==================== schedule_sequencer
Figure 1. Clock nets (schedule_sequencer).
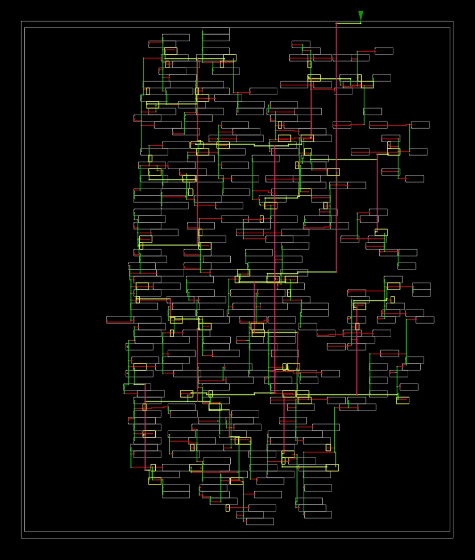

===== config.mk =====
export PLATFORM = sky130hd
export DESIGN_NAME = schedule_sequencer
export DESIGN_NICKNAME = d
export VERILOG_FILES = /design/src/rtl/schedule_sequencer.sv
export SDC_FILE = /design/constraint.sdc
export NUM_CORES = 1
export LEC_CHECK = 0
export CAP_MARGIN = 20
export CORE_ASPECT_RATIO = 1.2
export CORE_UTILIZATION = 30
export CTS_BUF_LIST = sky130_fd_sc_hd__clkbuf_8
export CTS_CLUSTER_SIZE = 14
export DETAILED_ROUTE_END_ITERATION = 10
export PLACE_DENSITY = 0.56
export SETUP_SLACK_MARGIN = 0.3
export SLEW_MARGIN = 10
export SYNTH_ARGS = -nofsm -noshare
export SYNTH_HDL_FRONTEND = slang
export SYNTH_SLANG_ARGS = --single-unit

===== constraint.sdc =====
create_clock -name i_clk -period 5.85 [get_ports i_clk]
set_input_delay 1.17 -clock i_clk [delete_from_list [all_inputs] [get_ports i_clk]]
set_output_delay 1.17 -clock i_clk [all_outputs]
set_load 0.01 [all_outputs]

===== src/rtl/schedule_sequencer.sv =====
// Weekly thermostat schedule sequencer.
// Watches day/hour/minute from the time keeper. Whenever the time changes it scans the
// schedule table, one entry per clock. The highest-index matching entry then loads the
// active setpoint. A manual override holds its setpoint until the next matching entry.
// Ports:
//   i_clk, i_reset                        clock, synchronous active-high reset
//   i_day/i_hour/i_minute                 current time (one-hot day, 0..23, 0..59)
//   i_wr_*                                table write port (one entry per cycle)
//   i_override_en/i_override_setpoint     manual setpoint pulse
//   o_setpoint, o_active_idx              active setpoint and the entry that set it
//   o_override_active, o_busy, o_event    override flag, scan in progress, apply pulse
module schedule_sequencer #(
  parameter int unsigned g_num_entries      = 8,
  parameter int unsigned g_addr_w           = 3,
  parameter logic [6:0]  g_default_setpoint = 7'd68
) (
  input  logic                i_clk,
  input  logic                i_reset,
  input  logic [6:0]          i_day,
  input  logic [4:0]          i_hour,
  input  logic [5:0]          i_minute,
  input  logic                i_wr_en,
  input  logic [g_addr_w-1:0] i_wr_addr,
  input  logic                i_wr_valid,
  input  logic [6:0]          i_wr_day_mask,
  input  logic [4:0]          i_wr_hour,
  input  logic [5:0]          i_wr_minute,
  input  logic [6:0]          i_wr_setpoint,
  input  logic                i_override_en,
  input  logic [6:0]          i_override_setpoint,
  output logic [6:0]          o_setpoint,
  output logic [g_addr_w-1:0] o_active_idx,
  output logic                o_override_active,
  output logic                o_busy,
  output logic                o_event
);

  localparam int unsigned TIME_W = 18;
  localparam logic [g_addr_w-1:0] LAST_IDX = g_addr_w'(g_num_entries - 1);

  typedef enum logic [1:0] {S_IDLE, S_SCAN, S_APPLY} state_t;

  state_t              state;
  logic [TIME_W-1:0]   prev_time;
  logic [TIME_W-1:0]   snap_time;
  logic [TIME_W-1:0]   now_time;
  logic                changed;
  logic                pending;
  logic [g_addr_w-1:0] idx;
  logic                found;
  logic [g_addr_w-1:0] found_idx;
  logic [6:0]          found_sp;
  logic                hit;
  logic                wr_ok;

  // Schedule table
  logic       t_valid    [g_num_entries];
  logic [6:0] t_mask     [g_num_entries];
  logic [4:0] t_hour     [g_num_entries];
  logic [5:0] t_minute   [g_num_entries];
  logic [6:0] t_setpoint [g_num_entries];

  assign now_time = {i_day, i_hour, i_minute};
  assign changed  = (now_time != prev_time);
  assign o_busy   = (state != S_IDLE);

  // Addresses past the table end are dropped; with a full power-of-two table none exist.
  if (g_num_entries == (32'd1 << g_addr_w)) begin : g_full
    assign wr_ok = 1'b1;
  end else begin : g_partial
    assign wr_ok = (32'(i_wr_addr) < g_num_entries);
  end

  // Match of the entry under scan against the snapshot; out-of-range entry times never match.
  assign hit = t_valid[idx]
            && ((t_mask[idx] & snap_time[17:11]) != 7'd0)
            && (t_hour[idx] == snap_time[10:6])
            && (t_minute[idx] == snap_time[5:0])
            && (t_hour[idx] <= 5'd23)
            && (t_minute[idx] <= 6'd59);

  always_ff @(posedge i_clk) begin
    if (i_reset) begin
      state             <= S_IDLE;
      prev_time         <= now_time;
      snap_time         <= '0;
      pending           <= 1'b0;
      idx               <= '0;
      found             <= 1'b0;
      found_idx         <= '0;
      found_sp          <= '0;
      o_setpoint        <= g_default_setpoint;
      o_active_idx      <= '0;
      o_override_active <= 1'b0;
      o_event           <= 1'b0;
      for (int unsigned i = 0; i < g_num_entries; i++) begin
        t_valid[i] <= 1'b0;
      end
    end else begin
      prev_time <= now_time;
      o_event   <= 1'b0;

      if (i_wr_en && wr_ok) begin
        t_valid[i_wr_addr]    <= i_wr_valid;
        t_mask[i_wr_addr]     <= i_wr_day_mask;
        t_hour[i_wr_addr]     <= i_wr_hour;
        t_minute[i_wr_addr]   <= i_wr_minute;
        t_setpoint[i_wr_addr] <= i_wr_setpoint;
      end

      case (state)
        S_IDLE: begin
          if (changed) begin
            snap_time <= now_time;
            idx       <= '0;
            found     <= 1'b0;
            state     <= S_SCAN;
          end
        end
        S_SCAN: begin
          if (changed) pending <= 1'b1;
          // Ascending scan: later hits overwrite, so the highest index wins.
          if (hit) begin
            found     <= 1'b1;
            found_idx <= idx;
            found_sp  <= t_setpoint[idx];
          end
          if (idx == LAST_IDX) begin
            state <= S_APPLY;
          end else begin
            idx <= idx + g_addr_w'(1);
          end
        end
        S_APPLY: begin
          if (found && !i_override_en) begin
            o_setpoint        <= found_sp;
            o_active_idx      <= found_idx;
            o_override_active <= 1'b0;
            o_event           <= 1'b1;
          end
          // Any change seen during the scan (or now) restarts on the latest time.
          if (pending || changed) begin
            snap_time <= now_time;
            idx       <= '0;
            found     <= 1'b0;
            pending   <= 1'b0;
            state     <= S_SCAN;
          end else begin
            state <= S_IDLE;
          end
        end
        default: state <= S_IDLE;
      endcase

      // Override is last so it wins over a same-cycle apply.
      if (i_override_en) begin
        o_setpoint        <= i_override_setpoint;
        o_override_active <= 1'b1;
      end
    end
  end

endmodule


==================== uart_rx_ctrl
File: src/rtl/uart_rx_ctrl.sv
// UART RX controller: frame validation, byte FIFO with valid/ready, idle-gated baud updates.
// Optional macro UART_RX_CTRL_ERR_CNT_EN adds the saturating err_cnt output.
module uart_rx_ctrl #(
    parameter int DEPTH    = 8,
    parameter int IDLE_CYC = 5208
) (
    input  logic                     clk,
    input  logic                     nrst,
    input  logic                     rx_line,
    input  logic                     rx_done,
    input  logic [7:0]               data_byte,
    input  logic [2:0]               start_cnt,
    input  logic [2:0]               stop_cnt,
    input  logic                     cfg_wr,
    input  logic [2:0]               cfg_baud,
    input  logic                     clr_err,
    output logic [2:0]               baud_set,
    output logic                     baud_pend,
    output logic                     m_valid,
    output logic [7:0]               m_data,
    input  logic                     m_ready,
    output logic [$clog2(DEPTH):0]   fifo_cnt,
    output logic                     frame_err,
`ifdef UART_RX_CTRL_ERR_CNT_EN
    output logic                     overrun,
    output logic [7:0]               err_cnt
`else
    output logic                     overrun
`endif
);

    localparam int AW = $clog2(DEPTH);
    localparam int CW = AW + 1;

    typedef enum logic [0:0] {
        LINE_ACTIVE = 1'b0,
        LINE_IDLE   = 1'b1
    } line_state_e;

    function automatic logic [2:0] clamp_baud(input logic [2:0] code);
        clamp_baud = (code > 3'd4) ? 3'd0 : code;
    endfunction

    function automatic logic frame_good(input logic [2:0] s_cnt, input logic [2:0] p_cnt);
        frame_good = (s_cnt <= 3'd2) && (p_cnt >= 3'd4);
    endfunction

    line_state_e     state_r, state_nxt_s;
    logic            line_idle_s;
    logic [15:0]     idle_cnt_r;
    logic [2:0]      baud_set_r, pend_code_r;
    logic            pend_r;
    logic [7:0]      mem_r [DEPTH];
    logic [AW-1:0]   wr_ptr_r, rd_ptr_r, rd_next_s;
    logic [CW-1:0]   cnt_r, cnt_nxt_s, occ_after_pop_s;
    logic            m_valid_r;
    logic [7:0]      m_data_r, head_nxt_s;
    logic            full_s, pop_s, good_s, push_s, drop_s, bad_s;
    logic            frame_err_r, overrun_r;

    // Idle counter: cleared by any low sample, saturates at IDLE_CYC
    always_ff @(posedge clk or negedge nrst) begin
        if (!nrst)
            idle_cnt_r <= 16'd0;
        else if (!rx_line)
            idle_cnt_r <= 16'd0;
        else if (idle_cnt_r != 16'(IDLE_CYC))
            idle_cnt_r <= idle_cnt_r + 16'd1;
        else
            idle_cnt_r <= idle_cnt_r;
    end

    // Line FSM state register
    always_ff @(posedge clk or negedge nrst) begin
        if (!nrst)
            state_r <= LINE_ACTIVE;
        else
            state_r <= state_nxt_s;
    end

    // Line FSM next-state logic
    always_comb begin
        state_nxt_s = state_r;
        case (state_r)
            LINE_ACTIVE: if (idle_cnt_r == 16'(IDLE_CYC)) state_nxt_s = LINE_IDLE;
                         else                              state_nxt_s = LINE_ACTIVE;
            LINE_IDLE:   if (!rx_line)                     state_nxt_s = LINE_ACTIVE;
                         else                              state_nxt_s = LINE_IDLE;
            default:     state_nxt_s = LINE_ACTIVE;
        endcase
    end

    // Line FSM outputs
    always_comb begin
        line_idle_s = 1'b0;
        case (state_r)
            LINE_IDLE: line_idle_s = 1'b1;
            default:   line_idle_s = 1'b0;
        endcase
    end

    // Baud control: a fresh write always beats applying the older pending code
    always_ff @(posedge clk or negedge nrst) begin
        if (!nrst) begin
            baud_set_r  <= 3'd0;
            pend_code_r <= 3'd0;
            pend_r      <= 1'b0;
        end else if (cfg_wr) begin
            pend_code_r <= clamp_baud(cfg_baud);
            pend_r      <= 1'b1;
        end else if (pend_r && line_idle_s) begin
            baud_set_r  <= pend_code_r;
            pend_r      <= 1'b0;
        end else begin
            pend_r      <= pend_r;
        end
    end

    // Push/pop decode and next head selection
    always_comb begin
        full_s          = (cnt_r == CW'(DEPTH));
        pop_s           = m_valid_r && m_ready;
        good_s          = frame_good(start_cnt, stop_cnt);
        bad_s           = rx_done && !good_s;
        push_s          = rx_done && good_s && (!full_s || pop_s);
        drop_s          = rx_done && good_s && full_s && !pop_s;
        rd_next_s       = pop_s ? (rd_ptr_r + AW'(1'b1)) : rd_ptr_r;
        occ_after_pop_s = cnt_r - CW'(pop_s);
        cnt_nxt_s       = cnt_r;
        case ({push_s, pop_s})
            2'b10:   cnt_nxt_s = cnt_r + CW'(1'b1);
            2'b01:   cnt_nxt_s = cnt_r - CW'(1'b1);
            default: cnt_nxt_s = cnt_r;
        endcase
        // Bypass the incoming byte when it becomes the head of an otherwise empty queue
        if (occ_after_pop_s != CW'(1'b0))
            head_nxt_s = mem_r[rd_next_s];
        else if (push_s)
            head_nxt_s = data_byte;
        else
            head_nxt_s = m_data_r;
    end

    // FIFO storage; contents need no reset
    always_ff @(posedge clk) begin
        if (push_s)
            mem_r[wr_ptr_r] <= data_byte;
        else
            mem_r[wr_ptr_r] <= mem_r[wr_ptr_r];
    end

    // FIFO pointers, occupancy and registered head
    always_ff @(posedge clk or negedge nrst) begin
        if (!nrst) begin
            wr_ptr_r  <= '0;
            rd_ptr_r  <= '0;
            cnt_r     <= '0;
            m_valid_r <= 1'b0;
            m_data_r  <= 8'd0;
        end else begin
            wr_ptr_r  <= push_s ? (wr_ptr_r + AW'(1'b1)) : wr_ptr_r;
            rd_ptr_r  <= rd_next_s;
            cnt_r     <= cnt_nxt_s;
            m_valid_r <= (cnt_nxt_s != CW'(1'b0));
            m_data_r  <= head_nxt_s;
        end
    end

    // Sticky error flags; a new error beats clr_err
    always_ff @(posedge clk or negedge nrst) begin
        if (!nrst) begin
            frame_err_r <= 1'b0;
            overrun_r   <= 1'b0;
        end else begin
            frame_err_r <= bad_s  ? 1'b1 : (clr_err ? 1'b0 : frame_err_r);
            overrun_r   <= drop_s ? 1'b1 : (clr_err ? 1'b0 : overrun_r);
        end
    end

`ifdef UART_RX_CTRL_ERR_CNT_EN
    logic [7:0] err_cnt_r;

    // Saturating error counter
    always_ff @(posedge clk or negedge nrst) begin
        if (!nrst)
            err_cnt_r <= 8'd0;
        else if (bad_s || drop_s)
            err_cnt_r <= clr_err ? 8'd1 : ((err_cnt_r == 8'd255) ? err_cnt_r : err_cnt_r + 8'd1);
        else if (clr_err)
            err_cnt_r <= 8'd0;
        else
            err_cnt_r <= err_cnt_r;
    end

    assign err_cnt = err_cnt_r;
`endif

    assign baud_set  = baud_set_r;
    assign baud_pend = pend_r;
    assign m_valid   = m_valid_r;
    assign m_data    = m_data_r;
    assign fifo_cnt  = cnt_r;
    assign frame_err = frame_err_r;
    assign overrun   = overrun_r;

endmodule
File: config.mk
export PLATFORM = sky130hd
export DESIGN_NAME = uart_rx_ctrl
export DESIGN_NICKNAME = d
export VERILOG_FILES = /design/src/rtl/uart_rx_ctrl.sv
export SDC_FILE = /design/constraint.sdc
export NUM_CORES = 1
export LEC_CHECK = 0
export ABC_CLOCK_PERIOD_IN_PS = 2900
export CAP_MARGIN = 0
export CORE_ASPECT_RATIO = 1.75
export CORE_MARGIN = 1.5
export CORE_UTILIZATION = 40
export CTS_BUF_LIST = sky130_fd_sc_hd__clkbuf_4 sky130_fd_sc_hd__clkbuf_8
export CTS_CLUSTER_SIZE = 40
export DETAILED_ROUTE_END_ITERATION = 10
export MAX_ROUTING_LAYER = met4
export PLACE_DENSITY_LB_ADDON = 0.05
export SYNTH_ARGS = -nofsm -noshare
export SYNTH_HDL_FRONTEND = slang
export SYNTH_SLANG_ARGS = --single-unit
File: constraint.sdc
create_clock -name clk -period 2.9 [get_ports clk]
set_input_delay 0.58 -clock clk [delete_from_list [all_inputs] [get_ports clk]]
set_output_delay 0.58 -clock clk [all_outputs]
set_load 0.005 [all_outputs]
==================== program_sequencer
**config.mk**
```make
export PLATFORM = sky130hd
export DESIGN_NAME = program_sequencer
export DESIGN_NICKNAME = d
export VERILOG_FILES = /design/src/rtl/program_sequencer.sv
export SDC_FILE = /design/constraint.sdc
export NUM_CORES = 1
export LEC_CHECK = 0
export ABC_AREA = 1
export CORE_ASPECT_RATIO = 1.4
export CORE_MARGIN = 2
export CORE_UTILIZATION = 40
export CTS_BUF_LIST = sky130_fd_sc_hd__clkbuf_8 sky130_fd_sc_hd__clkbuf_16
export DETAILED_ROUTE_END_ITERATION = 8
export REMOVE_ABC_BUFFERS = 1
export SYNTH_ARGS = -nofsm -noshare
export SYNTH_HDL_FRONTEND = slang
export SYNTH_SLANG_ARGS = --single-unit
```
**constraint.sdc**
```tcl
create_clock -name clk -period 2.3 [get_ports clk]
set_clock_uncertainty 0.15 [all_clocks]
set_input_delay 0.23 -clock clk [delete_from_list [all_inputs] [get_ports clk]]
set_output_delay 0.23 -clock clk [all_outputs]
set_load 0.05 [all_outputs]
```
**src/rtl/program_sequencer.sv**
```systemverilog
// -----------------------------------------------------------------------------
// program_sequencer
//
// Small microprogram sequencer. A 16-entry program memory holds
// {ctl[1:0], opcode[3:0]} entries. After start it walks the program and
// hands one opcode per clock to a CPU, with four entry kinds:
//   SEQ  (00) issue opcode, continue at PC+1 (mod 16)
//   RPTZ (01) issue opcode, then wait one cycle and re-issue until cpu_zf=1
//   WRAP (10) issue opcode, continue at PC 0
//   HALT (11) issue nothing, stop with done=1
//
// Optional feature: define SEQ_WATCHDOG_EN to add an 8-bit repeat counter
// that aborts a runaway RPTZ loop with err=1 after 256 failed zero checks.
// Without the macro err is tied to 0 and RPTZ may repeat indefinitely.
//
// Ports:
//   clk        system clock, rising edge
//   rstn       asynchronous active-low reset
//   prog_we    program write strobe (ignored while busy)
//   prog_addr  program write address
//   prog_wdata program entry {ctl[1:0], opcode[3:0]}
//   start      begin a run at PC 0 (from IDLE or DONE)
//   abort      stop a run, return to IDLE (wins over start)
//   cpu_cf     CPU carry flag (reserved, no effect)
//   cpu_zf     CPU zero flag, sampled in CHECK
//   op_code    opcode to the CPU, NOP_CODE when nothing is issued
//   busy       run in progress (ISSUE or CHECK)
//   done       run ended by HALT or watchdog error
//   pc         current program address
//   err        watchdog timeout flag
// -----------------------------------------------------------------------------
module program_sequencer #(
  parameter logic [3:0] NOP_CODE = 4'b0000,
  parameter int         DEPTH    = 16
) (
  input  logic       clk,
  input  logic       rstn,
  input  logic       prog_we,
  input  logic [3:0] prog_addr,
  input  logic [5:0] prog_wdata,
  input  logic       start,
  input  logic       abort,
  input  logic       cpu_cf,
  input  logic       cpu_zf,
  output logic [3:0] op_code,
  output logic       busy,
  output logic       done,
  output logic [3:0] pc,
  output logic       err
);

  localparam logic [1:0] CTL_SEQ  = 2'b00;
  localparam logic [1:0] CTL_RPTZ = 2'b01;
  localparam logic [1:0] CTL_WRAP = 2'b10;
  localparam logic [1:0] CTL_HALT = 2'b11;

  typedef enum logic [1:0] {IDLE, ISSUE, CHECK, DONE} state_t;

  state_t     state_q, state_d;
  logic [3:0] pc_q, pc_d;
  logic       done_q, done_d;
  logic [5:0] mem_q [DEPTH];

  logic [1:0] cur_ctl;
  logic [3:0] cur_op;

  // Carry flag is reserved for future conditional entries.
  logic unused_cf;
  assign unused_cf = cpu_cf;

  assign cur_ctl = mem_q[pc_q][5:4];
  assign cur_op  = mem_q[pc_q][3:0];

  assign busy    = (state_q == ISSUE) || (state_q == CHECK);
  assign done    = done_q;
  assign pc      = pc_q;

  // Opcode is a pure function of the current state, so an asynchronous
  // reset silences it immediately.
  always_comb begin
    op_code = NOP_CODE;
    if (state_q == ISSUE && cur_ctl != CTL_HALT) begin
      op_code = cur_op;
    end
  end

`ifdef SEQ_WATCHDOG_EN
  logic [7:0] cnt_q, cnt_d;
  logic       err_q, err_d;
  assign err = err_q;
`else
  assign err = 1'b0;
`endif

  always_comb begin
    state_d = state_q;
    pc_d    = pc_q;
    done_d  = done_q;
`ifdef SEQ_WATCHDOG_EN
    cnt_d   = cnt_q;
    err_d   = err_q;
`endif
    if (abort) begin
      // err is deliberately kept so software can still read why a run ended.
      state_d = IDLE;
      pc_d    = 4'd0;
      done_d  = 1'b0;
    end else begin
      unique case (state_q)
        IDLE, DONE: begin
          if (start) begin
            state_d = ISSUE;
            pc_d    = 4'd0;
            done_d  = 1'b0;
`ifdef SEQ_WATCHDOG_EN
            err_d   = 1'b0;
            cnt_d   = 8'd0;
`endif
          end
        end
        ISSUE: begin
`ifdef SEQ_WATCHDOG_EN
          // Only a repeat of the same RPTZ entry keeps the count; any other
          // entry means the next RPTZ seen is a fresh address.
          if (cur_ctl != CTL_RPTZ) cnt_d = 8'd0;
`endif
          unique case (cur_ctl)
            CTL_SEQ:  pc_d = pc_q + 4'd1;
            CTL_WRAP: pc_d = 4'd0;
            CTL_RPTZ: state_d = CHECK;
            CTL_HALT: begin
              state_d = DONE;
              done_d  = 1'b1;
            end
            default:  state_d = IDLE;
          endcase
        end
        CHECK: begin
          if (cpu_zf) begin
            state_d = ISSUE;
            pc_d    = pc_q + 4'd1;
`ifdef SEQ_WATCHDOG_EN
            cnt_d   = 8'd0;
`endif
          end else begin
`ifdef SEQ_WATCHDOG_EN
            if (cnt_q == 8'hFF) begin
              state_d = DONE;
              done_d  = 1'b1;
              err_d   = 1'b1;
            end else begin
              state_d = ISSUE;
              cnt_d   = cnt_q + 8'd1;
            end
`else
            state_d = ISSUE;
`endif
          end
        end
        default: state_d = IDLE;
      endcase
    end
  end

  always_ff @(posedge clk or negedge rstn) begin
    if (!rstn) begin
      state_q <= IDLE;
      pc_q    <= 4'd0;
      done_q  <= 1'b0;
    end else begin
      state_q <= state_d;
      pc_q    <= pc_d;
      done_q  <= done_d;
    end
  end

`ifdef SEQ_WATCHDOG_EN
  always_ff @(posedge clk or negedge rstn) begin
    if (!rstn) begin
      cnt_q <= 8'd0;
      err_q <= 1'b0;
    end else begin
      cnt_q <= cnt_d;
      err_q <= err_d;
    end
  end
`endif

  // Writes are blocked while busy, so the executing entry can never change
  // underneath the sequencer.
  always_ff @(posedge clk or negedge rstn) begin
    if (!rstn) begin
      for (int i = 0; i < DEPTH; i++) begin
        mem_q[i] <= {CTL_HALT, NOP_CODE};
      end
    end else if (prog_we && !busy) begin
      mem_q[prog_addr] <= prog_wdata;
    end
  end

endmodule

```
==================== irq_dispatch
### src/rtl/irq_dispatch.sv
// Interrupt dispatcher: registers encoder requests and presents one interrupt at a time over valid/ack/eoi.
// Define IRQ_DISPATCH_TMR_EN to triplicate state, captured bus/chan and wait counter with majority voting.
module irq_dispatch #(
  parameter int TIMEOUT_CYC = 16,
  parameter int MISS_W      = 8
) (
  input  logic              clk,
  input  logic              rst,
  input  logic              pa,
  input  logic              pb,
  input  logic              pc,
  input  logic [3:0]        chan,
  output logic              irq_valid,
  output logic [1:0]        irq_bus,
  output logic [3:0]        irq_chan,
  input  logic              irq_ack,
  input  logic              eoi,
  output logic              timeout,
  output logic [MISS_W-1:0] miss_cnt,
  input  logic              miss_clr,
  output logic              tmr_err
);

  typedef enum logic [1:0] {IDLE = 2'd0, REQ = 2'd1, SERV = 2'd2, DONE = 2'd3} state_t;

  // Everything that is protected by redundancy lives in one packed word.
  typedef struct packed {
    state_t     st;
    logic [1:0] bus;
    logic [3:0] chan;
    logic [7:0] cnt;
  } core_t;

  core_t             core0_q;
  core_t             voted;
  core_t             nxt;
  logic              tmo_q;
  logic              tmo_nxt;
  logic [MISS_W-1:0] miss_q;
  logic              any_req;

  function automatic core_t vote(input core_t a, input core_t b, input core_t c);
    return core_t'((a & b) | (a & c) | (b & c));
  endfunction

  function automatic logic [MISS_W-1:0] sat_inc(input logic [MISS_W-1:0] v);
    return (&v) ? v : v + 1'b1;
  endfunction

  assign any_req = pa | pb | pc;

  // State register (single copy or triplicated, each copy reloads the voted next value)
`ifdef IRQ_DISPATCH_TMR_EN
  core_t core1_q;
  core_t core2_q;

  assign voted   = vote(core0_q, core1_q, core2_q);
  assign tmr_err = (core0_q != core1_q) || (core0_q != core2_q);

  always_ff @(posedge clk) begin
    if (rst) begin
      core0_q <= '0;
      core1_q <= '0;
      core2_q <= '0;
    end else begin
      core0_q <= nxt;
      core1_q <= nxt;
      core2_q <= nxt;
    end
  end
`else
  assign voted   = core0_q;
  assign tmr_err = 1'b0;

  always_ff @(posedge clk) begin
    if (rst) core0_q <= '0;
    else     core0_q <= nxt;
  end
`endif

  always_ff @(posedge clk) begin
    if (rst) tmo_q <= 1'b0;
    else     tmo_q <= tmo_nxt;
  end

  always_ff @(posedge clk) begin
    if (rst || miss_clr)                   miss_q <= '0;
    else if (voted.st != IDLE && any_req)  miss_q <= sat_inc(miss_q);
  end

  // Next-state logic
  always_comb begin
    nxt     = voted;
    tmo_nxt = 1'b0;
    case (voted.st)
      IDLE: begin
        nxt.bus  = 2'b00;
        nxt.chan = 4'h0;
        nxt.cnt  = 8'd0;
        if (any_req) begin
          nxt.st   = REQ;
          nxt.bus  = pa ? 2'b01 : (pb ? 2'b10 : 2'b11);
          nxt.chan = chan;
        end
      end
      REQ: begin
        // An ack in the expiry cycle takes precedence over the timeout.
        if (irq_ack) begin
          nxt.st = SERV;
        end else if (voted.cnt == 8'(TIMEOUT_CYC - 1)) begin
          nxt.st   = IDLE;
          nxt.bus  = 2'b00;
          nxt.chan = 4'h0;
          nxt.cnt  = 8'd0;
          tmo_nxt  = 1'b1;
        end else begin
          nxt.cnt = voted.cnt + 8'd1;
        end
      end
      SERV: begin
        if (eoi) nxt.st = DONE;
      end
      DONE: begin
        nxt.st   = IDLE;
        nxt.bus  = 2'b00;
        nxt.chan = 4'h0;
        nxt.cnt  = 8'd0;
      end
      default: nxt = '0;
    endcase
  end

  // Output decode
  always_comb begin
    irq_valid = (voted.st == REQ);
    irq_bus   = (voted.st == IDLE) ? 2'b00 : voted.bus;
    irq_chan  = (voted.st == IDLE) ? 4'h0  : voted.chan;
  end

  assign timeout  = tmo_q;
  assign miss_cnt = miss_q;

endmodule

### config.mk
export PLATFORM = sky130hd
export DESIGN_NAME = irq_dispatch
export DESIGN_NICKNAME = d
export VERILOG_FILES = /design/src/rtl/irq_dispatch.sv
export SDC_FILE = /design/constraint.sdc
export NUM_CORES = 1
export LEC_CHECK = 0
export ABC_CLOCK_PERIOD_IN_PS = 1800
export CORE_AREA = 2 2 58 60
export CTS_BUF_LIST = sky130_fd_sc_hd__clkbuf_4
export DETAILED_ROUTE_END_ITERATION = 6
export DIE_AREA = 0 0 60 62
export PLACE_DENSITY_LB_ADDON = 0.1
export SLEW_MARGIN = 20
export SYNTH_ARGS = -nofsm -noshare
export SYNTH_HDL_FRONTEND = slang
export SYNTH_SLANG_ARGS = --single-unit
### constraint.sdc
create_clock -name clk -period 1.8 [get_ports clk]
set_clock_uncertainty 0.05 [all_clocks]
set_input_delay 0.18 -clock clk [delete_from_list [all_inputs] [get_ports clk]]
set_output_delay 0.18 -clock clk [all_outputs]
set_load 0.05 [all_outputs]
Figure 2. Clock nets (uart_rx_ctrl).
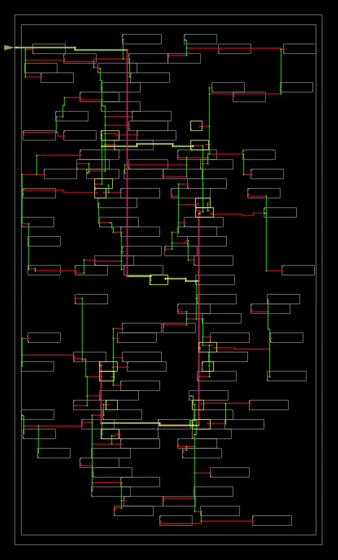
Power Clock: 887 uW
CTS Buf Count: 9
clock sink total: 109

Figure 3. Wiring by layer (uart_rx_ctrl).
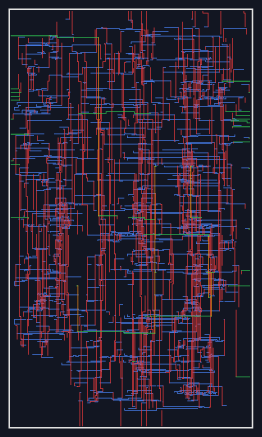
M4 -> orange  # wire length 196 um
M3 -> green  # wire length 255 um
M1 -> blue  # wire length 3,960 um
M2 -> red  # wire length 5,790 um

==> flow_summary_export.csv, uart_rx_ctrl <==
group,metric,value,unit
grt,grt_pass1_wl,16760,um
yosys,simple_gate_share,0.1506,
drt,num_vias,3139,
status,status,"completed",
drt,antenna_violating_nets_post_route,0,
run,maxCapViolations,0,
final_timing,rsz0062_at_grt,"false",
power,switching_share,0.3480,
yosys,synthCells,382,
final_timing,fin_setup_tns,0,ns
drt,dr.pass1.iters,4,
layout,largest_register_ffs,64,
power,p_int,3096,uW
yosys,logic_family,"simple AND/OR/NAND/NOR gates",
layout,fin_area,5817,um^2
final_timing,clock_skew,0.01416,ns
final_timing,final.setup.worst_slack,0.4727,ns
clocking,h-tree-depth,3,
grt,met2_usage,0.3225,
power,p_sw,1653,uW
final_timing,whs,0.1502,ns
setup_path,path_max_fanout,5,
setup_path,crit_type,"in -> reg",
drt,via_per_inst,5.137,
## uart_rx_ctrl: cell usage after synthesis, types with 7 or more instances
cell type and number:
edfxtp_1 64, dfrtp_1 45, nand2_1 27, and2_1 20, nand3_1 19, o21ai_0 19, nor2_1 18, inv_1 17
xnor2_1 13, mux4_2 10, clkbuf_1 8, nand2b_1 8, o211ai_1 8, or3_1 8, a31oi_1 7, xor2_1 7
## uart_rx_ctrl: per-layer routing
metal | wire, um | vias to the layer above
met5 | 0 | -
met4 | 195 | 0
met3 | 255 | 14
met2 | 5789 | 43
met1 | 3960 | 1544
li1 | - | 1538
## uart_rx_ctrl: final cells by class
| class | instances | share of cell area |
|---|---|---|
| Tap cell | 165 | 0.03549 |
| Timing Repair Buffer | 62 | 0.09852 |
| Clock inverter | 7 | 0.01140 |
| Multi-Input combinational cell | 240 | 0.2971 |
| Sequential cell | 109 | 0.5240 |
| Clock buffer | 9 | 0.02129 |
| Inverter | 19 | 0.01226 |
## uart_rx_ctrl: worst max-delay path, delay by kind of cell
family,cells,cell delay [ns]
AND-OR/OR-AND,2,0.45
XOR/XNOR,2,0.29
adder cells (fa/ha/maj),1,0.21
buffers and inverters,1,0.45
AND/OR/NAND/NOR,2,0.70
Figure 4. Wiring by layer (program_sequencer).
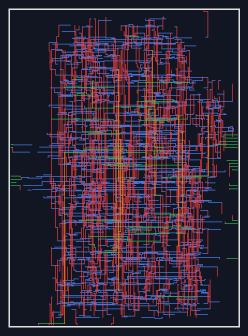
M2 -> red  # wire length 6,860 um
M1 -> blue  # wire length 5,660 um
M4 -> orange  # wire length 505 um
M3 -> green  # wire length 608 um

==> flow_summary_export.csv, program_sequencer <==
group,metric,value,unit
setup_path,cpLargestDelayFamily,"flip-flops",
final_timing,hold_viol,0,
final_timing,finalSetupViolCount,4,
yosys,logic_family,"simple AND/OR/NAND/NOR gates",
yosys,common_cells,"nand2_1, o21ai_0, dfrtp_1",
yosys,avgSynthCellArea,8.104,um^2
yosys,enable_flop_cells,0,
status,violations,"negative setup slack",
clocking,cts_max_path_buffers,2,
yosys,synth_adder_area_share,0.007593,
drt,via_per_inst,5.354,
status,status,"finished, violations left",
layout,lay_top_count,"nand2_1",
final_timing,final.setup.worst_slack,-0.1404,ns
power,pwr.group.sequential,3270,uW
==> program_sequencer: path summary, 6_finish.rpt <==
path | startpoint | endpoint | slack [ns]
min reg2reg | mem_q[80]$_DFFE_PN0P_ | mem_q[80]$_DFFE_PN0P_ | 0.33
min | rstn | mem_q[91]$_DFFE_PN0P_ | 0.27
min in group clk | mem_q[80]$_DFFE_PN0P_ | mem_q[80]$_DFFE_PN0P_ | 0.33
max | pc[0]$_DFFE_PN0P_ | op_code[0] | -0.14
max in group asynchronous | rstn | mem_q[83]$_DFFE_PN1P_ | 1.07
max reg2reg | pc[0]$_DFFE_PN0P_ | pc[0]$_DFFE_PN0P_ | 0.25
==> program_sequencer: routing by layer <==
| metal | GRT usage | routed length, um |
|---|---|---|
| met3 | 0.03044 | 607 |
| met2 | 0.3565 | 6863 |
| met5 | 0 | 0 |
| met1 | 0.2699 | 5660 |
| met4 | 0.1019 | 504 |
==> program_sequencer: layout make-up <==
cell class | count | area share
tap | 150 | 0.03062
timing repair buffer | 61 | 0.1200
multi-input combinational | 438 | 0.3529
clock inverter | 6 | 0.01021
sequential | 103 | 0.4274
inverter | 30 | 0.02205
clock buffer | 9 | 0.03674
Figure 5. Selected gate families (schedule_sequencer).
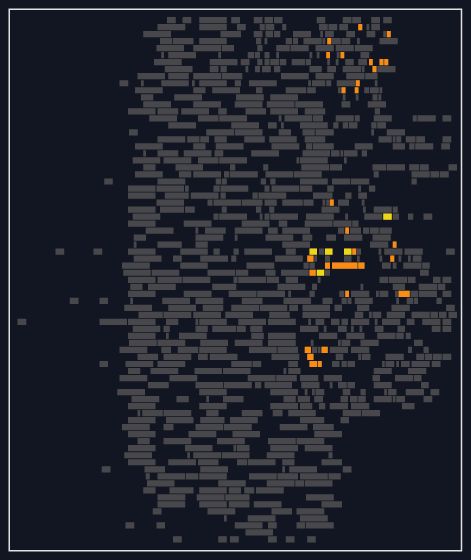
aoi and oai cells -> orange  # cells 29
non-inverting ao/oa cells -> yellow  # cells 5

Notes on Figure 1 above:
Late-Pin Clk Latency: 0.55 ns
clock sink total: 276
CTS Buf Count: 42

==> flow_summary_export.csv, schedule_sequencer <==
group,metric,value,unit
status,status,"completed",
grt,grt_pass1_vias,5700,
power,top_power_group,"registers",
layout,largest_class,"sequential cells",
drt,wl_per_cell,18.32,um
power,p_comb,243,uW
final_timing,rsz0062_at_grt,"false",
final_timing,whs,0.4615,ns
grt,use_met1,0.1536,
final_timing,fin_crit,3.198,ns
setup_path,cp-end-kind,"register",
drt,antenna_violating_nets_post_route,0,
setup_path,critPathMaxStageDelay,0.77,ns
power,p_seq_frac,0.568,
die,nWellTaps,462,
layout,inverters,2,
layout,mi_logic_area,2998,um^2
-- schedule_sequencer: worst reg2reg max path, cell delays in order (launching register included) --
cell and delay, ns:
dfxtp_2 0.77, buf_4 0.42, mux4_1 0.60, mux2i_1 0.20, xor2_1 0.17, nand4_1 0.12, nor3_2 0.17, buf_4 0.27
mux2_2 0.37
-- schedule_sequencer: stage by stage --
| step | cell area [um^2] | setup WS, ns | util |
|---|---|---|---|
| after floorplan | 10740 | 1.746 | - |
| after global placement | 12020 | 2.249 | 0.3424 |
| after detailed placement | 12020 | 2.222 | 0.3424 |
| after CTS | 12760 | 2.544 | 0.3637 |
| after global routing | 12760 | 2.418 | 0.3637 |
| final | 12760 | 2.652 | 0.3637 |
-- schedule_sequencer: path summary, 6_finish.rpt --
kind,depth (start not counted),to,slack (ns),from
setup / recovery,8,found_sp[0]$_SDFFE_PP0P_,2.65,register
hold / removal,2,o_active_idx[1]$_SDFFE_PP0P_,0.46,found_idx[1]$_SDFFE_PP0P_
setup reg to reg,8,found_sp[0]$_SDFFE_PP0P_,2.65,register
hold reg to reg,2,o_active_idx[1]$_SDFFE_PP0P_,0.46,found_idx[1]$_SDFFE_PP0P_
Figure 6. Clock nets (irq_dispatch).
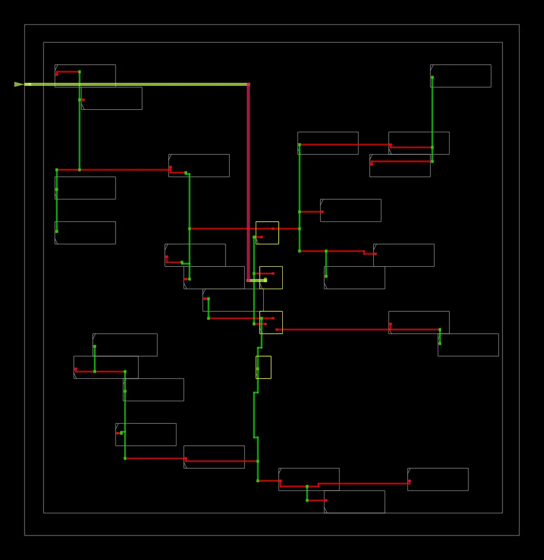
CLK BUF: 3
clock sink total: 25
Late-Pin Clk Latency: 0.31 ns

==> flow_summary_export.csv, irq_dispatch <==
group,metric,value,unit
setup_path,reg2reg_slack,0.21,ns
yosys,yosysChipArea,1179,um^2
yosys,yosys.area_share.aoi,0.1529,
layout,largest_register_ffs,15,
status,status,"completed",
final_timing,period_used_share,0.9609,
final_timing,rsz0062_at_grt,"false",
setup_path,path_buffers,1,
final_timing,final.setup.worst_slack,0.07037,ns
power,p_sw,339.4,uW
drt,routed_wl,2435,um
layout,fill_cells,296,
yosys,common_cells,"dfxtp_1, nor2_1, nand3_1",
drt,num_vias,1038,
power,p_clk,252,uW
die,fp-row-count,21,
die,die.size.y,62,um
final_timing,slew_headroom,0.5373,
setup_path,path_max_fanout,4,
grt,grt_pass1_vias,959,
setup_path,worstPathCellList,"clkdlybuf4s50_1",
drt,drt_iter0_markers,25,
power,pwr.group.sequential,602,uW
## irq_dispatch: layer usage
metal  track usage  wire [um]
met4       0.05079         23
met1        0.1835       1109
met3       0.02899         94
met5             0          0
met2        0.2345       1207
## irq_dispatch: how the worst min path moves through the flow
stage	from	endpoint	slack, ns
after floorplan	irq_ack	timeout$_SDFF_PP0_	0.21
after global placement	core0_q[11]$_SDFFE_PP0P_	core0_q[11]$_SDFFE_PP0P_	0.40
after detailed placement	core0_q[12]$_SDFFE_PP0P_	core0_q[12]$_SDFFE_PP0P_	0.41
after CTS	chan[2]	core0_q[10]$_SDFFE_PP0P_	0.40
after global routing	chan[2]	core0_q[10]$_SDFFE_PP0P_	0.40
final	chan[2]	core0_q[10]$_SDFFE_PP0P_	0.40
## irq_dispatch: layout make-up
type / count / area, um^2 / share of cell area
Clock buffer: 3 / 22.52 / 0.01372
Clock inverter: 1 / 5.005 / 0.003049
Inverter: 5 / 18.77 / 0.01143
Multi-Input combinational cell: 99 / 644.4 / 0.3925
Sequential cell: 25 / 503.0 / 0.3064
Tap cell: 46 / 57.56 / 0.03506
Timing Repair Buffer: 34 / 390.4 / 0.2378

==> screenshots <==
Port wiring.
panel A
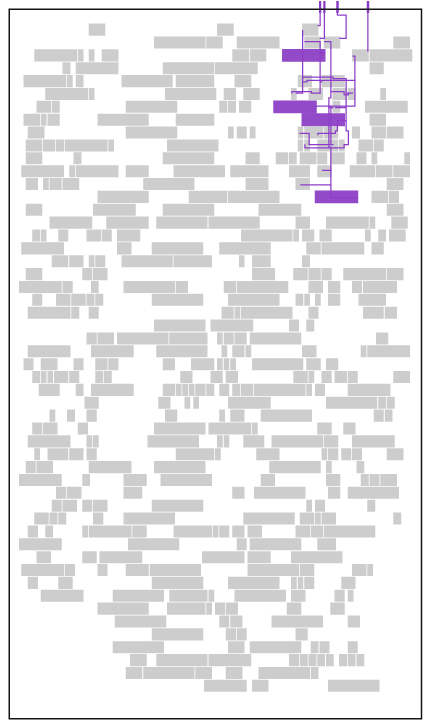
panel B
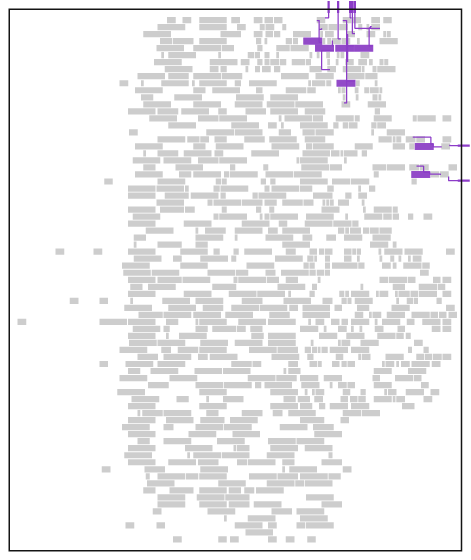
panel C
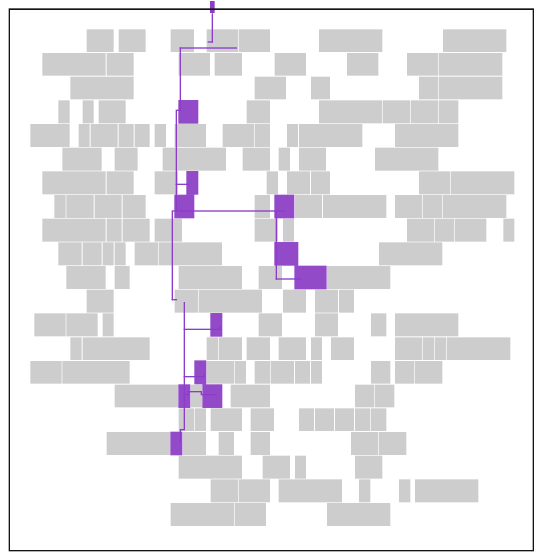
panel D
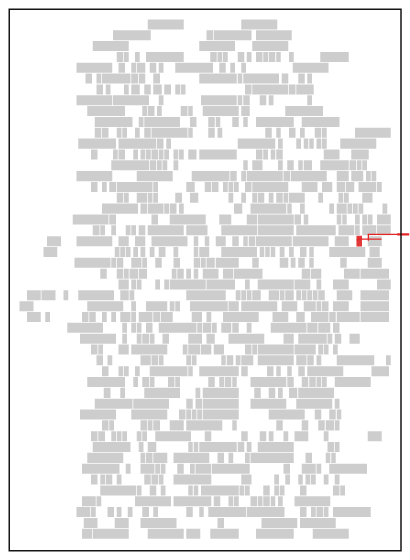
Of these, fewest cells: panel C
Of these, most cells: panel B
panel D -> program_sequencer
panel B -> schedule_sequencer
panel A -> uart_rx_ctrl
panel C -> irq_dispatch

Key to panel C:
rst -> purple  # bits 1, direction input, edge top, end cells 11, buffers 2, wire 93.0 um


==================== serial_adder
==> config.mk <==
export PLATFORM = sky130hd
export DESIGN_NAME = serial_adder
export DESIGN_NICKNAME = d
export VERILOG_FILES = /design/src/rtl/serial_adder_pkg.sv /design/src/rtl/serial_adder_full_adder.sv /design/src/rtl/serial_adder.sv
export SDC_FILE = /design/constraint.sdc
export NUM_CORES = 1
export LEC_CHECK = 0
export CELL_PAD_IN_SITES_DETAIL_PLACEMENT = 0
export CELL_PAD_IN_SITES_GLOBAL_PLACEMENT = 1
export CORE_UTILIZATION = 44
export DETAILED_ROUTE_END_ITERATION = 8
export PLACE_DENSITY_LB_ADDON = 0.1
export SLEW_MARGIN = 0
export SYNTH_ARGS = -nofsm -noshare
export SYNTH_HDL_FRONTEND = slang
export SYNTH_SLANG_ARGS = --single-unit
==> constraint.sdc <==
create_clock -name clk -period 3.45 [get_ports clk]
set_input_delay 0.345 -clock clk [delete_from_list [all_inputs] [get_ports clk]]
set_output_delay 0.345 -clock clk [all_outputs]
set_load 0.005 [all_outputs]
==> src/rtl/serial_adder_pkg.sv <==
// -----------------------------------------------------------------------------
// serial_adder_pkg
// Shared definitions for the bit-serial adder:
//   - state_e    : control FSM states (IDLE, RUN)
//   - cnt_width  : width of the bit counter for an N-bit operation
// No ports; imported by serial_adder and its bit cell.
// -----------------------------------------------------------------------------
package serial_adder_pkg;

   typedef enum logic {
      IDLE = 1'b0,
      RUN  = 1'b1
   } state_e;

   // Bit counter width. The counter indexes bits 0..N-1, so $clog2(N) bits
   // suffice. N=1 would give zero bits, so the width is floored at 1.
   function automatic int cnt_width(input int n);
      return (n <= 1) ? 1 : $clog2(n);
   endfunction

endpackage : serial_adder_pkg

==> src/rtl/serial_adder_full_adder.sv <==
// -----------------------------------------------------------------------------
// half_adder / full_adder
// Combinational bit cells for the serial adder.
//
// half_adder ports:
//   a, b  in  : addend bits
//   s     out : a ^ b
//   c     out : a & b
//
// full_adder ports:
//   a, b  in  : addend bits
//   ci    in  : carry in
//   s     out : sum bit
//   co    out : carry out
// The full adder is built from two half adders; the two partial carries can
// never both be 1, so a plain OR merges them.
// -----------------------------------------------------------------------------
module half_adder (
   input  logic a,
   input  logic b,
   output logic s,
   output logic c
);

   assign s = a ^ b;
   assign c = a & b;

endmodule : half_adder

module full_adder (
   input  logic a,
   input  logic b,
   input  logic ci,
   output logic s,
   output logic co
);

   logic s1;
   logic c1;
   logic c2;

   half_adder u_ha_ab (
      .a (a),
      .b (b),
      .s (s1),
      .c (c1)
   );

   half_adder u_ha_ci (
      .a (s1),
      .b (ci),
      .s (s),
      .c (c2)
   );

   assign co = c1 | c2;

endmodule : full_adder

==> src/rtl/serial_adder.sv <==
// -----------------------------------------------------------------------------
// serial_adder
// Bit-serial N-bit adder. Operands and carry-in are captured on the accepting
// edge, then one sum bit per clock is produced by a single full-adder cell,
// LSB first. After N bit-cycles the result is published with a one-cycle
// done pulse.
//
// Parameters:
//   N         operand / sum width (N >= 1)
//
// Ports:
//   clk       in   clock, rising edge
//   rst_n     in   asynchronous active-low reset
//   start     in   request a new addition (only honoured while not busy)
//   a, b      in   N-bit operands, sampled on the accepting edge
//   cin       in   carry-in, sampled on the accepting edge
//   busy      out  operation in progress
//   done      out  one-cycle pulse, results newly valid
//   sum       out  N-bit result, held until the next completion
//   cout      out  unsigned carry out of bit N-1
//   overflow  out  two's-complement overflow (carry into MSB ^ carry out)
// All outputs come straight from flops.
// -----------------------------------------------------------------------------
module serial_adder
   import serial_adder_pkg::*;
#(
   parameter int N = 8
) (
   input  logic         clk,
   input  logic         rst_n,
   input  logic         start,
   input  logic [N-1:0] a,
   input  logic [N-1:0] b,
   input  logic         cin,
   output logic         busy,
   output logic         done,
   output logic [N-1:0] sum,
   output logic         cout,
   output logic         overflow
);

   localparam int CW = cnt_width(N);

   // ---------------------------------------------------------------------
   // State
   // ---------------------------------------------------------------------
   state_e          state_q, state_d;
   logic [N-1:0]    opa_q,   opa_d;     // operand A, shifts right each bit
   logic [N-1:0]    opb_q,   opb_d;     // operand B, shifts right each bit
   logic [N-1:0]    res_q,   res_d;     // result, sum bits enter at the MSB
   logic            carry_q, carry_d;   // carry into the current bit
   logic [CW-1:0]   cnt_q,   cnt_d;     // index of the bit being processed
   logic [N-1:0]    sum_q,   sum_d;
   logic            cout_q,  cout_d;
   logic            ovf_q,   ovf_d;
   logic            done_q,  done_d;

   // ---------------------------------------------------------------------
   // Bit cell
   // ---------------------------------------------------------------------
   logic fa_s;
   logic fa_co;

   full_adder u_fa (
      .a  (opa_q[0]),
      .b  (opb_q[0]),
      .ci (carry_q),
      .s  (fa_s),
      .co (fa_co)
   );

   // Result register after this cycle's sum bit is shifted in. Built with a
   // shift plus a bit overwrite rather than a concatenation so that N=1 needs
   // no zero-width slice.
   logic [N-1:0] res_shift;
   logic         last_bit;

   always_comb begin
      res_shift        = res_q >> 1;
      res_shift[N-1]   = fa_s;
   end

   assign last_bit = (cnt_q == CW'(N - 1));

   // ---------------------------------------------------------------------
   // Next-state logic
   // ---------------------------------------------------------------------
   // NOTE: every signal driven here is given its hold value first, so no
   // path through the case leaves one unassigned and no latch is inferred.
   always_comb begin
      state_d = state_q;
      opa_d   = opa_q;
      opb_d   = opb_q;
      res_d   = res_q;
      carry_d = carry_q;
      cnt_d   = cnt_q;
      sum_d   = sum_q;
      cout_d  = cout_q;
      ovf_d   = ovf_q;
      done_d  = 1'b0;

      case (state_q)
         IDLE: begin
            if (start) begin
               opa_d   = a;
               opb_d   = b;
               res_d   = '0;
               carry_d = cin;
               cnt_d   = '0;
               state_d = RUN;
            end
         end

         RUN: begin
            opa_d   = opa_q >> 1;
            opb_d   = opb_q >> 1;
            res_d   = res_shift;
            carry_d = fa_co;
            cnt_d   = cnt_q + CW'(1);

            if (last_bit) begin
               // carry_q is still the carry into the MSB at this point, so
               // comparing it with the MSB carry-out gives signed overflow.
               sum_d   = res_shift;
               cout_d  = fa_co;
               ovf_d   = fa_co ^ carry_q;
               done_d  = 1'b1;
               cnt_d   = '0;
               state_d = IDLE;
            end
         end

         default: state_d = IDLE;
      endcase
   end

   // ---------------------------------------------------------------------
   // Registers
   // ---------------------------------------------------------------------
   // NOTE: sequential state uses non-blocking assignments so every flop
   // samples the pre-edge values computed above, independent of order.
   always_ff @(posedge clk or negedge rst_n) begin
      if (!rst_n) begin
         state_q <= IDLE;
         opa_q   <= '0;
         opb_q   <= '0;
         res_q   <= '0;
         carry_q <= 1'b0;
         cnt_q   <= '0;
         sum_q   <= '0;
         cout_q  <= 1'b0;
         ovf_q   <= 1'b0;
         done_q  <= 1'b0;
      end else begin
         state_q <= state_d;
         opa_q   <= opa_d;
         opb_q   <= opb_d;
         res_q   <= res_d;
         carry_q <= carry_d;
         cnt_q   <= cnt_d;
         sum_q   <= sum_d;
         cout_q  <= cout_d;
         ovf_q   <= ovf_d;
         done_q  <= done_d;
      end
   end

   // ---------------------------------------------------------------------
   // Outputs
   // ---------------------------------------------------------------------
   assign busy     = (state_q == RUN);
   assign done     = done_q;
   assign sum      = sum_q;
   assign cout     = cout_q;
   assign overflow = ovf_q;

endmodule : serial_adder

==================== fetch_ctrl
==> src/rtl/fetch_ctrl.sv <==
// Instruction fetch controller: drives a combinational instruction memory from a
// pc register and queues {pc, instr} pairs in a 2-entry FIFO toward decode.
module fetch_ctrl #(
  parameter logic [31:0] RESET_PC  = 32'h0000_0000,
  parameter int          MEM_WORDS = 1024
) (
  input  logic        clk,
  input  logic        rst_n,
  output logic [31:0] imem_addr,
  input  logic [31:0] imem_instr,
  output logic        if_valid,
  input  logic        if_ready,
  output logic [31:0] if_instr,
  output logic [31:0] if_pc,
  input  logic        redirect_valid,
  input  logic [31:0] redirect_pc,
  input  logic        halt_req,
  output logic        fault,
  output logic [1:0]  state
);

  // Decode side handshake: a transfer happens on a rising edge where if_valid and
  // if_ready are both high; the head stays stable while if_valid && !if_ready.

  typedef enum logic [1:0] {
    ST_RUN   = 2'd0,
    ST_HALT  = 2'd1,
    ST_FAULT = 2'd2
  } state_e;

  typedef struct packed {
    logic [31:0] pc;
    logic [31:0] instr;
  } entry_t;

  localparam logic [31:0] LAST_PC = 32'(4 * MEM_WORDS - 4);

  state_e      state_q, state_d;
  logic        fault_q, fault_d;
  logic [31:0] pc_q, pc_d;
  logic [1:0]  count_q, count_d;
  entry_t      e0_q, e0_d, e1_q, e1_d;

  logic   pop;
  logic   push;
  logic   flush;
  entry_t new_entry;

  assign imem_addr = pc_q;
  assign if_valid  = (count_q != 2'd0);
  assign if_pc     = e0_q.pc;
  assign if_instr  = e0_q.instr;
  assign fault     = fault_q;
  assign state     = state_q;
  assign pop       = if_valid && if_ready;
  assign new_entry = '{pc: pc_q, instr: imem_instr};

  always_comb begin
    state_d = state_q;
    fault_d = fault_q;
    pc_d    = pc_q;
    push    = 1'b0;
    flush   = 1'b0;
    if (state_q != ST_FAULT && redirect_valid) begin
      // Any redirect empties the queue; a misaligned target faults without moving pc.
      flush = 1'b1;
      if (redirect_pc[1:0] != 2'b00) begin
        state_d = ST_FAULT;
        fault_d = 1'b1;
      end else begin
        pc_d    = redirect_pc;
        state_d = ST_RUN;
      end
    end else if (state_q == ST_RUN) begin
      if (pc_q > LAST_PC) begin
        state_d = ST_FAULT;
        fault_d = 1'b1;
      end else if (halt_req) begin
        state_d = ST_HALT;
      end else if (count_q != 2'd2 || pop) begin
        push = 1'b1;
        pc_d = pc_q + 32'd4;
      end
    end else if (state_q == ST_HALT) begin
      if (!halt_req) state_d = ST_RUN;
    end
  end

  always_comb begin
    e0_d    = e0_q;
    e1_d    = e1_q;
    count_d = count_q;
    if (flush) begin
      count_d = 2'd0;
    end else begin
      case ({push, pop})
        2'b10: begin
          if (count_q == 2'd0) e0_d = new_entry;
          else                 e1_d = new_entry;
          count_d = count_q + 2'd1;
        end
        2'b01: begin
          e0_d    = e1_q;
          count_d = count_q - 2'd1;
        end
        2'b11: begin
          // Count is unchanged; the new entry lands behind whatever remains.
          if (count_q == 2'd1) begin
            e0_d = new_entry;
          end else begin
            e0_d = e1_q;
            e1_d = new_entry;
          end
        end
        default: ;
      endcase
    end
  end

  always_ff @(posedge clk or negedge rst_n) begin
    if (!rst_n) begin
      state_q <= ST_RUN;
      fault_q <= 1'b0;
      pc_q    <= RESET_PC;
      count_q <= 2'd0;
      e0_q    <= '0;
      e1_q    <= '0;
    end else begin
      state_q <= state_d;
      fault_q <= fault_d;
      pc_q    <= pc_d;
      count_q <= count_d;
      e0_q    <= e0_d;
      e1_q    <= e1_d;
    end
  end

endmodule
==> config.mk <==
export PLATFORM = sky130hd
export DESIGN_NAME = fetch_ctrl
export DESIGN_NICKNAME = d
export VERILOG_FILES = /design/src/rtl/fetch_ctrl.sv
export SDC_FILE = /design/constraint.sdc
export NUM_CORES = 1
export LEC_CHECK = 0
export ABC_AREA = 1
export ABC_CLOCK_PERIOD_IN_PS = 3500
export CAP_MARGIN = 40
export CELL_PAD_IN_SITES_DETAIL_PLACEMENT = 1
export CELL_PAD_IN_SITES_GLOBAL_PLACEMENT = 2
export CORE_AREA = 2 2 183 185
export DETAILED_ROUTE_END_ITERATION = 10
export DIE_AREA = 0 0 185 187
export GPL_ROUTABILITY_DRIVEN = 0
export GPL_TIMING_DRIVEN = 0
export PLACE_DENSITY = 0.82
export SLEW_MARGIN = 40
export SYNTH_ARGS = -nofsm -noshare
export SYNTH_HDL_FRONTEND = slang
export SYNTH_SLANG_ARGS = --single-unit
==> constraint.sdc <==
create_clock -name clk -period 3.5 [get_ports clk]
set_clock_uncertainty 0.2 [all_clocks]
set_input_delay 0.7 -clock clk [delete_from_list [all_inputs] [get_ports clk]]
set_output_delay 0.7 -clock clk [all_outputs]
set_load 0.02 [all_outputs]
==================== dpram_access_arbiter
[src/rtl/dpram_access_arbiter.sv]
// Dual-port RAM access arbiter: independent round-robin arbitration for the write and read
// ports, registered RAM controls, one-hot tagged read return and read/write collision blocking.
module dpram_access_arbiter #(
  parameter int unsigned NUM_REQ   = 4,
  parameter int unsigned RAM_WIDTH = 64,
  parameter int unsigned ADDR_SIZE = 4,
  parameter int unsigned RD_LAT    = 1
) (
  input  logic                           clk,
  input  logic                           reset,
  input  logic [NUM_REQ-1:0]             wr_req,
  input  logic [NUM_REQ*ADDR_SIZE-1:0]   wr_addr,
  input  logic [NUM_REQ*RAM_WIDTH-1:0]   wr_data,
  output logic [NUM_REQ-1:0]             wr_gnt,
  input  logic [NUM_REQ-1:0]             rd_req,
  input  logic [NUM_REQ*ADDR_SIZE-1:0]   rd_addr,
  output logic [NUM_REQ-1:0]             rd_gnt,
  output logic [NUM_REQ-1:0]             rd_valid,
  output logic [RAM_WIDTH-1:0]           rd_data,
  output logic                           write,
  output logic [ADDR_SIZE-1:0]           wr_address,
  output logic [RAM_WIDTH-1:0]           data_in,
  output logic                           read,
  output logic [ADDR_SIZE-1:0]           rd_address,
  input  logic [RAM_WIDTH-1:0]           data_out
);

  localparam int unsigned PtrW = (NUM_REQ > 1) ? $clog2(NUM_REQ) : 1;

  logic [PtrW-1:0]      wr_ptr_q, wr_ptr_d;
  logic [PtrW-1:0]      rd_ptr_q, rd_ptr_d;
  logic                 rd_blocked_q, rd_blocked_d;

  logic                 w_found, r_found;
  logic [PtrW-1:0]      w_idx, r_idx;
  logic [ADDR_SIZE-1:0] w_addr, r_addr;
  logic [RAM_WIDTH-1:0] w_data;
  logic                 collision;
  logic                 w_grant, r_grant;

  logic                 write_q;
  logic [ADDR_SIZE-1:0] wr_address_q;
  logic [RAM_WIDTH-1:0] data_in_q;
  logic                 read_q;
  logic [ADDR_SIZE-1:0] rd_address_q;
  logic [NUM_REQ-1:0]   tag_q [RD_LAT+1];
  logic [NUM_REQ-1:0]   rd_valid_q;
  logic [RAM_WIDTH-1:0] rd_data_q;

  // Returns {found, index} of the first active request at or after ptr, wrapping.
  function automatic logic [PtrW:0] rr_pick(input logic [NUM_REQ-1:0] req,
                                            input logic [PtrW-1:0]    ptr);
    logic            found;
    logic [PtrW-1:0] idx;
    logic [PtrW-1:0] cand;
    int              j;
    found = 1'b0;
    idx   = '0;
    for (int i = 0; i < NUM_REQ; i++) begin
      j = int'(ptr) + i;
      if (j >= int'(NUM_REQ)) j = j - int'(NUM_REQ);
      cand = PtrW'(j);
      if (!found && req[cand]) begin
        found = 1'b1;
        idx   = cand;
      end
    end
    return {found, idx};
  endfunction

  function automatic logic [PtrW-1:0] ptr_next(input logic [PtrW-1:0] idx);
    if (idx == PtrW'(NUM_REQ - 1)) return '0;
    return idx + PtrW'(1);
  endfunction

  always_comb begin
    {w_found, w_idx} = rr_pick(wr_req, wr_ptr_q);
    {r_found, r_idx} = rr_pick(rd_req, rd_ptr_q);
  end

  assign w_addr = wr_addr[w_idx*ADDR_SIZE +: ADDR_SIZE];
  assign w_data = wr_data[w_idx*RAM_WIDTH +: RAM_WIDTH];
  assign r_addr = rd_addr[r_idx*ADDR_SIZE +: ADDR_SIZE];

  // Collisions alternate between the ports so neither side can be starved.
  assign collision = w_found && r_found && (w_addr == r_addr);
  assign w_grant   = w_found && !(collision && rd_blocked_q);
  assign r_grant   = r_found && !(collision && !rd_blocked_q);

  always_comb begin
    wr_ptr_d     = wr_ptr_q;
    rd_ptr_d     = rd_ptr_q;
    rd_blocked_d = collision && !rd_blocked_q;
    if (w_grant) wr_ptr_d = ptr_next(w_idx);
    if (r_grant) rd_ptr_d = ptr_next(r_idx);
  end

  always_comb begin
    wr_gnt = '0;
    rd_gnt = '0;
    if (w_grant) wr_gnt[w_idx] = 1'b1;
    if (r_grant) rd_gnt[r_idx] = 1'b1;
  end

  always_ff @(posedge clk or posedge reset) begin
    if (reset) begin
      wr_ptr_q     <= '0;
      rd_ptr_q     <= '0;
      rd_blocked_q <= 1'b0;
      write_q      <= 1'b0;
      wr_address_q <= '0;
      data_in_q    <= '0;
      read_q       <= 1'b0;
      rd_address_q <= '0;
      rd_valid_q   <= '0;
      rd_data_q    <= '0;
      for (int i = 0; i <= RD_LAT; i++) tag_q[i] <= '0;
    end else begin
      wr_ptr_q     <= wr_ptr_d;
      rd_ptr_q     <= rd_ptr_d;
      rd_blocked_q <= rd_blocked_d;
      write_q      <= w_grant;
      if (w_grant) begin
        wr_address_q <= w_addr;
        data_in_q    <= w_data;
      end
      read_q <= r_grant;
      if (r_grant) rd_address_q <= r_addr;
      // Stage 0 lines up with read; stage RD_LAT lines up with valid data_out.
      tag_q[0] <= rd_gnt;
      for (int i = 1; i <= RD_LAT; i++) tag_q[i] <= tag_q[i-1];
      rd_valid_q <= tag_q[RD_LAT];
      if (tag_q[RD_LAT] != '0) rd_data_q <= data_out;
    end
  end

  assign write      = write_q;
  assign wr_address = wr_address_q;
  assign data_in    = data_in_q;
  assign read       = read_q;
  assign rd_address = rd_address_q;
  assign rd_valid   = rd_valid_q;
  assign rd_data    = rd_data_q;

endmodule

[config.mk]
export PLATFORM = sky130hd
export DESIGN_NAME = dpram_access_arbiter
export DESIGN_NICKNAME = d
export VERILOG_FILES = /design/src/rtl/dpram_access_arbiter.sv
export SDC_FILE = /design/constraint.sdc
export NUM_CORES = 1
export LEC_CHECK = 0
export CORE_AREA = 10 10 193 195
export CTS_CLUSTER_DIAMETER = 100
export CTS_CLUSTER_SIZE = 14
export DETAILED_ROUTE_END_ITERATION = 6
export DIE_AREA = 0 0 203 205
export GPL_TIMING_DRIVEN = 0
export PLACE_DENSITY = 0.58
export SLEW_MARGIN = 5
export SYNTH_ARGS = -nofsm -noshare
export SYNTH_HDL_FRONTEND = slang
export SYNTH_SLANG_ARGS = --single-unit
export TNS_END_PERCENT = 30
[constraint.sdc]
create_clock -name clk -period 7.26 [get_ports clk]
set_input_delay 1.452 -clock clk [delete_from_list [all_inputs] [get_ports clk]]
set_output_delay 1.452 -clock clk [all_outputs]
set_load 0.02 [all_outputs]
==================== alarm_sequencer
`src/rtl/alarm_sequencer.sv`:
```
`default_nettype none
// ============================================================================
// Module   : alarm_sequencer
// Purpose  : Alarm clock ring/snooze sequencer with missed-alarm flag and an
//            optional hourly chime (enabled by defining HOURLY_CHIME_EN).
// Revision : 1.0 - initial release
// ============================================================================
module alarm_sequencer #(
  parameter int RING_SECS   = 60,
  parameter int SNOOZE_SECS = 300,
  parameter int MAX_SNOOZE  = 3
) (
  input  logic        clk,
  input  logic        rst,
  input  logic        tick_1hz,
  input  logic [23:0] cur_time,
  input  logic [23:0] alarm_time,
  input  logic        alarm_on,
  input  logic        snooze_req,
  input  logic        stop_req,
  output logic        beep_en,
  output logic        tone_sel,
  output logic [1:0]  state,
  output logic [2:0]  snooze_cnt,
  output logic        alarm_missed
);

  typedef enum logic [1:0] {
    ST_IDLE   = 2'b00,
    ST_RING   = 2'b01,
    ST_SNOOZE = 2'b10,
    ST_CHIME  = 2'b11
  } state_t;

  localparam logic [7:0] c_ring_last   = 8'(RING_SECS - 1);
  localparam logic [7:0] c_ring_half   = 8'(RING_SECS / 2);
  localparam logic [9:0] c_snooze_load = 10'(SNOOZE_SECS);
  localparam logic [2:0] c_max_snooze  = 3'(MAX_SNOOZE);

  state_t     r_state, w_state_nxt;
  logic [7:0] r_sec_cnt, w_sec_cnt_nxt;
  logic [9:0] r_wait_cnt, w_wait_cnt_nxt;
  logic [2:0] r_snooze_cnt, w_snooze_cnt_nxt;
  logic       r_beep, w_beep_nxt;
  logic       r_tone, w_tone_nxt;
  logic       r_missed, w_missed_nxt;
  logic       w_match;
  logic [7:0] w_sec_inc;

`ifdef HOURLY_CHIME_EN
  logic       r_chime_cnt, w_chime_cnt_nxt;
  logic       w_top_of_hour;

  assign w_top_of_hour = tick_1hz && (cur_time[15:0] == 16'h0000);

  always_ff @(posedge clk or posedge rst) begin
    if (rst) r_chime_cnt <= 1'b0;
    else     r_chime_cnt <= w_chime_cnt_nxt;
  end
`endif

  assign w_match   = tick_1hz && alarm_on && (cur_time == alarm_time);
  assign w_sec_inc = r_sec_cnt + 8'd1;

  always_ff @(posedge clk or posedge rst) begin
    if (rst) begin
      r_state      <= ST_IDLE;
      r_sec_cnt    <= '0;
      r_wait_cnt   <= '0;
      r_snooze_cnt <= '0;
      r_beep       <= 1'b0;
      r_tone       <= 1'b0;
      r_missed     <= 1'b0;
    end else begin
      r_state      <= w_state_nxt;
      r_sec_cnt    <= w_sec_cnt_nxt;
      r_wait_cnt   <= w_wait_cnt_nxt;
      r_snooze_cnt <= w_snooze_cnt_nxt;
      r_beep       <= w_beep_nxt;
      r_tone       <= w_tone_nxt;
      r_missed     <= w_missed_nxt;
    end
  end

  always_comb begin
    w_state_nxt      = r_state;
    w_sec_cnt_nxt    = r_sec_cnt;
    w_wait_cnt_nxt   = r_wait_cnt;
    w_snooze_cnt_nxt = r_snooze_cnt;
    w_beep_nxt       = r_beep;
    w_tone_nxt       = r_tone;
    w_missed_nxt     = r_missed;
`ifdef HOURLY_CHIME_EN
    w_chime_cnt_nxt  = r_chime_cnt;
`endif

    if (r_state == ST_IDLE) begin
      // Disarm only clears the event's snooze count; chime entry stays open.
      if (!alarm_on) w_snooze_cnt_nxt = '0;
      if (alarm_on && stop_req) begin
        w_missed_nxt = 1'b0;
      end else if (w_match) begin
        w_state_nxt      = ST_RING;
        w_sec_cnt_nxt    = '0;
        w_beep_nxt       = 1'b1;
        w_tone_nxt       = 1'b0;
        w_snooze_cnt_nxt = '0;
      end
`ifdef HOURLY_CHIME_EN
      else if (w_top_of_hour) begin
        w_state_nxt     = ST_CHIME;
        w_beep_nxt      = 1'b1;
        w_tone_nxt      = 1'b1;
        w_chime_cnt_nxt = 1'b0;
      end
`endif
    end else if (!alarm_on || stop_req) begin
      w_state_nxt      = ST_IDLE;
      w_sec_cnt_nxt    = '0;
      w_wait_cnt_nxt   = '0;
      w_snooze_cnt_nxt = '0;
      w_beep_nxt       = 1'b0;
      w_tone_nxt       = 1'b0;
`ifdef HOURLY_CHIME_EN
      w_chime_cnt_nxt  = 1'b0;
`endif
      if (alarm_on) w_missed_nxt = 1'b0;
    end else begin
      case (r_state)
        ST_RING: begin
          if (snooze_req && (r_snooze_cnt < c_max_snooze)) begin
            w_state_nxt      = ST_SNOOZE;
            w_snooze_cnt_nxt = r_snooze_cnt + 3'd1;
            w_wait_cnt_nxt   = c_snooze_load;
            w_sec_cnt_nxt    = '0;
            w_beep_nxt       = 1'b0;
            w_tone_nxt       = 1'b0;
          end else if (tick_1hz) begin
            if (r_sec_cnt == c_ring_last) begin
              w_state_nxt   = ST_IDLE;
              w_sec_cnt_nxt = '0;
              w_beep_nxt    = 1'b0;
              w_tone_nxt    = 1'b0;
              w_missed_nxt  = 1'b1;
            end else begin
              w_sec_cnt_nxt = w_sec_inc;
              w_beep_nxt    = ~r_beep;
              w_tone_nxt    = (w_sec_inc >= c_ring_half);
            end
          end
        end
        ST_SNOOZE: begin
          if (tick_1hz) begin
            if (r_wait_cnt == 10'd1) begin
              w_state_nxt    = ST_RING;
              w_wait_cnt_nxt = '0;
              w_sec_cnt_nxt  = '0;
              w_beep_nxt     = 1'b1;
              w_tone_nxt     = 1'b0;
            end else begin
              w_wait_cnt_nxt = r_wait_cnt - 10'd1;
            end
          end
        end
`ifdef HOURLY_CHIME_EN
        ST_CHIME: begin
          // Second tick after entry ends the chime.
          if (tick_1hz) begin
            if (r_chime_cnt) begin
              w_state_nxt     = ST_IDLE;
              w_beep_nxt      = 1'b0;
              w_tone_nxt      = 1'b0;
              w_chime_cnt_nxt = 1'b0;
            end else begin
              w_chime_cnt_nxt = 1'b1;
            end
          end
        end
`endif
        default: begin
          w_state_nxt = ST_IDLE;
          w_beep_nxt  = 1'b0;
          w_tone_nxt  = 1'b0;
        end
      endcase
    end
  end

  assign state        = r_state;
  assign beep_en      = r_beep;
  assign tone_sel     = r_tone;
  assign snooze_cnt   = r_snooze_cnt;
  assign alarm_missed = r_missed;

endmodule
`default_nettype wire
```
`config.mk`:
```
export PLATFORM = sky130hd
export DESIGN_NAME = alarm_sequencer
export DESIGN_NICKNAME = d
export VERILOG_FILES = /design/src/rtl/alarm_sequencer.sv
export SDC_FILE = /design/constraint.sdc
export NUM_CORES = 1
export LEC_CHECK = 0
export CAP_MARGIN = 20
export CORE_ASPECT_RATIO = 1.25
export CORE_MARGIN = 8
export CORE_UTILIZATION = 47
export CTS_CLUSTER_SIZE = 24
export DETAILED_ROUTE_END_ITERATION = 16
export MAX_ROUTING_LAYER = met4
export PLACE_DENSITY = 0.89
export SLEW_MARGIN = 20
export SYNTH_ARGS = -nofsm -noshare
export SYNTH_HDL_FRONTEND = slang
export SYNTH_SLANG_ARGS = --single-unit
export TNS_END_PERCENT = 30
```
`constraint.sdc`:
```
create_clock -name clk -period 3.25 [get_ports clk]
set_clock_uncertainty 0.1 [all_clocks]
set_input_delay 0.65 -clock clk [delete_from_list [all_inputs] [get_ports clk]]
set_output_delay 0.65 -clock clk [all_outputs]
set_load 0.05 [all_outputs]
```
Figure 7. Clock distribution (dpram_access_arbiter).
Bar = 50 um.
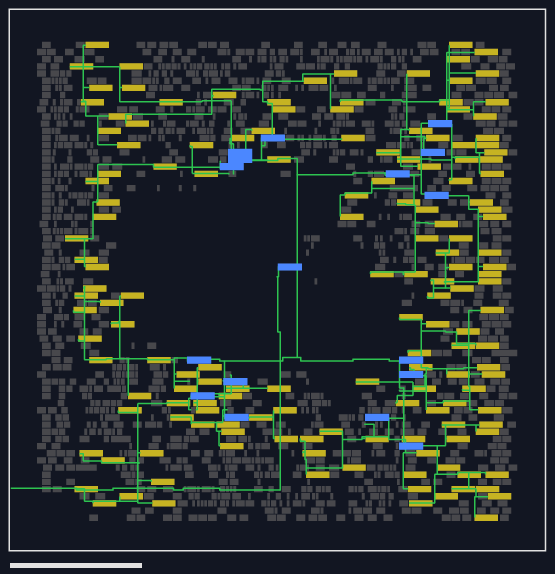
clock wires -> green  # length 2,490 um
clock-net drivers -> blue  # count 17
flip-flops -> yellow  # count 155
routed clock nets = 18
flops lie = spread over the die

==> flow_summary_export.csv, dpram_access_arbiter <==
group,metric,value,unit
layout,fill_cells,3305,
power,powerDensity,400.0,nW/um^2
final_timing,slew_headroom,0.3374,
power,vdd_ir_drop_max,0.1650,mV
placed_design,gp_congestion,0.9012,
yosys,async_reset_ff_frac,1.000,
yosys,synthCells,845,
drt,num_vias,8457,
setup_path,critPathMaxStageDelay,0.69,ns
status,status,"completed",
final_timing,fin_setup_tns,0,ns
layout,postLayoutCoreUtil,0.4372,
power,pwr.group.sequential,1520,uW
drt,wl_per_cell,22.00,um
yosys,avgSynthCellArea,9.804,um^2
==> dpram_access_arbiter: cell type report <==
type                    instances  area (um^2)  area share
plain buffers                  59        286.5     0.01969
well taps                     448        560.5     0.03852
clock buffers                  20        436.7     0.03001
repair buffers                513         5150      0.3539
multi-input cells             620         4084      0.2807
diodes                          3        7.507   0.0005160
inverters                      11        48.80    0.003354
clock inverters                11        97.59    0.006707
flip-flops and latches        155         3879      0.2666
==> dpram_access_arbiter: routing by layer <==
layer	track usage	wire length, um	share of wire
met1	0.2070	15920	0.39
met2	0.3171	19750	0.49
met3	0.07598	3913	0.097
met4	0.05622	842	0.021
met5	0	55	0.0014
==> dpram_access_arbiter: worst max-delay path: cells and delay by family <==
| family | cells | cell delay (ns) |
|---|---|---|
| AND-OR/OR-AND | 3 | 1.20 |
| buffers and inverters | 3 | 1.36 |
| AND/OR/NAND/NOR | 5 | 1.28 |
==> dpram_access_arbiter: registers in the layout (all words and copies together) (netlist names) <==
name / count
data_in: 64
rd_address: 4
rd_blocked_q: 1
rd_data: 64
rd_ptr_q: 2
rd_valid: 4
read: 1
tag_q: 8
wr_address: 4
wr_ptr_q: 2
write: 1
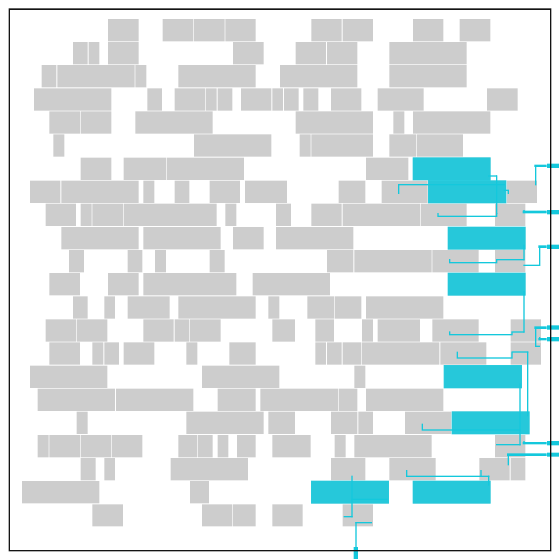
Figure 8: serial_adder, port wiring.
sum -> cyan  # bits 8, direction output, edge 7 right, 1 bottom, end cells 8, buffers 8, wire 142 um

==> flow_summary_export.csv, serial_adder <==
group,metric,value,unit
status,status,"completed",
drt,drc,0,
yosys,logic_family,"multiplexers",
layout,num-clock-buffers,6,
grt,grt_pass1_vias,1113,
final_timing,report.final.slew_viol_count,0,
grt,antenna_found_initial,0,
layout,clockNetworkAreaShare,0.06224,
die,fp-row-count,22,
power,p_sw,498.4,uW
yosys,synth.area.mux_share,0.1898,
drt,via_per_inst,4.929,
yosys,ys_ff,39,
drt,dr_wl_met3,128,um
grt,grt_usage,0.1576,
placed_design,gp_congestion,0.6977,
power,switching_share,0.2770,
clocking,cts_tree,"built",
die,fp-utilization,0.4556,
yosys,top_cells_by_area,"dfrtp_1, mux2i_1, mux2_4",
yosys,async_reset_ff_frac,1.000,
layout,logic_gates,82,
layout,finalNetCount,186,
final_timing,max_freq,457.8,MHz
[serial_adder: layer usage]
layer	GRT usage	up-vias
li1	-	519
met1	0.1815	497
met2	0.2726	25
met3	0.05254	4
met4	0.05114	0
met5	0	-
[serial_adder: cell usage after synthesis, types with 2 or more instances]
cell type / instances
ha_1: 2
buf_2: 4
nor2_1: 2
o21ai_1: 18
a22o_1: 7
mux2_4: 9
buf_4: 2
nand2b_1: 4
nand2_1: 18
dfrtp_1: 39
mux2i_1: 17
[serial_adder: flip-flops by register name, indices dropped and copies added (netlist names)]
signal	cells
done	1
busy	1
overflow	1
sum	8
carry_q	1
res_q	7
opb_q	8
opa_q	8
cnt_q	3
cout	1
[serial_adder: worst max-delay path: cells and delay by family, from the launching register on]
family   cells  cell delay (ns)
flops        1             0.59
buf+inv      2             0.96
[serial_adder: stage by stage]
stage	power [uW]	instances	area [um^2]	hold slack (ns)
floorplan	1147	131	1668	0.04941
global placement	1356	204	1998	0.4673
detailed placement	1376	204	1998	0.4754
CTS	1824	212	2131	0.1850
global route	1931	212	2131	0.2277
finish	1799	212	2131	0.1476
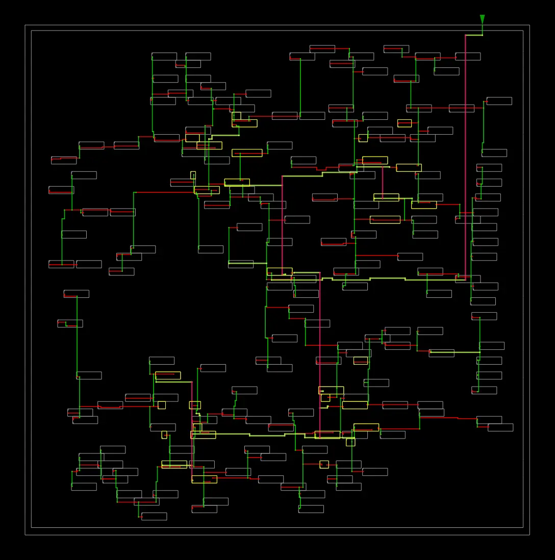
Figure 9: fetch_ctrl, clock nets.
CLK BUF: 20
Late-Pin Clk Latency: 0.44 ns
clock sink total: 165
number of sequential cells: 165

==> flow_summary_export.csv, fetch_ctrl <==
group,metric,value,unit
status,status,"completed",
yosys,synthCells,1352,
grt,grt_pass1_wl,60650,um
yosys,yosys.area_share.aoi,0.03894,
yosys,ys_cells,1352,
layout,inverters,65,
layout,fin_cells,2003,
setup_path,cp-startpoint,"count_q[0]$_DFFE_PN0P_",
die,fp-utilization,0.2953,
layout,drive_gt1_frac,0.08875,
grt,globalRouteMet3Util,0.02979,
yosys,synth_area,9703,um^2
setup_path,crit_type,"reg -> reg",
drt,num_vias,9955,
layout,clockNetworkAreaShare,0.04817,
run,warnings,28,
==> fetch_ctrl: flip-flops by register name (all words and copies together) (netlist names) <==
signal / count
if_instr: 32
fault: 1
e1_q: 64
imem_addr: 32
state: 2
if_pc: 32
count_q: 2
==> fetch_ctrl: critical path: cells and delay by family (launching register included) <==
kind | cells | cell delay (ns)
buffers and inverters | 5 | 1.54
AND/OR/NAND/NOR | 5 | 0.81
adder cells (fa/ha/maj) | 1 | 0.24
flip-flops | 1 | 0.38
==> fetch_ctrl: metrics by stage <==
stage | power [uW] | utilization | setup TNS (ns) | setup WS, ns
after global routing | 9495 | 0.3842 | 0 | 0.1306
after CTS | 8987 | 0.3841 | 0 | 0.1775
final | 8896 | 0.3842 | 0 | 0.2688
after global placement | 6889 | 0.3635 | -989.21 | -6.026
after floorplan | 5023 | - | 0 | 1.254
after detailed placement | 6970 | 0.3653 | -0.09125 | -0.03134
==> fetch_ctrl: report_power, final <==
part / internal [uW] / switching [uW] / total, uW
Combinational: 1620 / 2490 / 4110
Clock: 1120 / 866 / 1990
Sequential: 2370 / 428 / 2800
Total: 5110 / 3790 / 8900
Figure 10. Selected gate families (alarm_sequencer).
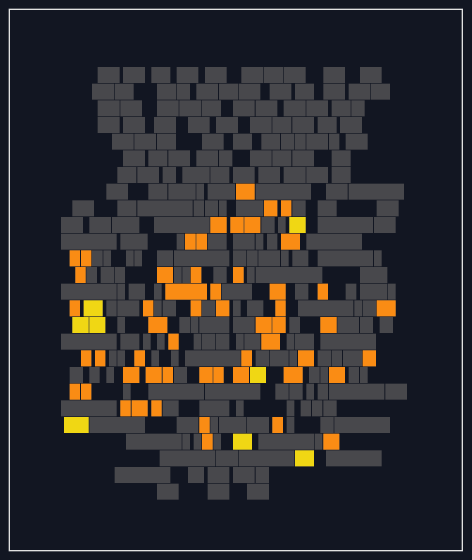
aoi and oai cells -> orange  # cells 54
non-inverting ao/oa cells -> yellow  # cells 8

Figure 11. Clock nets (alarm_sequencer).
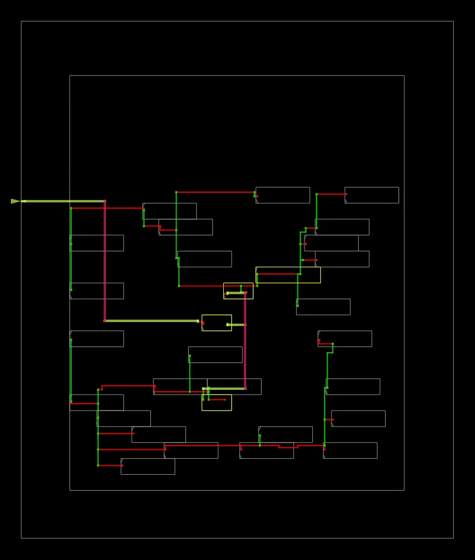
number of sequential cells: 26
CLK BUF: 3

==> flow_summary_export.csv, alarm_sequencer <==
group,metric,value,unit
layout,postLayoutCoreUtil,0.6725,
yosys,synth_area,1957,um^2
layout,fill_cells,353,
setup_path,start_kind,"input port",
layout,finalNetCount,357,
drt,antenna_violating_nets_post_route,0,
yosys,top_cells_by_area,"dfrtp_1, xnor2_1, ha_1",
hold_path,hold_start,"tone_sel$_DFFE_PP0P_",
yosys,post-synth-top-area-fraction,0.3325,
yosys,async_reset_ff_frac,1.000,
yosys,common_cells,"dfrtp_1, xnor2_1, nor2_1",
layout,sh_comb_area,0.4525,
yosys,synth_seq_share,0.3325,
clocking,holdBufCountCts,0,
yosys,ys_cells,230,
status,status,"completed",
yosys,synthXorXnorAreaFrac,0.1164,
drt,wl_per_cell,16.07,um
final_timing,worst-slew-pin-transition,0.6351,ns
clocking,h-tree-depth,1,
alarm_sequencer: stage by stage:
stage | power (uW) | hold WS [ns] | setup slack [ns]
2_1_floorplan | 628.3 | 0.3438 | 0.7687
3_3_place_gp | 741.1 | 0.3676 | 0.3644
3_5_place_dp | 755.1 | 0.3811 | 0.2250
4_1_cts | 1026 | 0.4036 | 0.4604
5_1_grt | 1082 | 0.4273 | 0.1862
6_report | 1032 | 0.4063 | 0.4303
alarm_sequencer: state kept, by name, indices dropped and copies added (netlist names):
register,count
alarm_missed,1
state,2
r_wait_cnt,10
snooze_cnt,3
beep_en,1
r_sec_cnt,8
tone_sel,1
alarm_sequencer: routing by layer:
metal | track usage | part of all wire
met1 | 0.1803 | 0.37
met2 | 0.3304 | 0.58
met3 | 0.01947 | 0.025
met4 | 0.05647 | 0.020
met5 | - | 0
alarm_sequencer: power by group:
part           total, uW  internal (uW)  switching, uW
logic                323            164            159
registers            434            370           64.2
clock network        275            165            110
total               1030            699            332
alarm_sequencer: worst register-to-register path: stages, from the launching register on:
cell and delay [ns]:
dfrtp_1 0.46, or4_1 0.60, or2_4 0.29, o21bai_4 0.20, o21ai_2 0.16, nor3_2 0.45
o21ai_0 0.18

==================== load_store_unit_d
Figure 12. Selected gate families (load_store_unit_d).
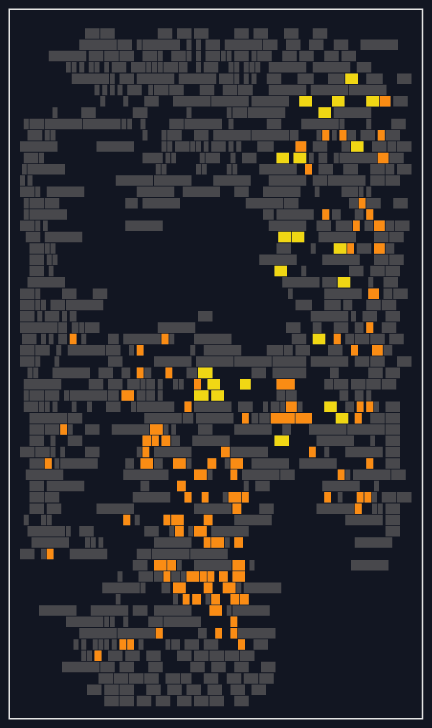

--- src/rtl/load_store_unit_d.sv ---
// load_store_unit_d: RV32I load/store front end to the data MMU; MISALIGN_TRAP_EN adds a misaligned-access trap.
// Latency: access issued the cycle after acceptance; ld_valid pulses one cycle after the completing edge.
// Backpressure: pipe_stall while an access is outstanding and mmu_nostall is low; next request rides the completing edge.
module load_store_unit_d #(
  parameter int AW = 32,
  parameter int DW = 32
) (
  input  logic          clk,
  input  logic          reset,
  input  logic          req_valid,
  input  logic          req_is_store,
  input  logic [2:0]    req_funct3,
  input  logic [AW-1:0] req_addr,
  input  logic [DW-1:0] req_wdata,
  output logic          pipe_stall,
  output logic          ld_valid,
  output logic [DW-1:0] ld_data,
  output logic [AW-1:0] mmu_addy,
  output logic [DW-1:0] mmu_datain,
  output logic          mmu_wen,
  output logic          mmu_ren,
  output logic [3:0]    mmu_byte_sel,
  input  logic          mmu_nostall,
  input  logic [DW-1:0] mmu_dataout
`ifdef MISALIGN_TRAP_EN
  ,
  output logic          misalign,
  output logic [AW-1:0] misalign_addr
`endif
);

  typedef enum logic {IDLE = 1'b0, ACCESS = 1'b1} state_e;

  typedef struct packed {
    logic [AW-1:0] addr;
    logic [DW-1:0] wdata;
    logic [3:0]    sel;
    logic [2:0]    funct3;
    logic [1:0]    off;
    logic          wen;
    logic          ren;
  } req_t;

  state_e        state_q, state_d;
  req_t          req_q, req_d;
  logic          ld_valid_q, ld_valid_d;
  logic [DW-1:0] ld_data_q, ld_data_d;
  logic          f3_legal, is_half, is_word, complete, accept, issue;
  logic [1:0]    off;
  logic [3:0]    sel;
  logic [DW-1:0] wrep, shifted;

  always_comb begin
    f3_legal = 1'b0;
    case (req_funct3)
      3'b000, 3'b001, 3'b010: f3_legal = 1'b1;
      3'b100, 3'b101:         f3_legal = !req_is_store;
      default:                f3_legal = 1'b0;
    endcase
    is_half = (req_funct3[1:0] == 2'b01);
    is_word = (req_funct3[1:0] == 2'b10);
    // Without the trap, misaligned halves/words are silently forced to natural alignment.
    if (is_word)      off = 2'b00;
    else if (is_half) off = {req_addr[1], 1'b0};
    else              off = req_addr[1:0];
    if (is_word)      sel = 4'b1111;
    else if (is_half) sel = 4'b0011 << off;
    else              sel = 4'b0001 << off;
    if (is_word)      wrep = req_wdata;
    else if (is_half) wrep = {2{req_wdata[15:0]}};
    else              wrep = {4{req_wdata[7:0]}};
  end

  assign complete = (state_q == ACCESS) && mmu_nostall;
  assign accept   = req_valid && ((state_q == IDLE) || mmu_nostall);

`ifdef MISALIGN_TRAP_EN
  logic          mis, misalign_q, misalign_d;
  logic [AW-1:0] misalign_addr_q, misalign_addr_d;

  assign mis             = (is_half && req_addr[0]) || (is_word && (req_addr[1:0] != 2'b00));
  assign issue           = accept && f3_legal && !mis;
  assign misalign_d      = accept && f3_legal && mis;
  assign misalign_addr_d = misalign_d ? req_addr : misalign_addr_q;
  assign misalign        = misalign_q;
  assign misalign_addr   = misalign_addr_q;
`else
  assign issue = accept && f3_legal;
`endif

  always_comb begin
    state_d = state_q;
    req_d   = req_q;
    if (complete) begin
      state_d   = IDLE;
      req_d.wen = 1'b0;
      req_d.ren = 1'b0;
    end
    if (issue) begin
      state_d      = ACCESS;
      req_d.addr   = {req_addr[AW-1:2], 2'b00};
      req_d.wdata  = wrep;
      req_d.sel    = sel;
      req_d.funct3 = req_funct3;
      req_d.off    = off;
      req_d.wen    = req_is_store;
      req_d.ren    = !req_is_store;
    end

    ld_valid_d = complete && req_q.ren;
    shifted    = mmu_dataout >> {req_q.off, 3'b000};
    ld_data_d  = ld_data_q;
    if (ld_valid_d) begin
      case (req_q.funct3)
        3'b000:  ld_data_d = {{24{shifted[7]}}, shifted[7:0]};
        3'b001:  ld_data_d = {{16{shifted[15]}}, shifted[15:0]};
        3'b100:  ld_data_d = {24'h0, shifted[7:0]};
        3'b101:  ld_data_d = {16'h0, shifted[15:0]};
        default: ld_data_d = shifted;
      endcase
    end
  end

  always_ff @(posedge clk or posedge reset) begin
    if (reset) begin
      state_q    <= IDLE;
      req_q      <= '0;
      ld_valid_q <= 1'b0;
      ld_data_q  <= '0;
`ifdef MISALIGN_TRAP_EN
      misalign_q      <= 1'b0;
      misalign_addr_q <= '0;
`endif
    end else begin
      state_q    <= state_d;
      req_q      <= req_d;
      ld_valid_q <= ld_valid_d;
      ld_data_q  <= ld_data_d;
`ifdef MISALIGN_TRAP_EN
      misalign_q      <= misalign_d;
      misalign_addr_q <= misalign_addr_d;
`endif
    end
  end

  assign pipe_stall   = (state_q == ACCESS) && !mmu_nostall;
  assign ld_valid     = ld_valid_q;
  assign ld_data      = ld_data_q;
  assign mmu_addy     = req_q.addr;
  assign mmu_datain   = req_q.wdata;
  assign mmu_wen      = req_q.wen;
  assign mmu_ren      = req_q.ren;
  assign mmu_byte_sel = req_q.sel;

endmodule

--- config.mk ---
export PLATFORM = sky130hd
export DESIGN_NAME = load_store_unit_d
export DESIGN_NICKNAME = d
export VERILOG_FILES = /design/src/rtl/load_store_unit_d.sv
export SDC_FILE = /design/constraint.sdc
export NUM_CORES = 1
export LEC_CHECK = 0
export CORE_ASPECT_RATIO = 1.75
export CORE_MARGIN = 2
export CORE_UTILIZATION = 35
export CTS_CLUSTER_DIAMETER = 80
export CTS_CLUSTER_SIZE = 24
export DETAILED_ROUTE_END_ITERATION = 10
export PLACE_DENSITY = 0.71
export SLEW_MARGIN = 5
export SYNTH_ARGS = -nofsm -noshare
export SYNTH_HDL_FRONTEND = slang
export SYNTH_SLANG_ARGS = --single-unit
--- constraint.sdc ---
create_clock -name clk -period 8.8 [get_ports clk]
set_input_delay 0.88 -clock clk [delete_from_list [all_inputs] [get_ports clk]]
set_output_delay 0.88 -clock clk [all_outputs]
set_load 0.05 [all_outputs]
==================== dlf_iir_mac
==> config.mk <==
export PLATFORM = sky130hd
export DESIGN_NAME = dlf_iir_mac
export DESIGN_NICKNAME = d
export VERILOG_FILES = /design/src/rtl/dlf_iir_mac.sv
export SDC_FILE = /design/constraint.sdc
export NUM_CORES = 1
export LEC_CHECK = 0
export ABC_AREA = 0
export CORE_ASPECT_RATIO = 0.9
export CORE_UTILIZATION = 40
export CTS_BUF_LIST = sky130_fd_sc_hd__clkbuf_8 sky130_fd_sc_hd__clkbuf_16
export DETAILED_ROUTE_END_ITERATION = 8
export PLACE_DENSITY = 0.57
export SLEW_MARGIN = 20
export SYNTH_ARGS = -nofsm -noshare
export SYNTH_HDL_FRONTEND = slang
export SYNTH_SLANG_ARGS = --single-unit
==> constraint.sdc <==
create_clock -name clk -period 30.2 [get_ports clk]
set_input_delay 4.53 -clock clk [delete_from_list [all_inputs] [get_ports clk]]
set_output_delay 4.53 -clock clk [all_outputs]
set_load 0.01 [all_outputs]
==> src/rtl/dlf_iir_mac.sv <==
// rtl/dlf_iir_mac.sv - time-multiplexed direct-form-I IIR loop filter with a single shared MAC
module dlf_iir_mac #(
    parameter int DW    = 8,
    parameter int ORDER = 3,
    parameter int CI    = 2,
    parameter int CF    = 18,
    localparam int CW   = CI + CF,
    parameter int ACC_W = DW + CW + 4
) (
    input  logic                 clk,
    input  logic                 rst,
    input  logic [DW-1:0]        in_data,
    input  logic                 in_valid,
    output logic                 in_ready,
    output logic [DW-1:0]        out_data,
    output logic                 out_valid,
    output logic                 out_sat,
    input  logic                 hold,
    input  logic                 clr,
    input  logic                 cfg_we,
    input  logic [3:0]           cfg_addr,
    input  logic [CW-1:0]        cfg_wdata,
    input  logic                 cfg_commit
);

    localparam int SW = 4;
    localparam logic [SW-1:0] LAST_STEP = SW'(2 * ORDER);
    localparam logic signed [ACC_W:0] HALF    = (ACC_W + 1)'(1) << (CF - 1);
    localparam logic signed [ACC_W:0] SAT_MAX = (ACC_W + 1)'(2 ** (DW - 1) - 1);
    localparam logic signed [ACC_W:0] SAT_MIN = -((ACC_W + 1)'(2 ** (DW - 1)));
    localparam logic [DW-1:0] OUT_MAX = {1'b0, {(DW - 1){1'b1}}};
    localparam logic [DW-1:0] OUT_MIN = {1'b1, {(DW - 1){1'b0}}};

    typedef enum logic [1:0] {IDLE, MAC, ROUND} state_t;

    state_t state, state_nx;

    logic signed [CW-1:0] shd_b [0:ORDER];
    logic signed [CW-1:0] shd_a [1:ORDER];
    logic signed [CW-1:0] act_b [0:ORDER];
    logic signed [CW-1:0] act_a [1:ORDER];
    logic signed [DW-1:0] x_hist [0:ORDER];
    logic signed [DW-1:0] y_hist [1:ORDER];

    logic                    commit_pend;
    logic                    start;
    logic                    do_commit;
    logic [SW-1:0]           step;
    logic signed [ACC_W-1:0] acc;
    logic signed [CW-1:0]    mac_coef;
    logic signed [DW-1:0]    mac_data;
    logic                    mac_sub;
    logic signed [DW+CW-1:0] prod;
    logic signed [ACC_W-1:0] prod_ext;
    logic signed [ACC_W:0]   rnd_sum;
    logic signed [ACC_W:0]   rnd_shift;
    logic [DW-1:0]           sat_data;
    logic                    sat_flag;

    assign start = (state == IDLE) && in_valid && !hold && !clr;

    // A commit coinciding with a real accept is deferred so the new sample sees the old bank.
    assign do_commit = (cfg_commit || commit_pend) &&
                       ((state == ROUND) || ((state == IDLE) && !start));

    always_ff @(posedge clk or posedge rst) begin
        if (rst) begin
            state <= IDLE;
        end else begin
            state <= state_nx;
        end
    end

    always_comb begin
        state_nx = state;
        case (state)
            IDLE:    if (start) state_nx = MAC;
            MAC:     if (clr) state_nx = IDLE;
                     else if (step == LAST_STEP) state_nx = ROUND;
            ROUND:   state_nx = IDLE;
            default: state_nx = IDLE;
        endcase
    end

    always_comb begin
        in_ready = (state == IDLE) && !clr;
    end

    // Step order: b0..bORDER against x history, then a1..aORDER against y history.
    always_comb begin
        mac_coef = '0;
        mac_data = '0;
        mac_sub  = 1'b0;
        for (int k = 0; k <= ORDER; k++) begin
            if (step == SW'(k)) begin
                mac_coef = act_b[k];
                mac_data = x_hist[k];
            end
        end
        for (int k = 1; k <= ORDER; k++) begin
            if (step == SW'(ORDER + k)) begin
                mac_coef = act_a[k];
                mac_data = y_hist[k];
                mac_sub  = 1'b1;
            end
        end
    end

    assign prod      = mac_coef * mac_data;
    assign prod_ext  = ACC_W'(prod);
    assign rnd_sum   = {acc[ACC_W-1], acc} + HALF;
    assign rnd_shift = rnd_sum >>> CF;

    always_comb begin
        sat_data = rnd_shift[DW-1:0];
        sat_flag = 1'b0;
        if (rnd_shift > SAT_MAX) begin
            sat_data = OUT_MAX;
            sat_flag = 1'b1;
        end else if (rnd_shift < SAT_MIN) begin
            sat_data = OUT_MIN;
            sat_flag = 1'b1;
        end
    end

    always_ff @(posedge clk or posedge rst) begin
        if (rst) begin
            commit_pend <= 1'b0;
            for (int k = 0; k <= ORDER; k++) begin
                shd_b[k] <= '0;
                act_b[k] <= '0;
            end
            for (int k = 1; k <= ORDER; k++) begin
                shd_a[k] <= '0;
                act_a[k] <= '0;
            end
        end else begin
            if (cfg_we) begin
                for (int k = 0; k <= ORDER; k++) begin
                    if (cfg_addr == 4'(k)) shd_b[k] <= cfg_wdata;
                end
                for (int k = 1; k <= ORDER; k++) begin
                    if (cfg_addr == 4'(8 + k)) shd_a[k] <= cfg_wdata;
                end
            end
            if (do_commit) begin
                act_b       <= shd_b;
                act_a       <= shd_a;
                commit_pend <= 1'b0;
            end else if (cfg_commit) begin
                commit_pend <= 1'b1;
            end
        end
    end

    always_ff @(posedge clk or posedge rst) begin
        if (rst) begin
            acc       <= '0;
            step      <= '0;
            out_data  <= '0;
            out_valid <= 1'b0;
            out_sat   <= 1'b0;
            for (int k = 0; k <= ORDER; k++) x_hist[k] <= '0;
            for (int k = 1; k <= ORDER; k++) y_hist[k] <= '0;
        end else begin
            out_valid <= 1'b0;
            if (clr) begin
                acc      <= '0;
                step     <= '0;
                out_data <= '0;
                out_sat  <= 1'b0;
                for (int k = 0; k <= ORDER; k++) x_hist[k] <= '0;
                for (int k = 1; k <= ORDER; k++) y_hist[k] <= '0;
            end else begin
                case (state)
                    IDLE: begin
                        if (in_valid && hold) begin
                            out_valid <= 1'b1;
                            out_sat   <= 1'b0;
                        end else if (in_valid) begin
                            x_hist[0] <= in_data;
                            for (int k = 1; k <= ORDER; k++) x_hist[k] <= x_hist[k-1];
                            acc  <= '0;
                            step <= '0;
                        end
                    end
                    MAC: begin
                        acc  <= mac_sub ? (acc - prod_ext) : (acc + prod_ext);
                        step <= step + 1'b1;
                    end
                    ROUND: begin
                        out_data  <= sat_data;
                        out_sat   <= sat_flag;
                        out_valid <= 1'b1;
                        y_hist[1] <= sat_data;
                        for (int k = 2; k <= ORDER; k++) y_hist[k] <= y_hist[k-1];
                    end
                    default: ;
                endcase
            end
        end
    end

endmodule

==================== multdiv_seq_ctrl
**config.mk**
```make
export PLATFORM = sky130hd
export DESIGN_NAME = multdiv_seq_ctrl
export DESIGN_NICKNAME = d
export VERILOG_FILES = /design/src/rtl/proc_pkg.sv /design/src/rtl/md_timeout_ctr.sv /design/src/rtl/multdiv_seq_ctrl.sv
export SDC_FILE = /design/constraint.sdc
export NUM_CORES = 1
export LEC_CHECK = 0
export ABC_CLOCK_PERIOD_IN_PS = 1650
export CORE_ASPECT_RATIO = 0.5
export CORE_MARGIN = 1.5
export CORE_UTILIZATION = 37
export CTS_CLUSTER_SIZE = 24
export DETAILED_ROUTE_END_ITERATION = 6
export PLACE_DENSITY = 0.77
export REMOVE_ABC_BUFFERS = 1
export SLEW_MARGIN = 40
export SYNTH_ARGS = -nofsm -noshare
export SYNTH_HDL_FRONTEND = slang
export SYNTH_HIERARCHICAL = 1
export SYNTH_SLANG_ARGS = --single-unit
export TNS_END_PERCENT = 30
```
**constraint.sdc**
```tcl
create_clock -name clock -period 1.65 [get_ports clock]
set_input_delay 0.4125 -clock clock [delete_from_list [all_inputs] [get_ports clock]]
set_output_delay 0.4125 -clock clock [all_outputs]
set_load 0.1 [all_outputs]
```
**src/rtl/proc_pkg.sv**
```systemverilog
// Shared processor constants: opcodes, ALU ops, status codes and the multdiv sequencer state type.
package proc_pkg;

    localparam int unsigned OPCODE_W   = 5;
    localparam int unsigned ALUOP_W    = 5;
    localparam int unsigned REG_ADDR_W = 5;
    localparam int unsigned DATA_W     = 32;
    localparam int unsigned CTR_W      = 7;

    localparam logic [OPCODE_W-1:0] OP_RTYPE = 5'b00000;
    localparam logic [OPCODE_W-1:0] OP_J     = 5'b00001;
    localparam logic [OPCODE_W-1:0] OP_BNE   = 5'b00010;
    localparam logic [OPCODE_W-1:0] OP_JAL   = 5'b00011;
    localparam logic [OPCODE_W-1:0] OP_ADDI  = 5'b00101;
    localparam logic [OPCODE_W-1:0] OP_BLT   = 5'b00110;
    localparam logic [OPCODE_W-1:0] OP_SW    = 5'b00111;
    localparam logic [OPCODE_W-1:0] OP_LW    = 5'b01000;

    localparam logic [ALUOP_W-1:0] ALU_MUL = 5'b00110;
    localparam logic [ALUOP_W-1:0] ALU_DIV = 5'b00111;

    localparam logic [DATA_W-1:0] STAT_MUL_EXC = 32'd4;
    localparam logic [DATA_W-1:0] STAT_DIV_EXC = 32'd5;

    localparam logic [REG_ADDR_W-1:0] REG_RSTATUS = 5'd30;

    typedef enum logic [1:0] {
        MD_IDLE = 2'd0,
        MD_WAIT = 2'd1,
        MD_WB   = 2'd2
    } md_state_e;

endpackage

```
**src/rtl/md_timeout_ctr.sv**
```systemverilog
// Counts WAIT cycles of a multdiv operation; flags the last permitted cycle.
module md_timeout_ctr
    import proc_pkg::*;
#(
    parameter int unsigned MD_TIMEOUT = 64
) (
    input  logic clock,
    input  logic reset,
    input  logic clr_i,
    input  logic en_i,
    output logic term_c_o
);

    logic [CTR_W-1:0] cnt_q;
    logic [CTR_W-1:0] cnt_d;

    // Next count: clear has priority over increment.
    always_comb begin
        cnt_d = cnt_q;
        if (clr_i) begin
            cnt_d = '0;
        end else if (en_i) begin
            cnt_d = cnt_q + CTR_W'(1);
        end
    end

    // Count register.
    always_ff @(posedge clock or negedge reset) begin
        if (!reset) begin
            cnt_q <= '0;
        end else begin
            cnt_q <= cnt_d;
        end
    end

    // Terminal when the current WAIT cycle is the last one allowed.
    assign term_c_o = (cnt_q == CTR_W'(MD_TIMEOUT - 1));

endmodule

```
**src/rtl/multdiv_seq_ctrl.sv**
```systemverilog
// Sequences a multi-cycle mul/div: start strobe, PC stall, then one register-file writeback.
module multdiv_seq_ctrl
    import proc_pkg::*;
#(
    parameter int unsigned MD_TIMEOUT = 64
) (
    input  logic                  clock,
    input  logic                  reset,
    input  logic [OPCODE_W-1:0]   opcode,
    input  logic [ALUOP_W-1:0]    alu_op,
    input  logic [REG_ADDR_W-1:0] rd,
    input  logic                  md_result_rdy,
    input  logic                  md_exception,
    output logic                  ctrl_mult,
    output logic                  ctrl_div,
    output logic                  stall,
    output logic                  md_we,
    output logic [REG_ADDR_W-1:0] md_waddr,
    output logic                  md_wsel,
    output logic [DATA_W-1:0]     md_status
);

    md_state_e             state_q, state_d;
    logic [REG_ADDR_W-1:0] rd_q, rd_d;
    logic                  kind_q, kind_d;   // 0 mul, 1 div
    logic                  exc_q, exc_d;

    logic is_mul, is_div, is_md;
    logic ctr_clr, ctr_en, ctr_term;

    assign is_mul = (opcode == OP_RTYPE) && (alu_op == ALU_MUL);
    assign is_div = (opcode == OP_RTYPE) && (alu_op == ALU_DIV);
    assign is_md  = is_mul || is_div;

    md_timeout_ctr #(
        .MD_TIMEOUT (MD_TIMEOUT)
    ) u_timeout (
        .clock    (clock),
        .reset    (reset),
        .clr_i    (ctr_clr),
        .en_i     (ctr_en),
        .term_c_o (ctr_term)
    );

    // Next-state and output decode; detect strobes are Mealy and masked while reset is held.
    always_comb begin
        state_d   = state_q;
        rd_d      = rd_q;
        kind_d    = kind_q;
        exc_d     = exc_q;
        ctr_clr   = 1'b0;
        ctr_en    = 1'b0;
        ctrl_mult = 1'b0;
        ctrl_div  = 1'b0;
        stall     = 1'b0;
        md_we     = 1'b0;
        md_waddr  = '0;
        md_wsel   = 1'b0;
        md_status = '0;

        case (state_q)
            MD_IDLE: begin
                if (is_md && reset) begin
                    ctrl_mult = is_mul;
                    ctrl_div  = is_div;
                    stall     = 1'b1;
                    rd_d      = rd;
                    kind_d    = is_div;
                    exc_d     = 1'b0;
                    ctr_clr   = 1'b1;
                    state_d   = MD_WAIT;
                end
            end
            MD_WAIT: begin
                stall  = 1'b1;
                ctr_en = 1'b1;
                if (md_result_rdy) begin
                    exc_d   = md_exception;
                    state_d = MD_WB;
                end else if (ctr_term) begin
                    exc_d   = 1'b1;
                    state_d = MD_WB;
                end
            end
            MD_WB: begin
                md_we     = 1'b1;
                md_waddr  = exc_q ? REG_RSTATUS : rd_q;
                md_wsel   = exc_q;
                md_status = exc_q ? (kind_q ? STAT_DIV_EXC : STAT_MUL_EXC) : '0;
                state_d   = MD_IDLE;
            end
            default: begin
                state_d = MD_IDLE;
            end
        endcase
    end

    // State and captured-instruction registers.
    always_ff @(posedge clock or negedge reset) begin
        if (!reset) begin
            state_q <= MD_IDLE;
            rd_q    <= '0;
            kind_q  <= 1'b0;
            exc_q   <= 1'b0;
        end else begin
            state_q <= state_d;
            rd_q    <= rd_d;
            kind_q  <= kind_d;
            exc_q   <= exc_d;
        end
    end

endmodule

```
==================== alu_cmd_sequencer
[config.mk]
export PLATFORM = sky130hd
export DESIGN_NAME = alu_cmd_sequencer
export DESIGN_NICKNAME = d
export VERILOG_FILES = /design/src/rtl/alu_cmd_sequencer.sv
export SDC_FILE = /design/constraint.sdc
export NUM_CORES = 1
export LEC_CHECK = 0
export CORE_ASPECT_RATIO = 0.75
export CORE_MARGIN = 5
export CORE_UTILIZATION = 50
export CTS_CLUSTER_DIAMETER = 100
export CTS_CLUSTER_SIZE = 20
export DETAILED_ROUTE_END_ITERATION = 6
export PLACE_DENSITY = 0.75
export SKIP_LAST_GASP = 1
export SYNTH_ARGS = -nofsm -noshare
export SYNTH_HDL_FRONTEND = slang
export SYNTH_SLANG_ARGS = --single-unit
[constraint.sdc]
create_clock -name clk -period 3.35 [get_ports clk]
set_input_delay 0.335 -clock clk [delete_from_list [all_inputs] [get_ports clk]]
set_output_delay 0.335 -clock clk [all_outputs]
set_load 0.05 [all_outputs]
[src/rtl/alu_cmd_sequencer.sv]
// Command FIFO and issue sequencer for the signed ALU datapath: queues {sel,a,b},
// drives the ALU inputs for a fixed latency, then returns C/Z on a valid/ready channel.
module alu_cmd_sequencer #(
    parameter int unsigned DATA_W     = 8,
    parameter int unsigned SEL_W      = 3,
    parameter int unsigned LATENCY    = 2,
    parameter int unsigned FIFO_DEPTH = 4
) (
    input  logic                          clk,
    input  logic                          rst_n,
    input  logic                          cmd_valid,
    output logic                          cmd_ready,
    input  logic [SEL_W-1:0]              cmd_sel,
    input  logic [DATA_W-1:0]             cmd_a,
    input  logic [DATA_W-1:0]             cmd_b,
    output logic [SEL_W-1:0]              alu_sel,
    output logic [DATA_W-1:0]             alu_a,
    output logic [DATA_W-1:0]             alu_b,
    input  logic [DATA_W-1:0]             alu_c,
    input  logic                          alu_z,
    output logic                          rsp_valid,
    input  logic                          rsp_ready,
    output logic [DATA_W-1:0]             rsp_c,
    output logic                          rsp_z,
    output logic                          busy,
    output logic [$clog2(FIFO_DEPTH):0]   cmd_count
);

    localparam int unsigned PTR_W = $clog2(FIFO_DEPTH);
    localparam int unsigned OCC_W = PTR_W + 1;
    localparam int unsigned LAT_W = $clog2(LATENCY + 1);

    typedef struct packed {
        logic [SEL_W-1:0]  sel;
        logic [DATA_W-1:0] a;
        logic [DATA_W-1:0] b;
    } cmd_t;

    typedef enum logic [1:0] {IDLE, WAIT, RESP} state_t;

    cmd_t              mem_q [FIFO_DEPTH];
    logic [PTR_W-1:0]  wr_ptr_q, wr_ptr_d;
    logic [PTR_W-1:0]  rd_ptr_q, rd_ptr_d;
    logic [OCC_W-1:0]  count_q, count_d;
    state_t            state_q, state_d;
    logic [LAT_W-1:0]  cnt_q, cnt_d;
    cmd_t              alu_q, alu_d;
    logic              rsp_valid_q, rsp_valid_d;
    logic [DATA_W-1:0] rsp_c_q, rsp_c_d;
    logic              rsp_z_q, rsp_z_d;

    logic push;
    logic pop;
    logic empty;
    cmd_t head;

    assign empty     = (count_q == '0);
    assign cmd_ready = (count_q != OCC_W'(FIFO_DEPTH));
    assign push      = cmd_valid && cmd_ready;
    assign head      = mem_q[rd_ptr_q];

    // FIFO storage needs no reset: occupancy gates every read
    always_ff @(posedge clk) begin
        if (push) begin
            mem_q[wr_ptr_q] <= '{sel: cmd_sel, a: cmd_a, b: cmd_b};
        end
    end

    always_comb begin
        wr_ptr_d = push ? wr_ptr_q + PTR_W'(1) : wr_ptr_q;
        rd_ptr_d = pop  ? rd_ptr_q + PTR_W'(1) : rd_ptr_q;
        count_d  = count_q;
        if (push && !pop) begin
            count_d = count_q + OCC_W'(1);
        end else if (!push && pop) begin
            count_d = count_q - OCC_W'(1);
        end
    end

    // Issue / wait / respond sequencing
    always_comb begin
        state_d     = state_q;
        cnt_d       = cnt_q;
        alu_d       = alu_q;
        rsp_valid_d = rsp_valid_q;
        rsp_c_d     = rsp_c_q;
        rsp_z_d     = rsp_z_q;
        pop         = 1'b0;
        case (state_q)
            IDLE: begin
                if (!empty) begin
                    pop     = 1'b1;
                    alu_d   = head;
                    cnt_d   = LAT_W'(LATENCY);
                    state_d = WAIT;
                end
            end
            WAIT: begin
                if (cnt_q == '0) begin
                    rsp_c_d     = alu_c;
                    rsp_z_d     = alu_z;
                    rsp_valid_d = 1'b1;
                    state_d     = RESP;
                end else begin
                    cnt_d = cnt_q - LAT_W'(1);
                end
            end
            RESP: begin
                if (rsp_ready) begin
                    rsp_valid_d = 1'b0;
                    if (!empty) begin
                        pop     = 1'b1;
                        alu_d   = head;
                        cnt_d   = LAT_W'(LATENCY);
                        state_d = WAIT;
                    end else begin
                        state_d = IDLE;
                    end
                end
            end
            default: state_d = IDLE;
        endcase
    end

    always_ff @(posedge clk or negedge rst_n) begin
        if (!rst_n) begin
            wr_ptr_q    <= '0;
            rd_ptr_q    <= '0;
            count_q     <= '0;
            state_q     <= IDLE;
            cnt_q       <= '0;
            alu_q       <= '0;
            rsp_valid_q <= 1'b0;
            rsp_c_q     <= '0;
            rsp_z_q     <= 1'b0;
        end else begin
            wr_ptr_q    <= wr_ptr_d;
            rd_ptr_q    <= rd_ptr_d;
            count_q     <= count_d;
            state_q     <= state_d;
            cnt_q       <= cnt_d;
            alu_q       <= alu_d;
            rsp_valid_q <= rsp_valid_d;
            rsp_c_q     <= rsp_c_d;
            rsp_z_q     <= rsp_z_d;
        end
    end

    assign alu_sel   = alu_q.sel;
    assign alu_a     = alu_q.a;
    assign alu_b     = alu_q.b;
    assign rsp_valid = rsp_valid_q;
    assign rsp_c     = rsp_c_q;
    assign rsp_z     = rsp_z_q;
    assign busy      = (state_q != IDLE) || !empty;
    assign cmd_count = count_q;

endmodule
Figure 13. Clock distribution (load_store_unit_d).
Bar = 20 um.
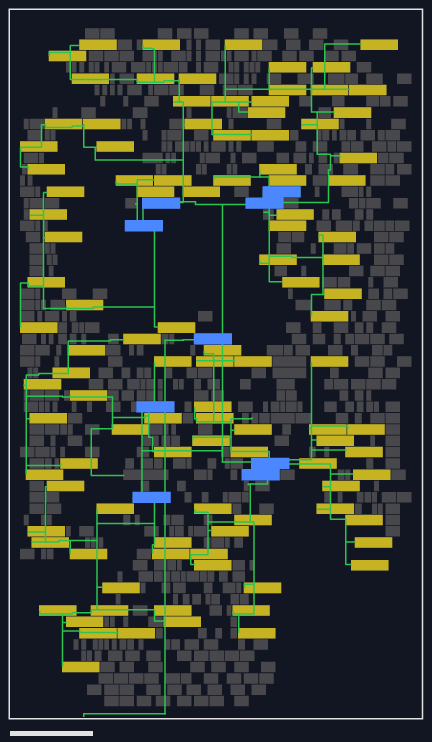
clock wires -> green  # length 1,390 um
flip-flops -> yellow  # count 107
clock-net drivers -> blue  # count 9
flops lie = spread over the die
routed clock nets = 10

Figure 14. Wiring by layer (load_store_unit_d).
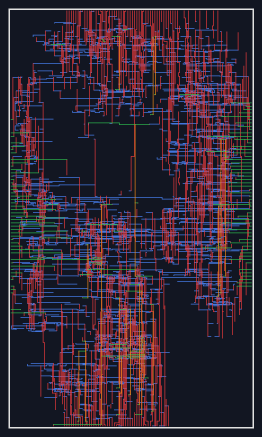
M3 -> green  # wire length 984 um
M4 -> orange  # wire length 737 um
M1 -> blue  # wire length 5,790 um
M2 -> red  # wire length 8,530 um

About Figure 12:
aoi and oai cells -> orange  # cells 98
non-inverting ao/oa cells -> yellow  # cells 22

==> flow_summary_export.csv, load_store_unit_d <==
group,metric,value,unit
run,maxCapViolations,0,
grt,grt_pass1_wl,25270,um
yosys,ys_ff,107,
clocking,cts_max_path_buffers,2,
setup_path,cp-startpoint,"mmu_nostall",
layout,postLayoutCoreUtil,0.4859,
yosys,synth_seq_share,0.4847,
clocking,cts_tree,"built",
power,powerDensity,303.7,nW/um^2
yosys,synth.distinct_cells,36,
placed_design,io_buffers,205,
drt,antenna_violating_nets_post_route,0,
final_timing,fin_crit,3.343,ns
setup_path,crit_arrival,2.46,ns
drt,wl_per_cell,17.75,um
layout,lay_top_cells,"clkdlybuf4s50_1, nand2_1, dfrtp_1",
hold_path,hold_class,"reg -> reg",
clocking,clkLatencyLatePin,0.34,ns
yosys,ys_cells,594,
status,status,"completed",
yosys,yosysChipArea,5524,um^2
[load_store_unit_d: cell families after synthesis]
group | share of synthesized area
muxes | 0.06818
buffers and inverters | 0.1282
AOI/OAI and AO/OA | 0.1475
other | 0.0006789
and+or+nand+nor | 0.1708
DFF | 0.4847
[load_store_unit_d: metrics by stage]
stage / instances / power, uW / hold slack, ns / cell area [um^2] / setup WS, ns
3_5_place_dp: 888 / 1883 / 0.4626 / 7182 / 5.274
3_3_place_gp: 888 / 1862 / 0.4581 / 7182 / 5.425
4_1_cts: 903 / 2295 / 0.4807 / 7476 / 5.450
5_1_grt: 904 / 2374 / 0.5012 / 7478 / 5.260
6_report: 904 / 2271 / 0.4781 / 7478 / 5.457
2_1_floorplan: 595 / 1552 / 0.4469 / 5528 / 5.103
[load_store_unit_d: where the power goes]
| group | internal, uW | switching (uW) | total, uW |
|---|---|---|---|
| registers | 636 | 93.3 | 729 |
| clock network | 227 | 178 | 405 |
| logic | 399 | 738 | 1140 |
[load_store_unit_d: per-layer routing]
layer	track usage	up-vias	wire length, um
li1	-	2182	-
met1	0.2033	2268	5794
met2	0.3425	203	8526
met3	0.03409	44	983
met4	0.1042	0	737
met5	0	-	0
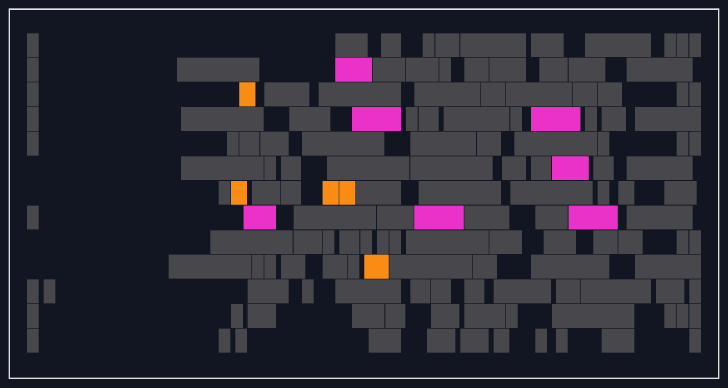
Figure 15: multdiv_seq_ctrl, selected gate families.
aoi and oai cells -> orange  # cells 5, where center
mux cells -> magenta  # cells 7

==> flow_summary_export.csv, multdiv_seq_ctrl <==
group,metric,value,unit
grt,grt-ovfl-total,0,
final_timing,period_used_share,1.119,
final_timing,finalSetupViolCount,15,
die,dieArea,3174,um^2
yosys,ys_ff,16,
status,status,"finished, violations left",
status,violations,"negative setup slack",
setup_path,worstPathRequired,1.24,ns
setup_path,start_kind,"register",
drt,antenna_violating_nets_post_route,0,
grt,globalRouteMet3Util,0.03864,
final_timing,final.setup.worst_slack,-0.1957,ns
power,switching_share,0.4404,
yosys,synth_area,1046,um^2
grt,gr-max-usage-layer,"met2",
setup_path,crit_arrival,1.43,ns
==> multdiv_seq_ctrl: sequential cells by signal (all words and copies together), names as in the netlist <==
| register | cells |
|---|---|
| u_timeout/cnt_q | 7 |
| rd_q | 5 |
| state_q | 2 |
| exc_q | 1 |
| kind_q | 1 |
==> multdiv_seq_ctrl: per-stage QoR <==
step | total power (uW) | TNS, ns | instances
2_1_floorplan | 829.0 | -10.93 | 104
3_3_place_gp | 899.4 | -4.619 | 179
3_5_place_dp | 909.7 | -6.594 | 179
4_1_cts | 1197 | -1.967 | 184
5_1_grt | 1248 | -2.570 | 185
6_report | 1193 | -1.818 | 185
==> multdiv_seq_ctrl: repair_timing <==
item | in CTS | in global routing
gates resized | 26 | 5
setup buffers | 2 | 1
pin swaps | 6 | 5
endpoints found under the setup margin | 25 | 22
==> multdiv_seq_ctrl: layout make-up <==
| class | count | area (um^2) |
|---|---|---|
| tap | 37 | 46.29 |
| fill | 225 | 1094 |
| inverter | 4 | 15.01 |
| sequential | 16 | 400.4 |
| timing repair buffer | 41 | 486.7 |
| multi-input combinational | 84 | 551.8 |
| clock buffer | 3 | 41.29 |
Figure 16. Selected gate families (dlf_iir_mac).
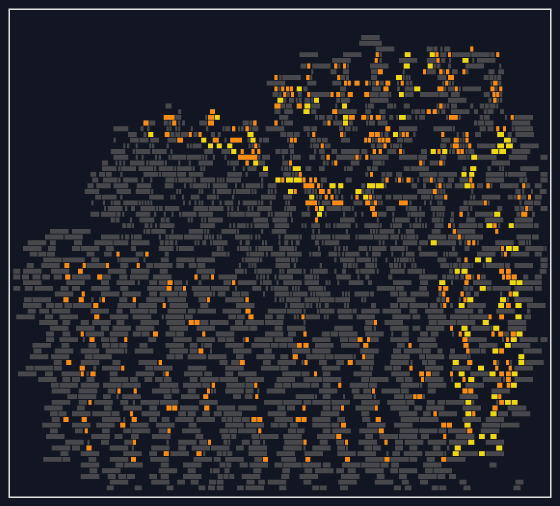
aoi and oai cells -> orange  # cells 332, where spread over the die
non-inverting ao/oa cells -> yellow  # cells 109

==> flow_summary_export.csv, dlf_iir_mac <==
group,metric,value,unit
yosys,synth_adder_area_share,0.1567,
clocking,cts_sinks,377,
drt,highest_layer,"met5",
yosys,yosys.area_share.aoi,0.1270,
setup_path,reg2reg_slack,19.75,ns
final_timing,finalSetupViolCount,0,
die,ios,50,
clocking,cts_root_buf,"clkbuf_16",
setup_path,path_max_fanout,10,
final_timing,slew_headroom,0.3041,
power,vdd_ir_drop_max,0.04410,mV
setup_path,r2r-end,"acc[31]$_DFFE_PP0P_",
drt,num_vias,16320,
placed_design,place_ws,19.68,ns
layout,finalNetCount,2473,
setup_path,worstPathCellList,"clkdlybuf4s50_1, nor3_1, clkdlybuf4s50_1",
power,p_comb,641,uW
setup_path,r2r_cells,41,
yosys,synth_area,23530,um^2
drt,wl_met2,25000,um
placed_design,io_buffers,49,
status,status,"completed",
yosys,ys_cells,2213,
yosys,ys_warn_count,0,
hold_path,hold_class,"reg -> reg",
grt,grt_pass1_vias,17130,
yosys,ys_ff,377,
-- dlf_iir_mac: worst reg2reg max path, delay by kind of cell, from the launching register on --
kind	cells	cell delay (ns)
adder cells (fa/ha/maj)	7	2.97
flip-flops	1	0.43
XOR/XNOR	2	0.53
AND/OR/NAND/NOR	8	2.13
buffers and inverters	5	0.50
AND-OR/OR-AND	19	3.82
-- dlf_iir_mac: cell type report --
| cell class | instances | area, um^2 |
|---|---|---|
| Fill cell | 5409 | 31540 |
| Multi-Input combinational cell | 1514 | 12900 |
| Sequential cell | 377 | 9434 |
| Clock buffer | 47 | 1109 |
| Tap cell | 765 | 957.2 |
| Inverter | 205 | 777.0 |
| Timing Repair Buffer | 77 | 729.5 |
| Clock inverter | 23 | 191.4 |
-- dlf_iir_mac: flip-flops by register name, indices dropped and copies added (netlist names) --
| register | count |
|---|---|
| step | 4 |
| act_a | 60 |
| out_sat | 1 |
| shd_b | 80 |
| y_hist | 16 |
| x_hist | 32 |
| commit_pend | 1 |
| state | 2 |
| out_data | 8 |
| shd_a | 60 |
| acc | 32 |
| act_b | 80 |
| out_valid | 1 |
Figure 17. Clock nets (alu_cmd_sequencer).
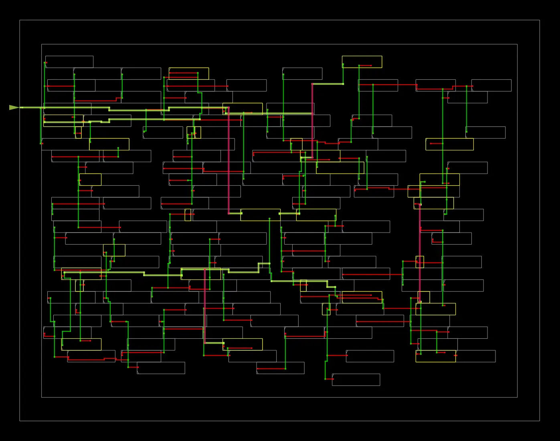
clock sink total: 116
CLK BUF: 22

==> flow_summary_export.csv, alu_cmd_sequencer <==
group,metric,value,unit
status,status,"completed",
grt,grt_max_degree,41,
setup_path,cp-startpoint,"state_q[0]$_DFFE_PN0P_",
layout,fill_cells,637,
final_timing,slew_headroom,0.3399,
setup_path,critPathMaxStageDelay,0.70,ns
yosys,synth_adder_area_share,0.02090,
setup_path,slowest_stage,"clkdlybuf4s50_1",
clocking,cts_resized,0,
setup_path,reg2reg_slack,1.30,ns
final_timing,rsz0062_at_grt,"false",
layout,largest_register_ffs,76,
yosys,yosys.area_share.aoi,0.01430,
drt,drc,0,
power,pwr-share-clk,0.261,
layout,area_delta_synth_final,29.86,%
drt,wl_met1,3509,um
die,die.size.y,92.62,um
## alu_cmd_sequencer: layout make-up
class | count | area share
flip-flops and latches | 116 | 0.5556
multi-input cells | 92 | 0.2007
repair buffers | 71 | 0.1190
clock buffers | 22 | 0.07855
well taps | 112 | 0.02371
clock inverters | 10 | 0.01800
inverters | 7 | 0.004446
## alu_cmd_sequencer: per-stage QoR
| step | hold WS (ns) | instances | util |
|---|---|---|---|
| 4_1_cts | 0.09988 | 430 | 0.6587 |
| 5_1_grt | 0.1623 | 430 | 0.6587 |
| 6_report | 0.06708 | 430 | 0.6587 |
| 2_1_floorplan | 0.03941 | 223 | - |
| 3_5_place_dp | 0.4935 | 398 | 0.5951 |
| 3_3_place_gp | 0.4865 | 398 | 0.5951 |
## alu_cmd_sequencer: layout by cell type (no fill, tap or decap), types with 3 or more instances in the layout
master,count
edfxtp_1,76
clkdlybuf4s50_1,64
dfrtp_1,40
mux4_2,18
mux2_4,18
clkbuf_16,17
mux2_2,12
inv_1,7
ha_1,6
nor2_1,5
buf_4,5
and2_1,4
xor2_1,4
clkinv_2,4
nand2_1,3
a21oi_1,3
clkinvlp_4,3
clkbuf_1,3


==> notes/layouts.md <==
Pictures saved along the way, in no particular order.

Wiring by layer.
(a)
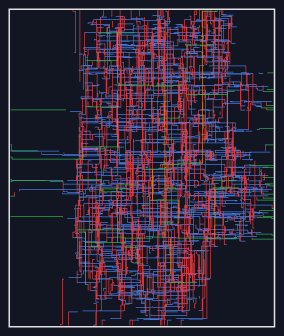
(b)
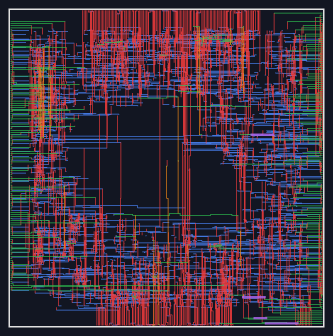
(c)
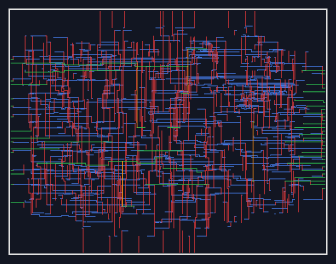
(d)
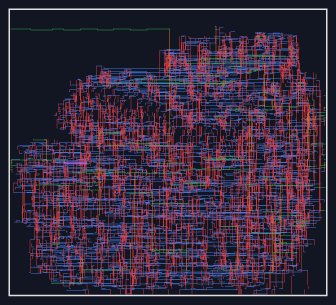
(e)
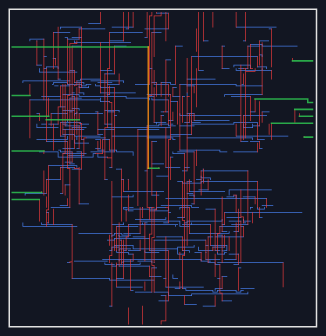
(f)
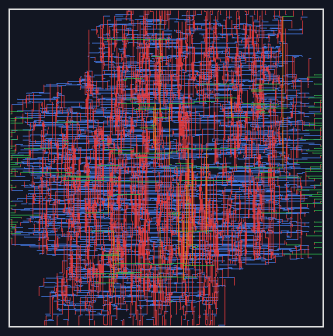
The one with the most wire is (d).
The one with the least wire is (e).
For fetch_ctrl, see (f).
For dlf_iir_mac, see (d).
For schedule_sequencer, see (a).
For alu_cmd_sequencer, see (c).
For dpram_access_arbiter, see (b).
For irq_dispatch, see (e).

Key to (f):
M2 -> red  # wire length 18,000 um
M1 -> blue  # wire length 18,100 um
M4 -> orange  # wire length 627 um
M3 -> green  # wire length 1,490 um


## Gallery

Clock distribution.
Plate I
Bar = 20 um.
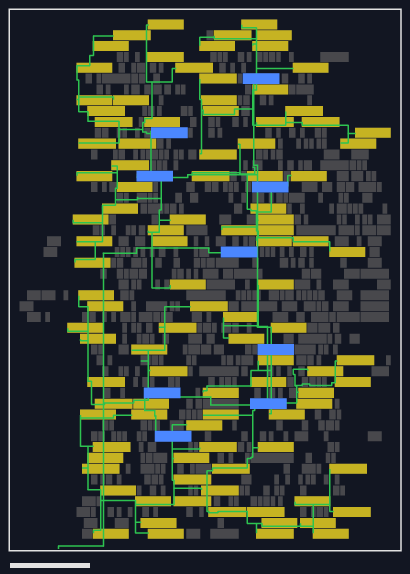
Plate II
Bar = 50 um.
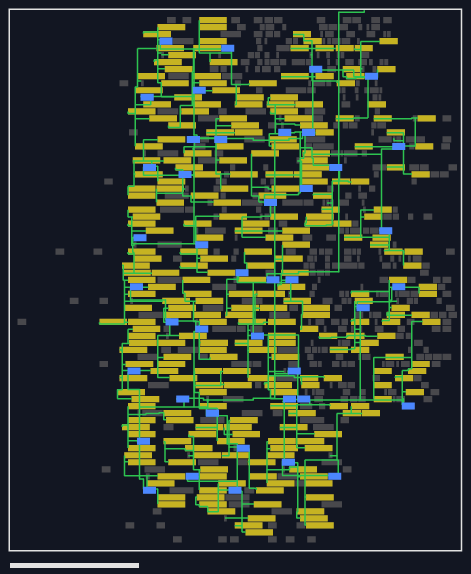
Plate III
Bar = 20 um.
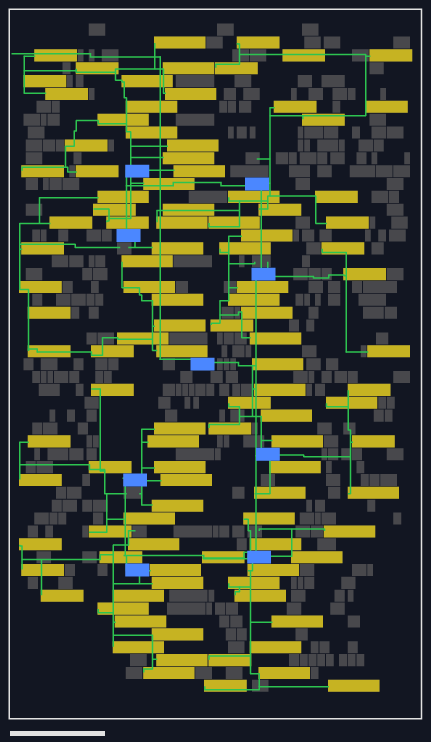
Plate IV
Bar = 20 um.
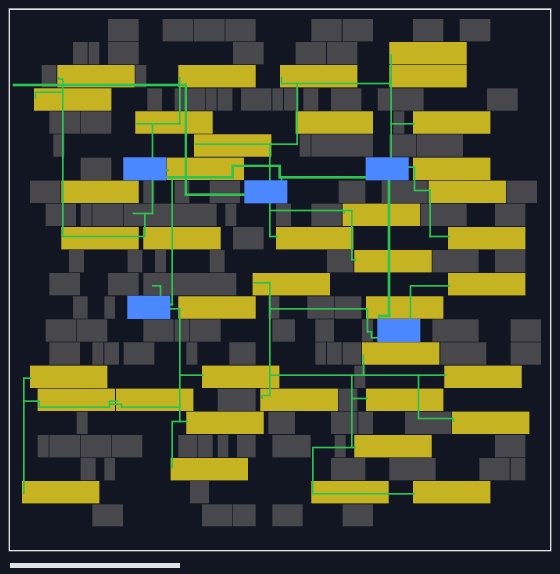
Plate V
Bar = 20 um.
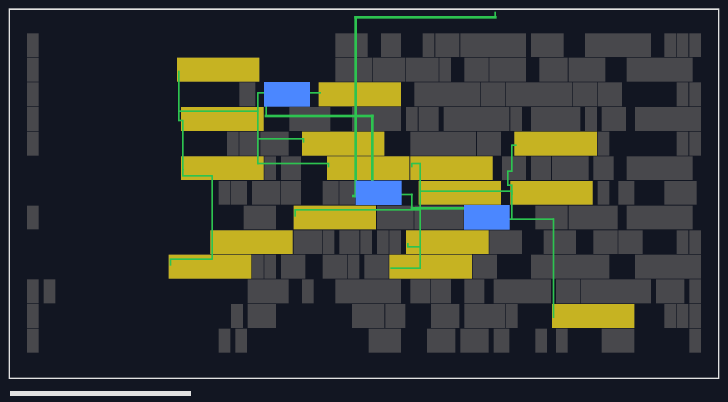
Plate VI
Bar = 20 um.
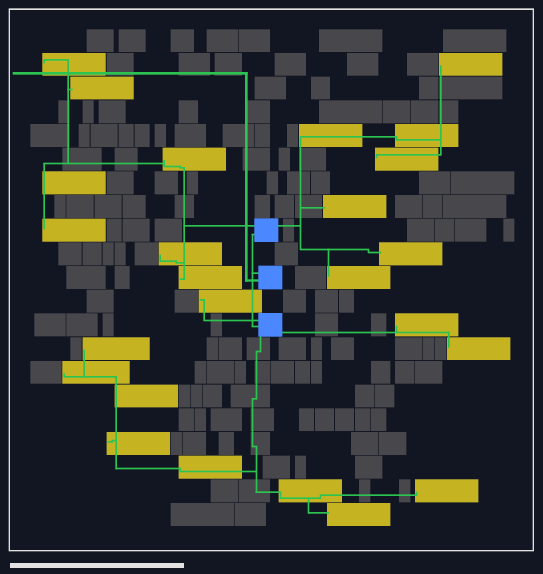
Plate III: uart_rx_ctrl
Plate IV: serial_adder
Plate V: multdiv_seq_ctrl
Plate VI: irq_dispatch
Plate I: program_sequencer
Plate II: schedule_sequencer
The one with the most sequential cells is Plate II.
The one with the smallest die is Plate V.

Key to Plate VI:
flip-flops -> yellow  # count 25
clock-net drivers -> blue  # count 3
clock wires -> green  # length 316 um
routed clock nets = 4

Power and IR drop assume default switching activity.
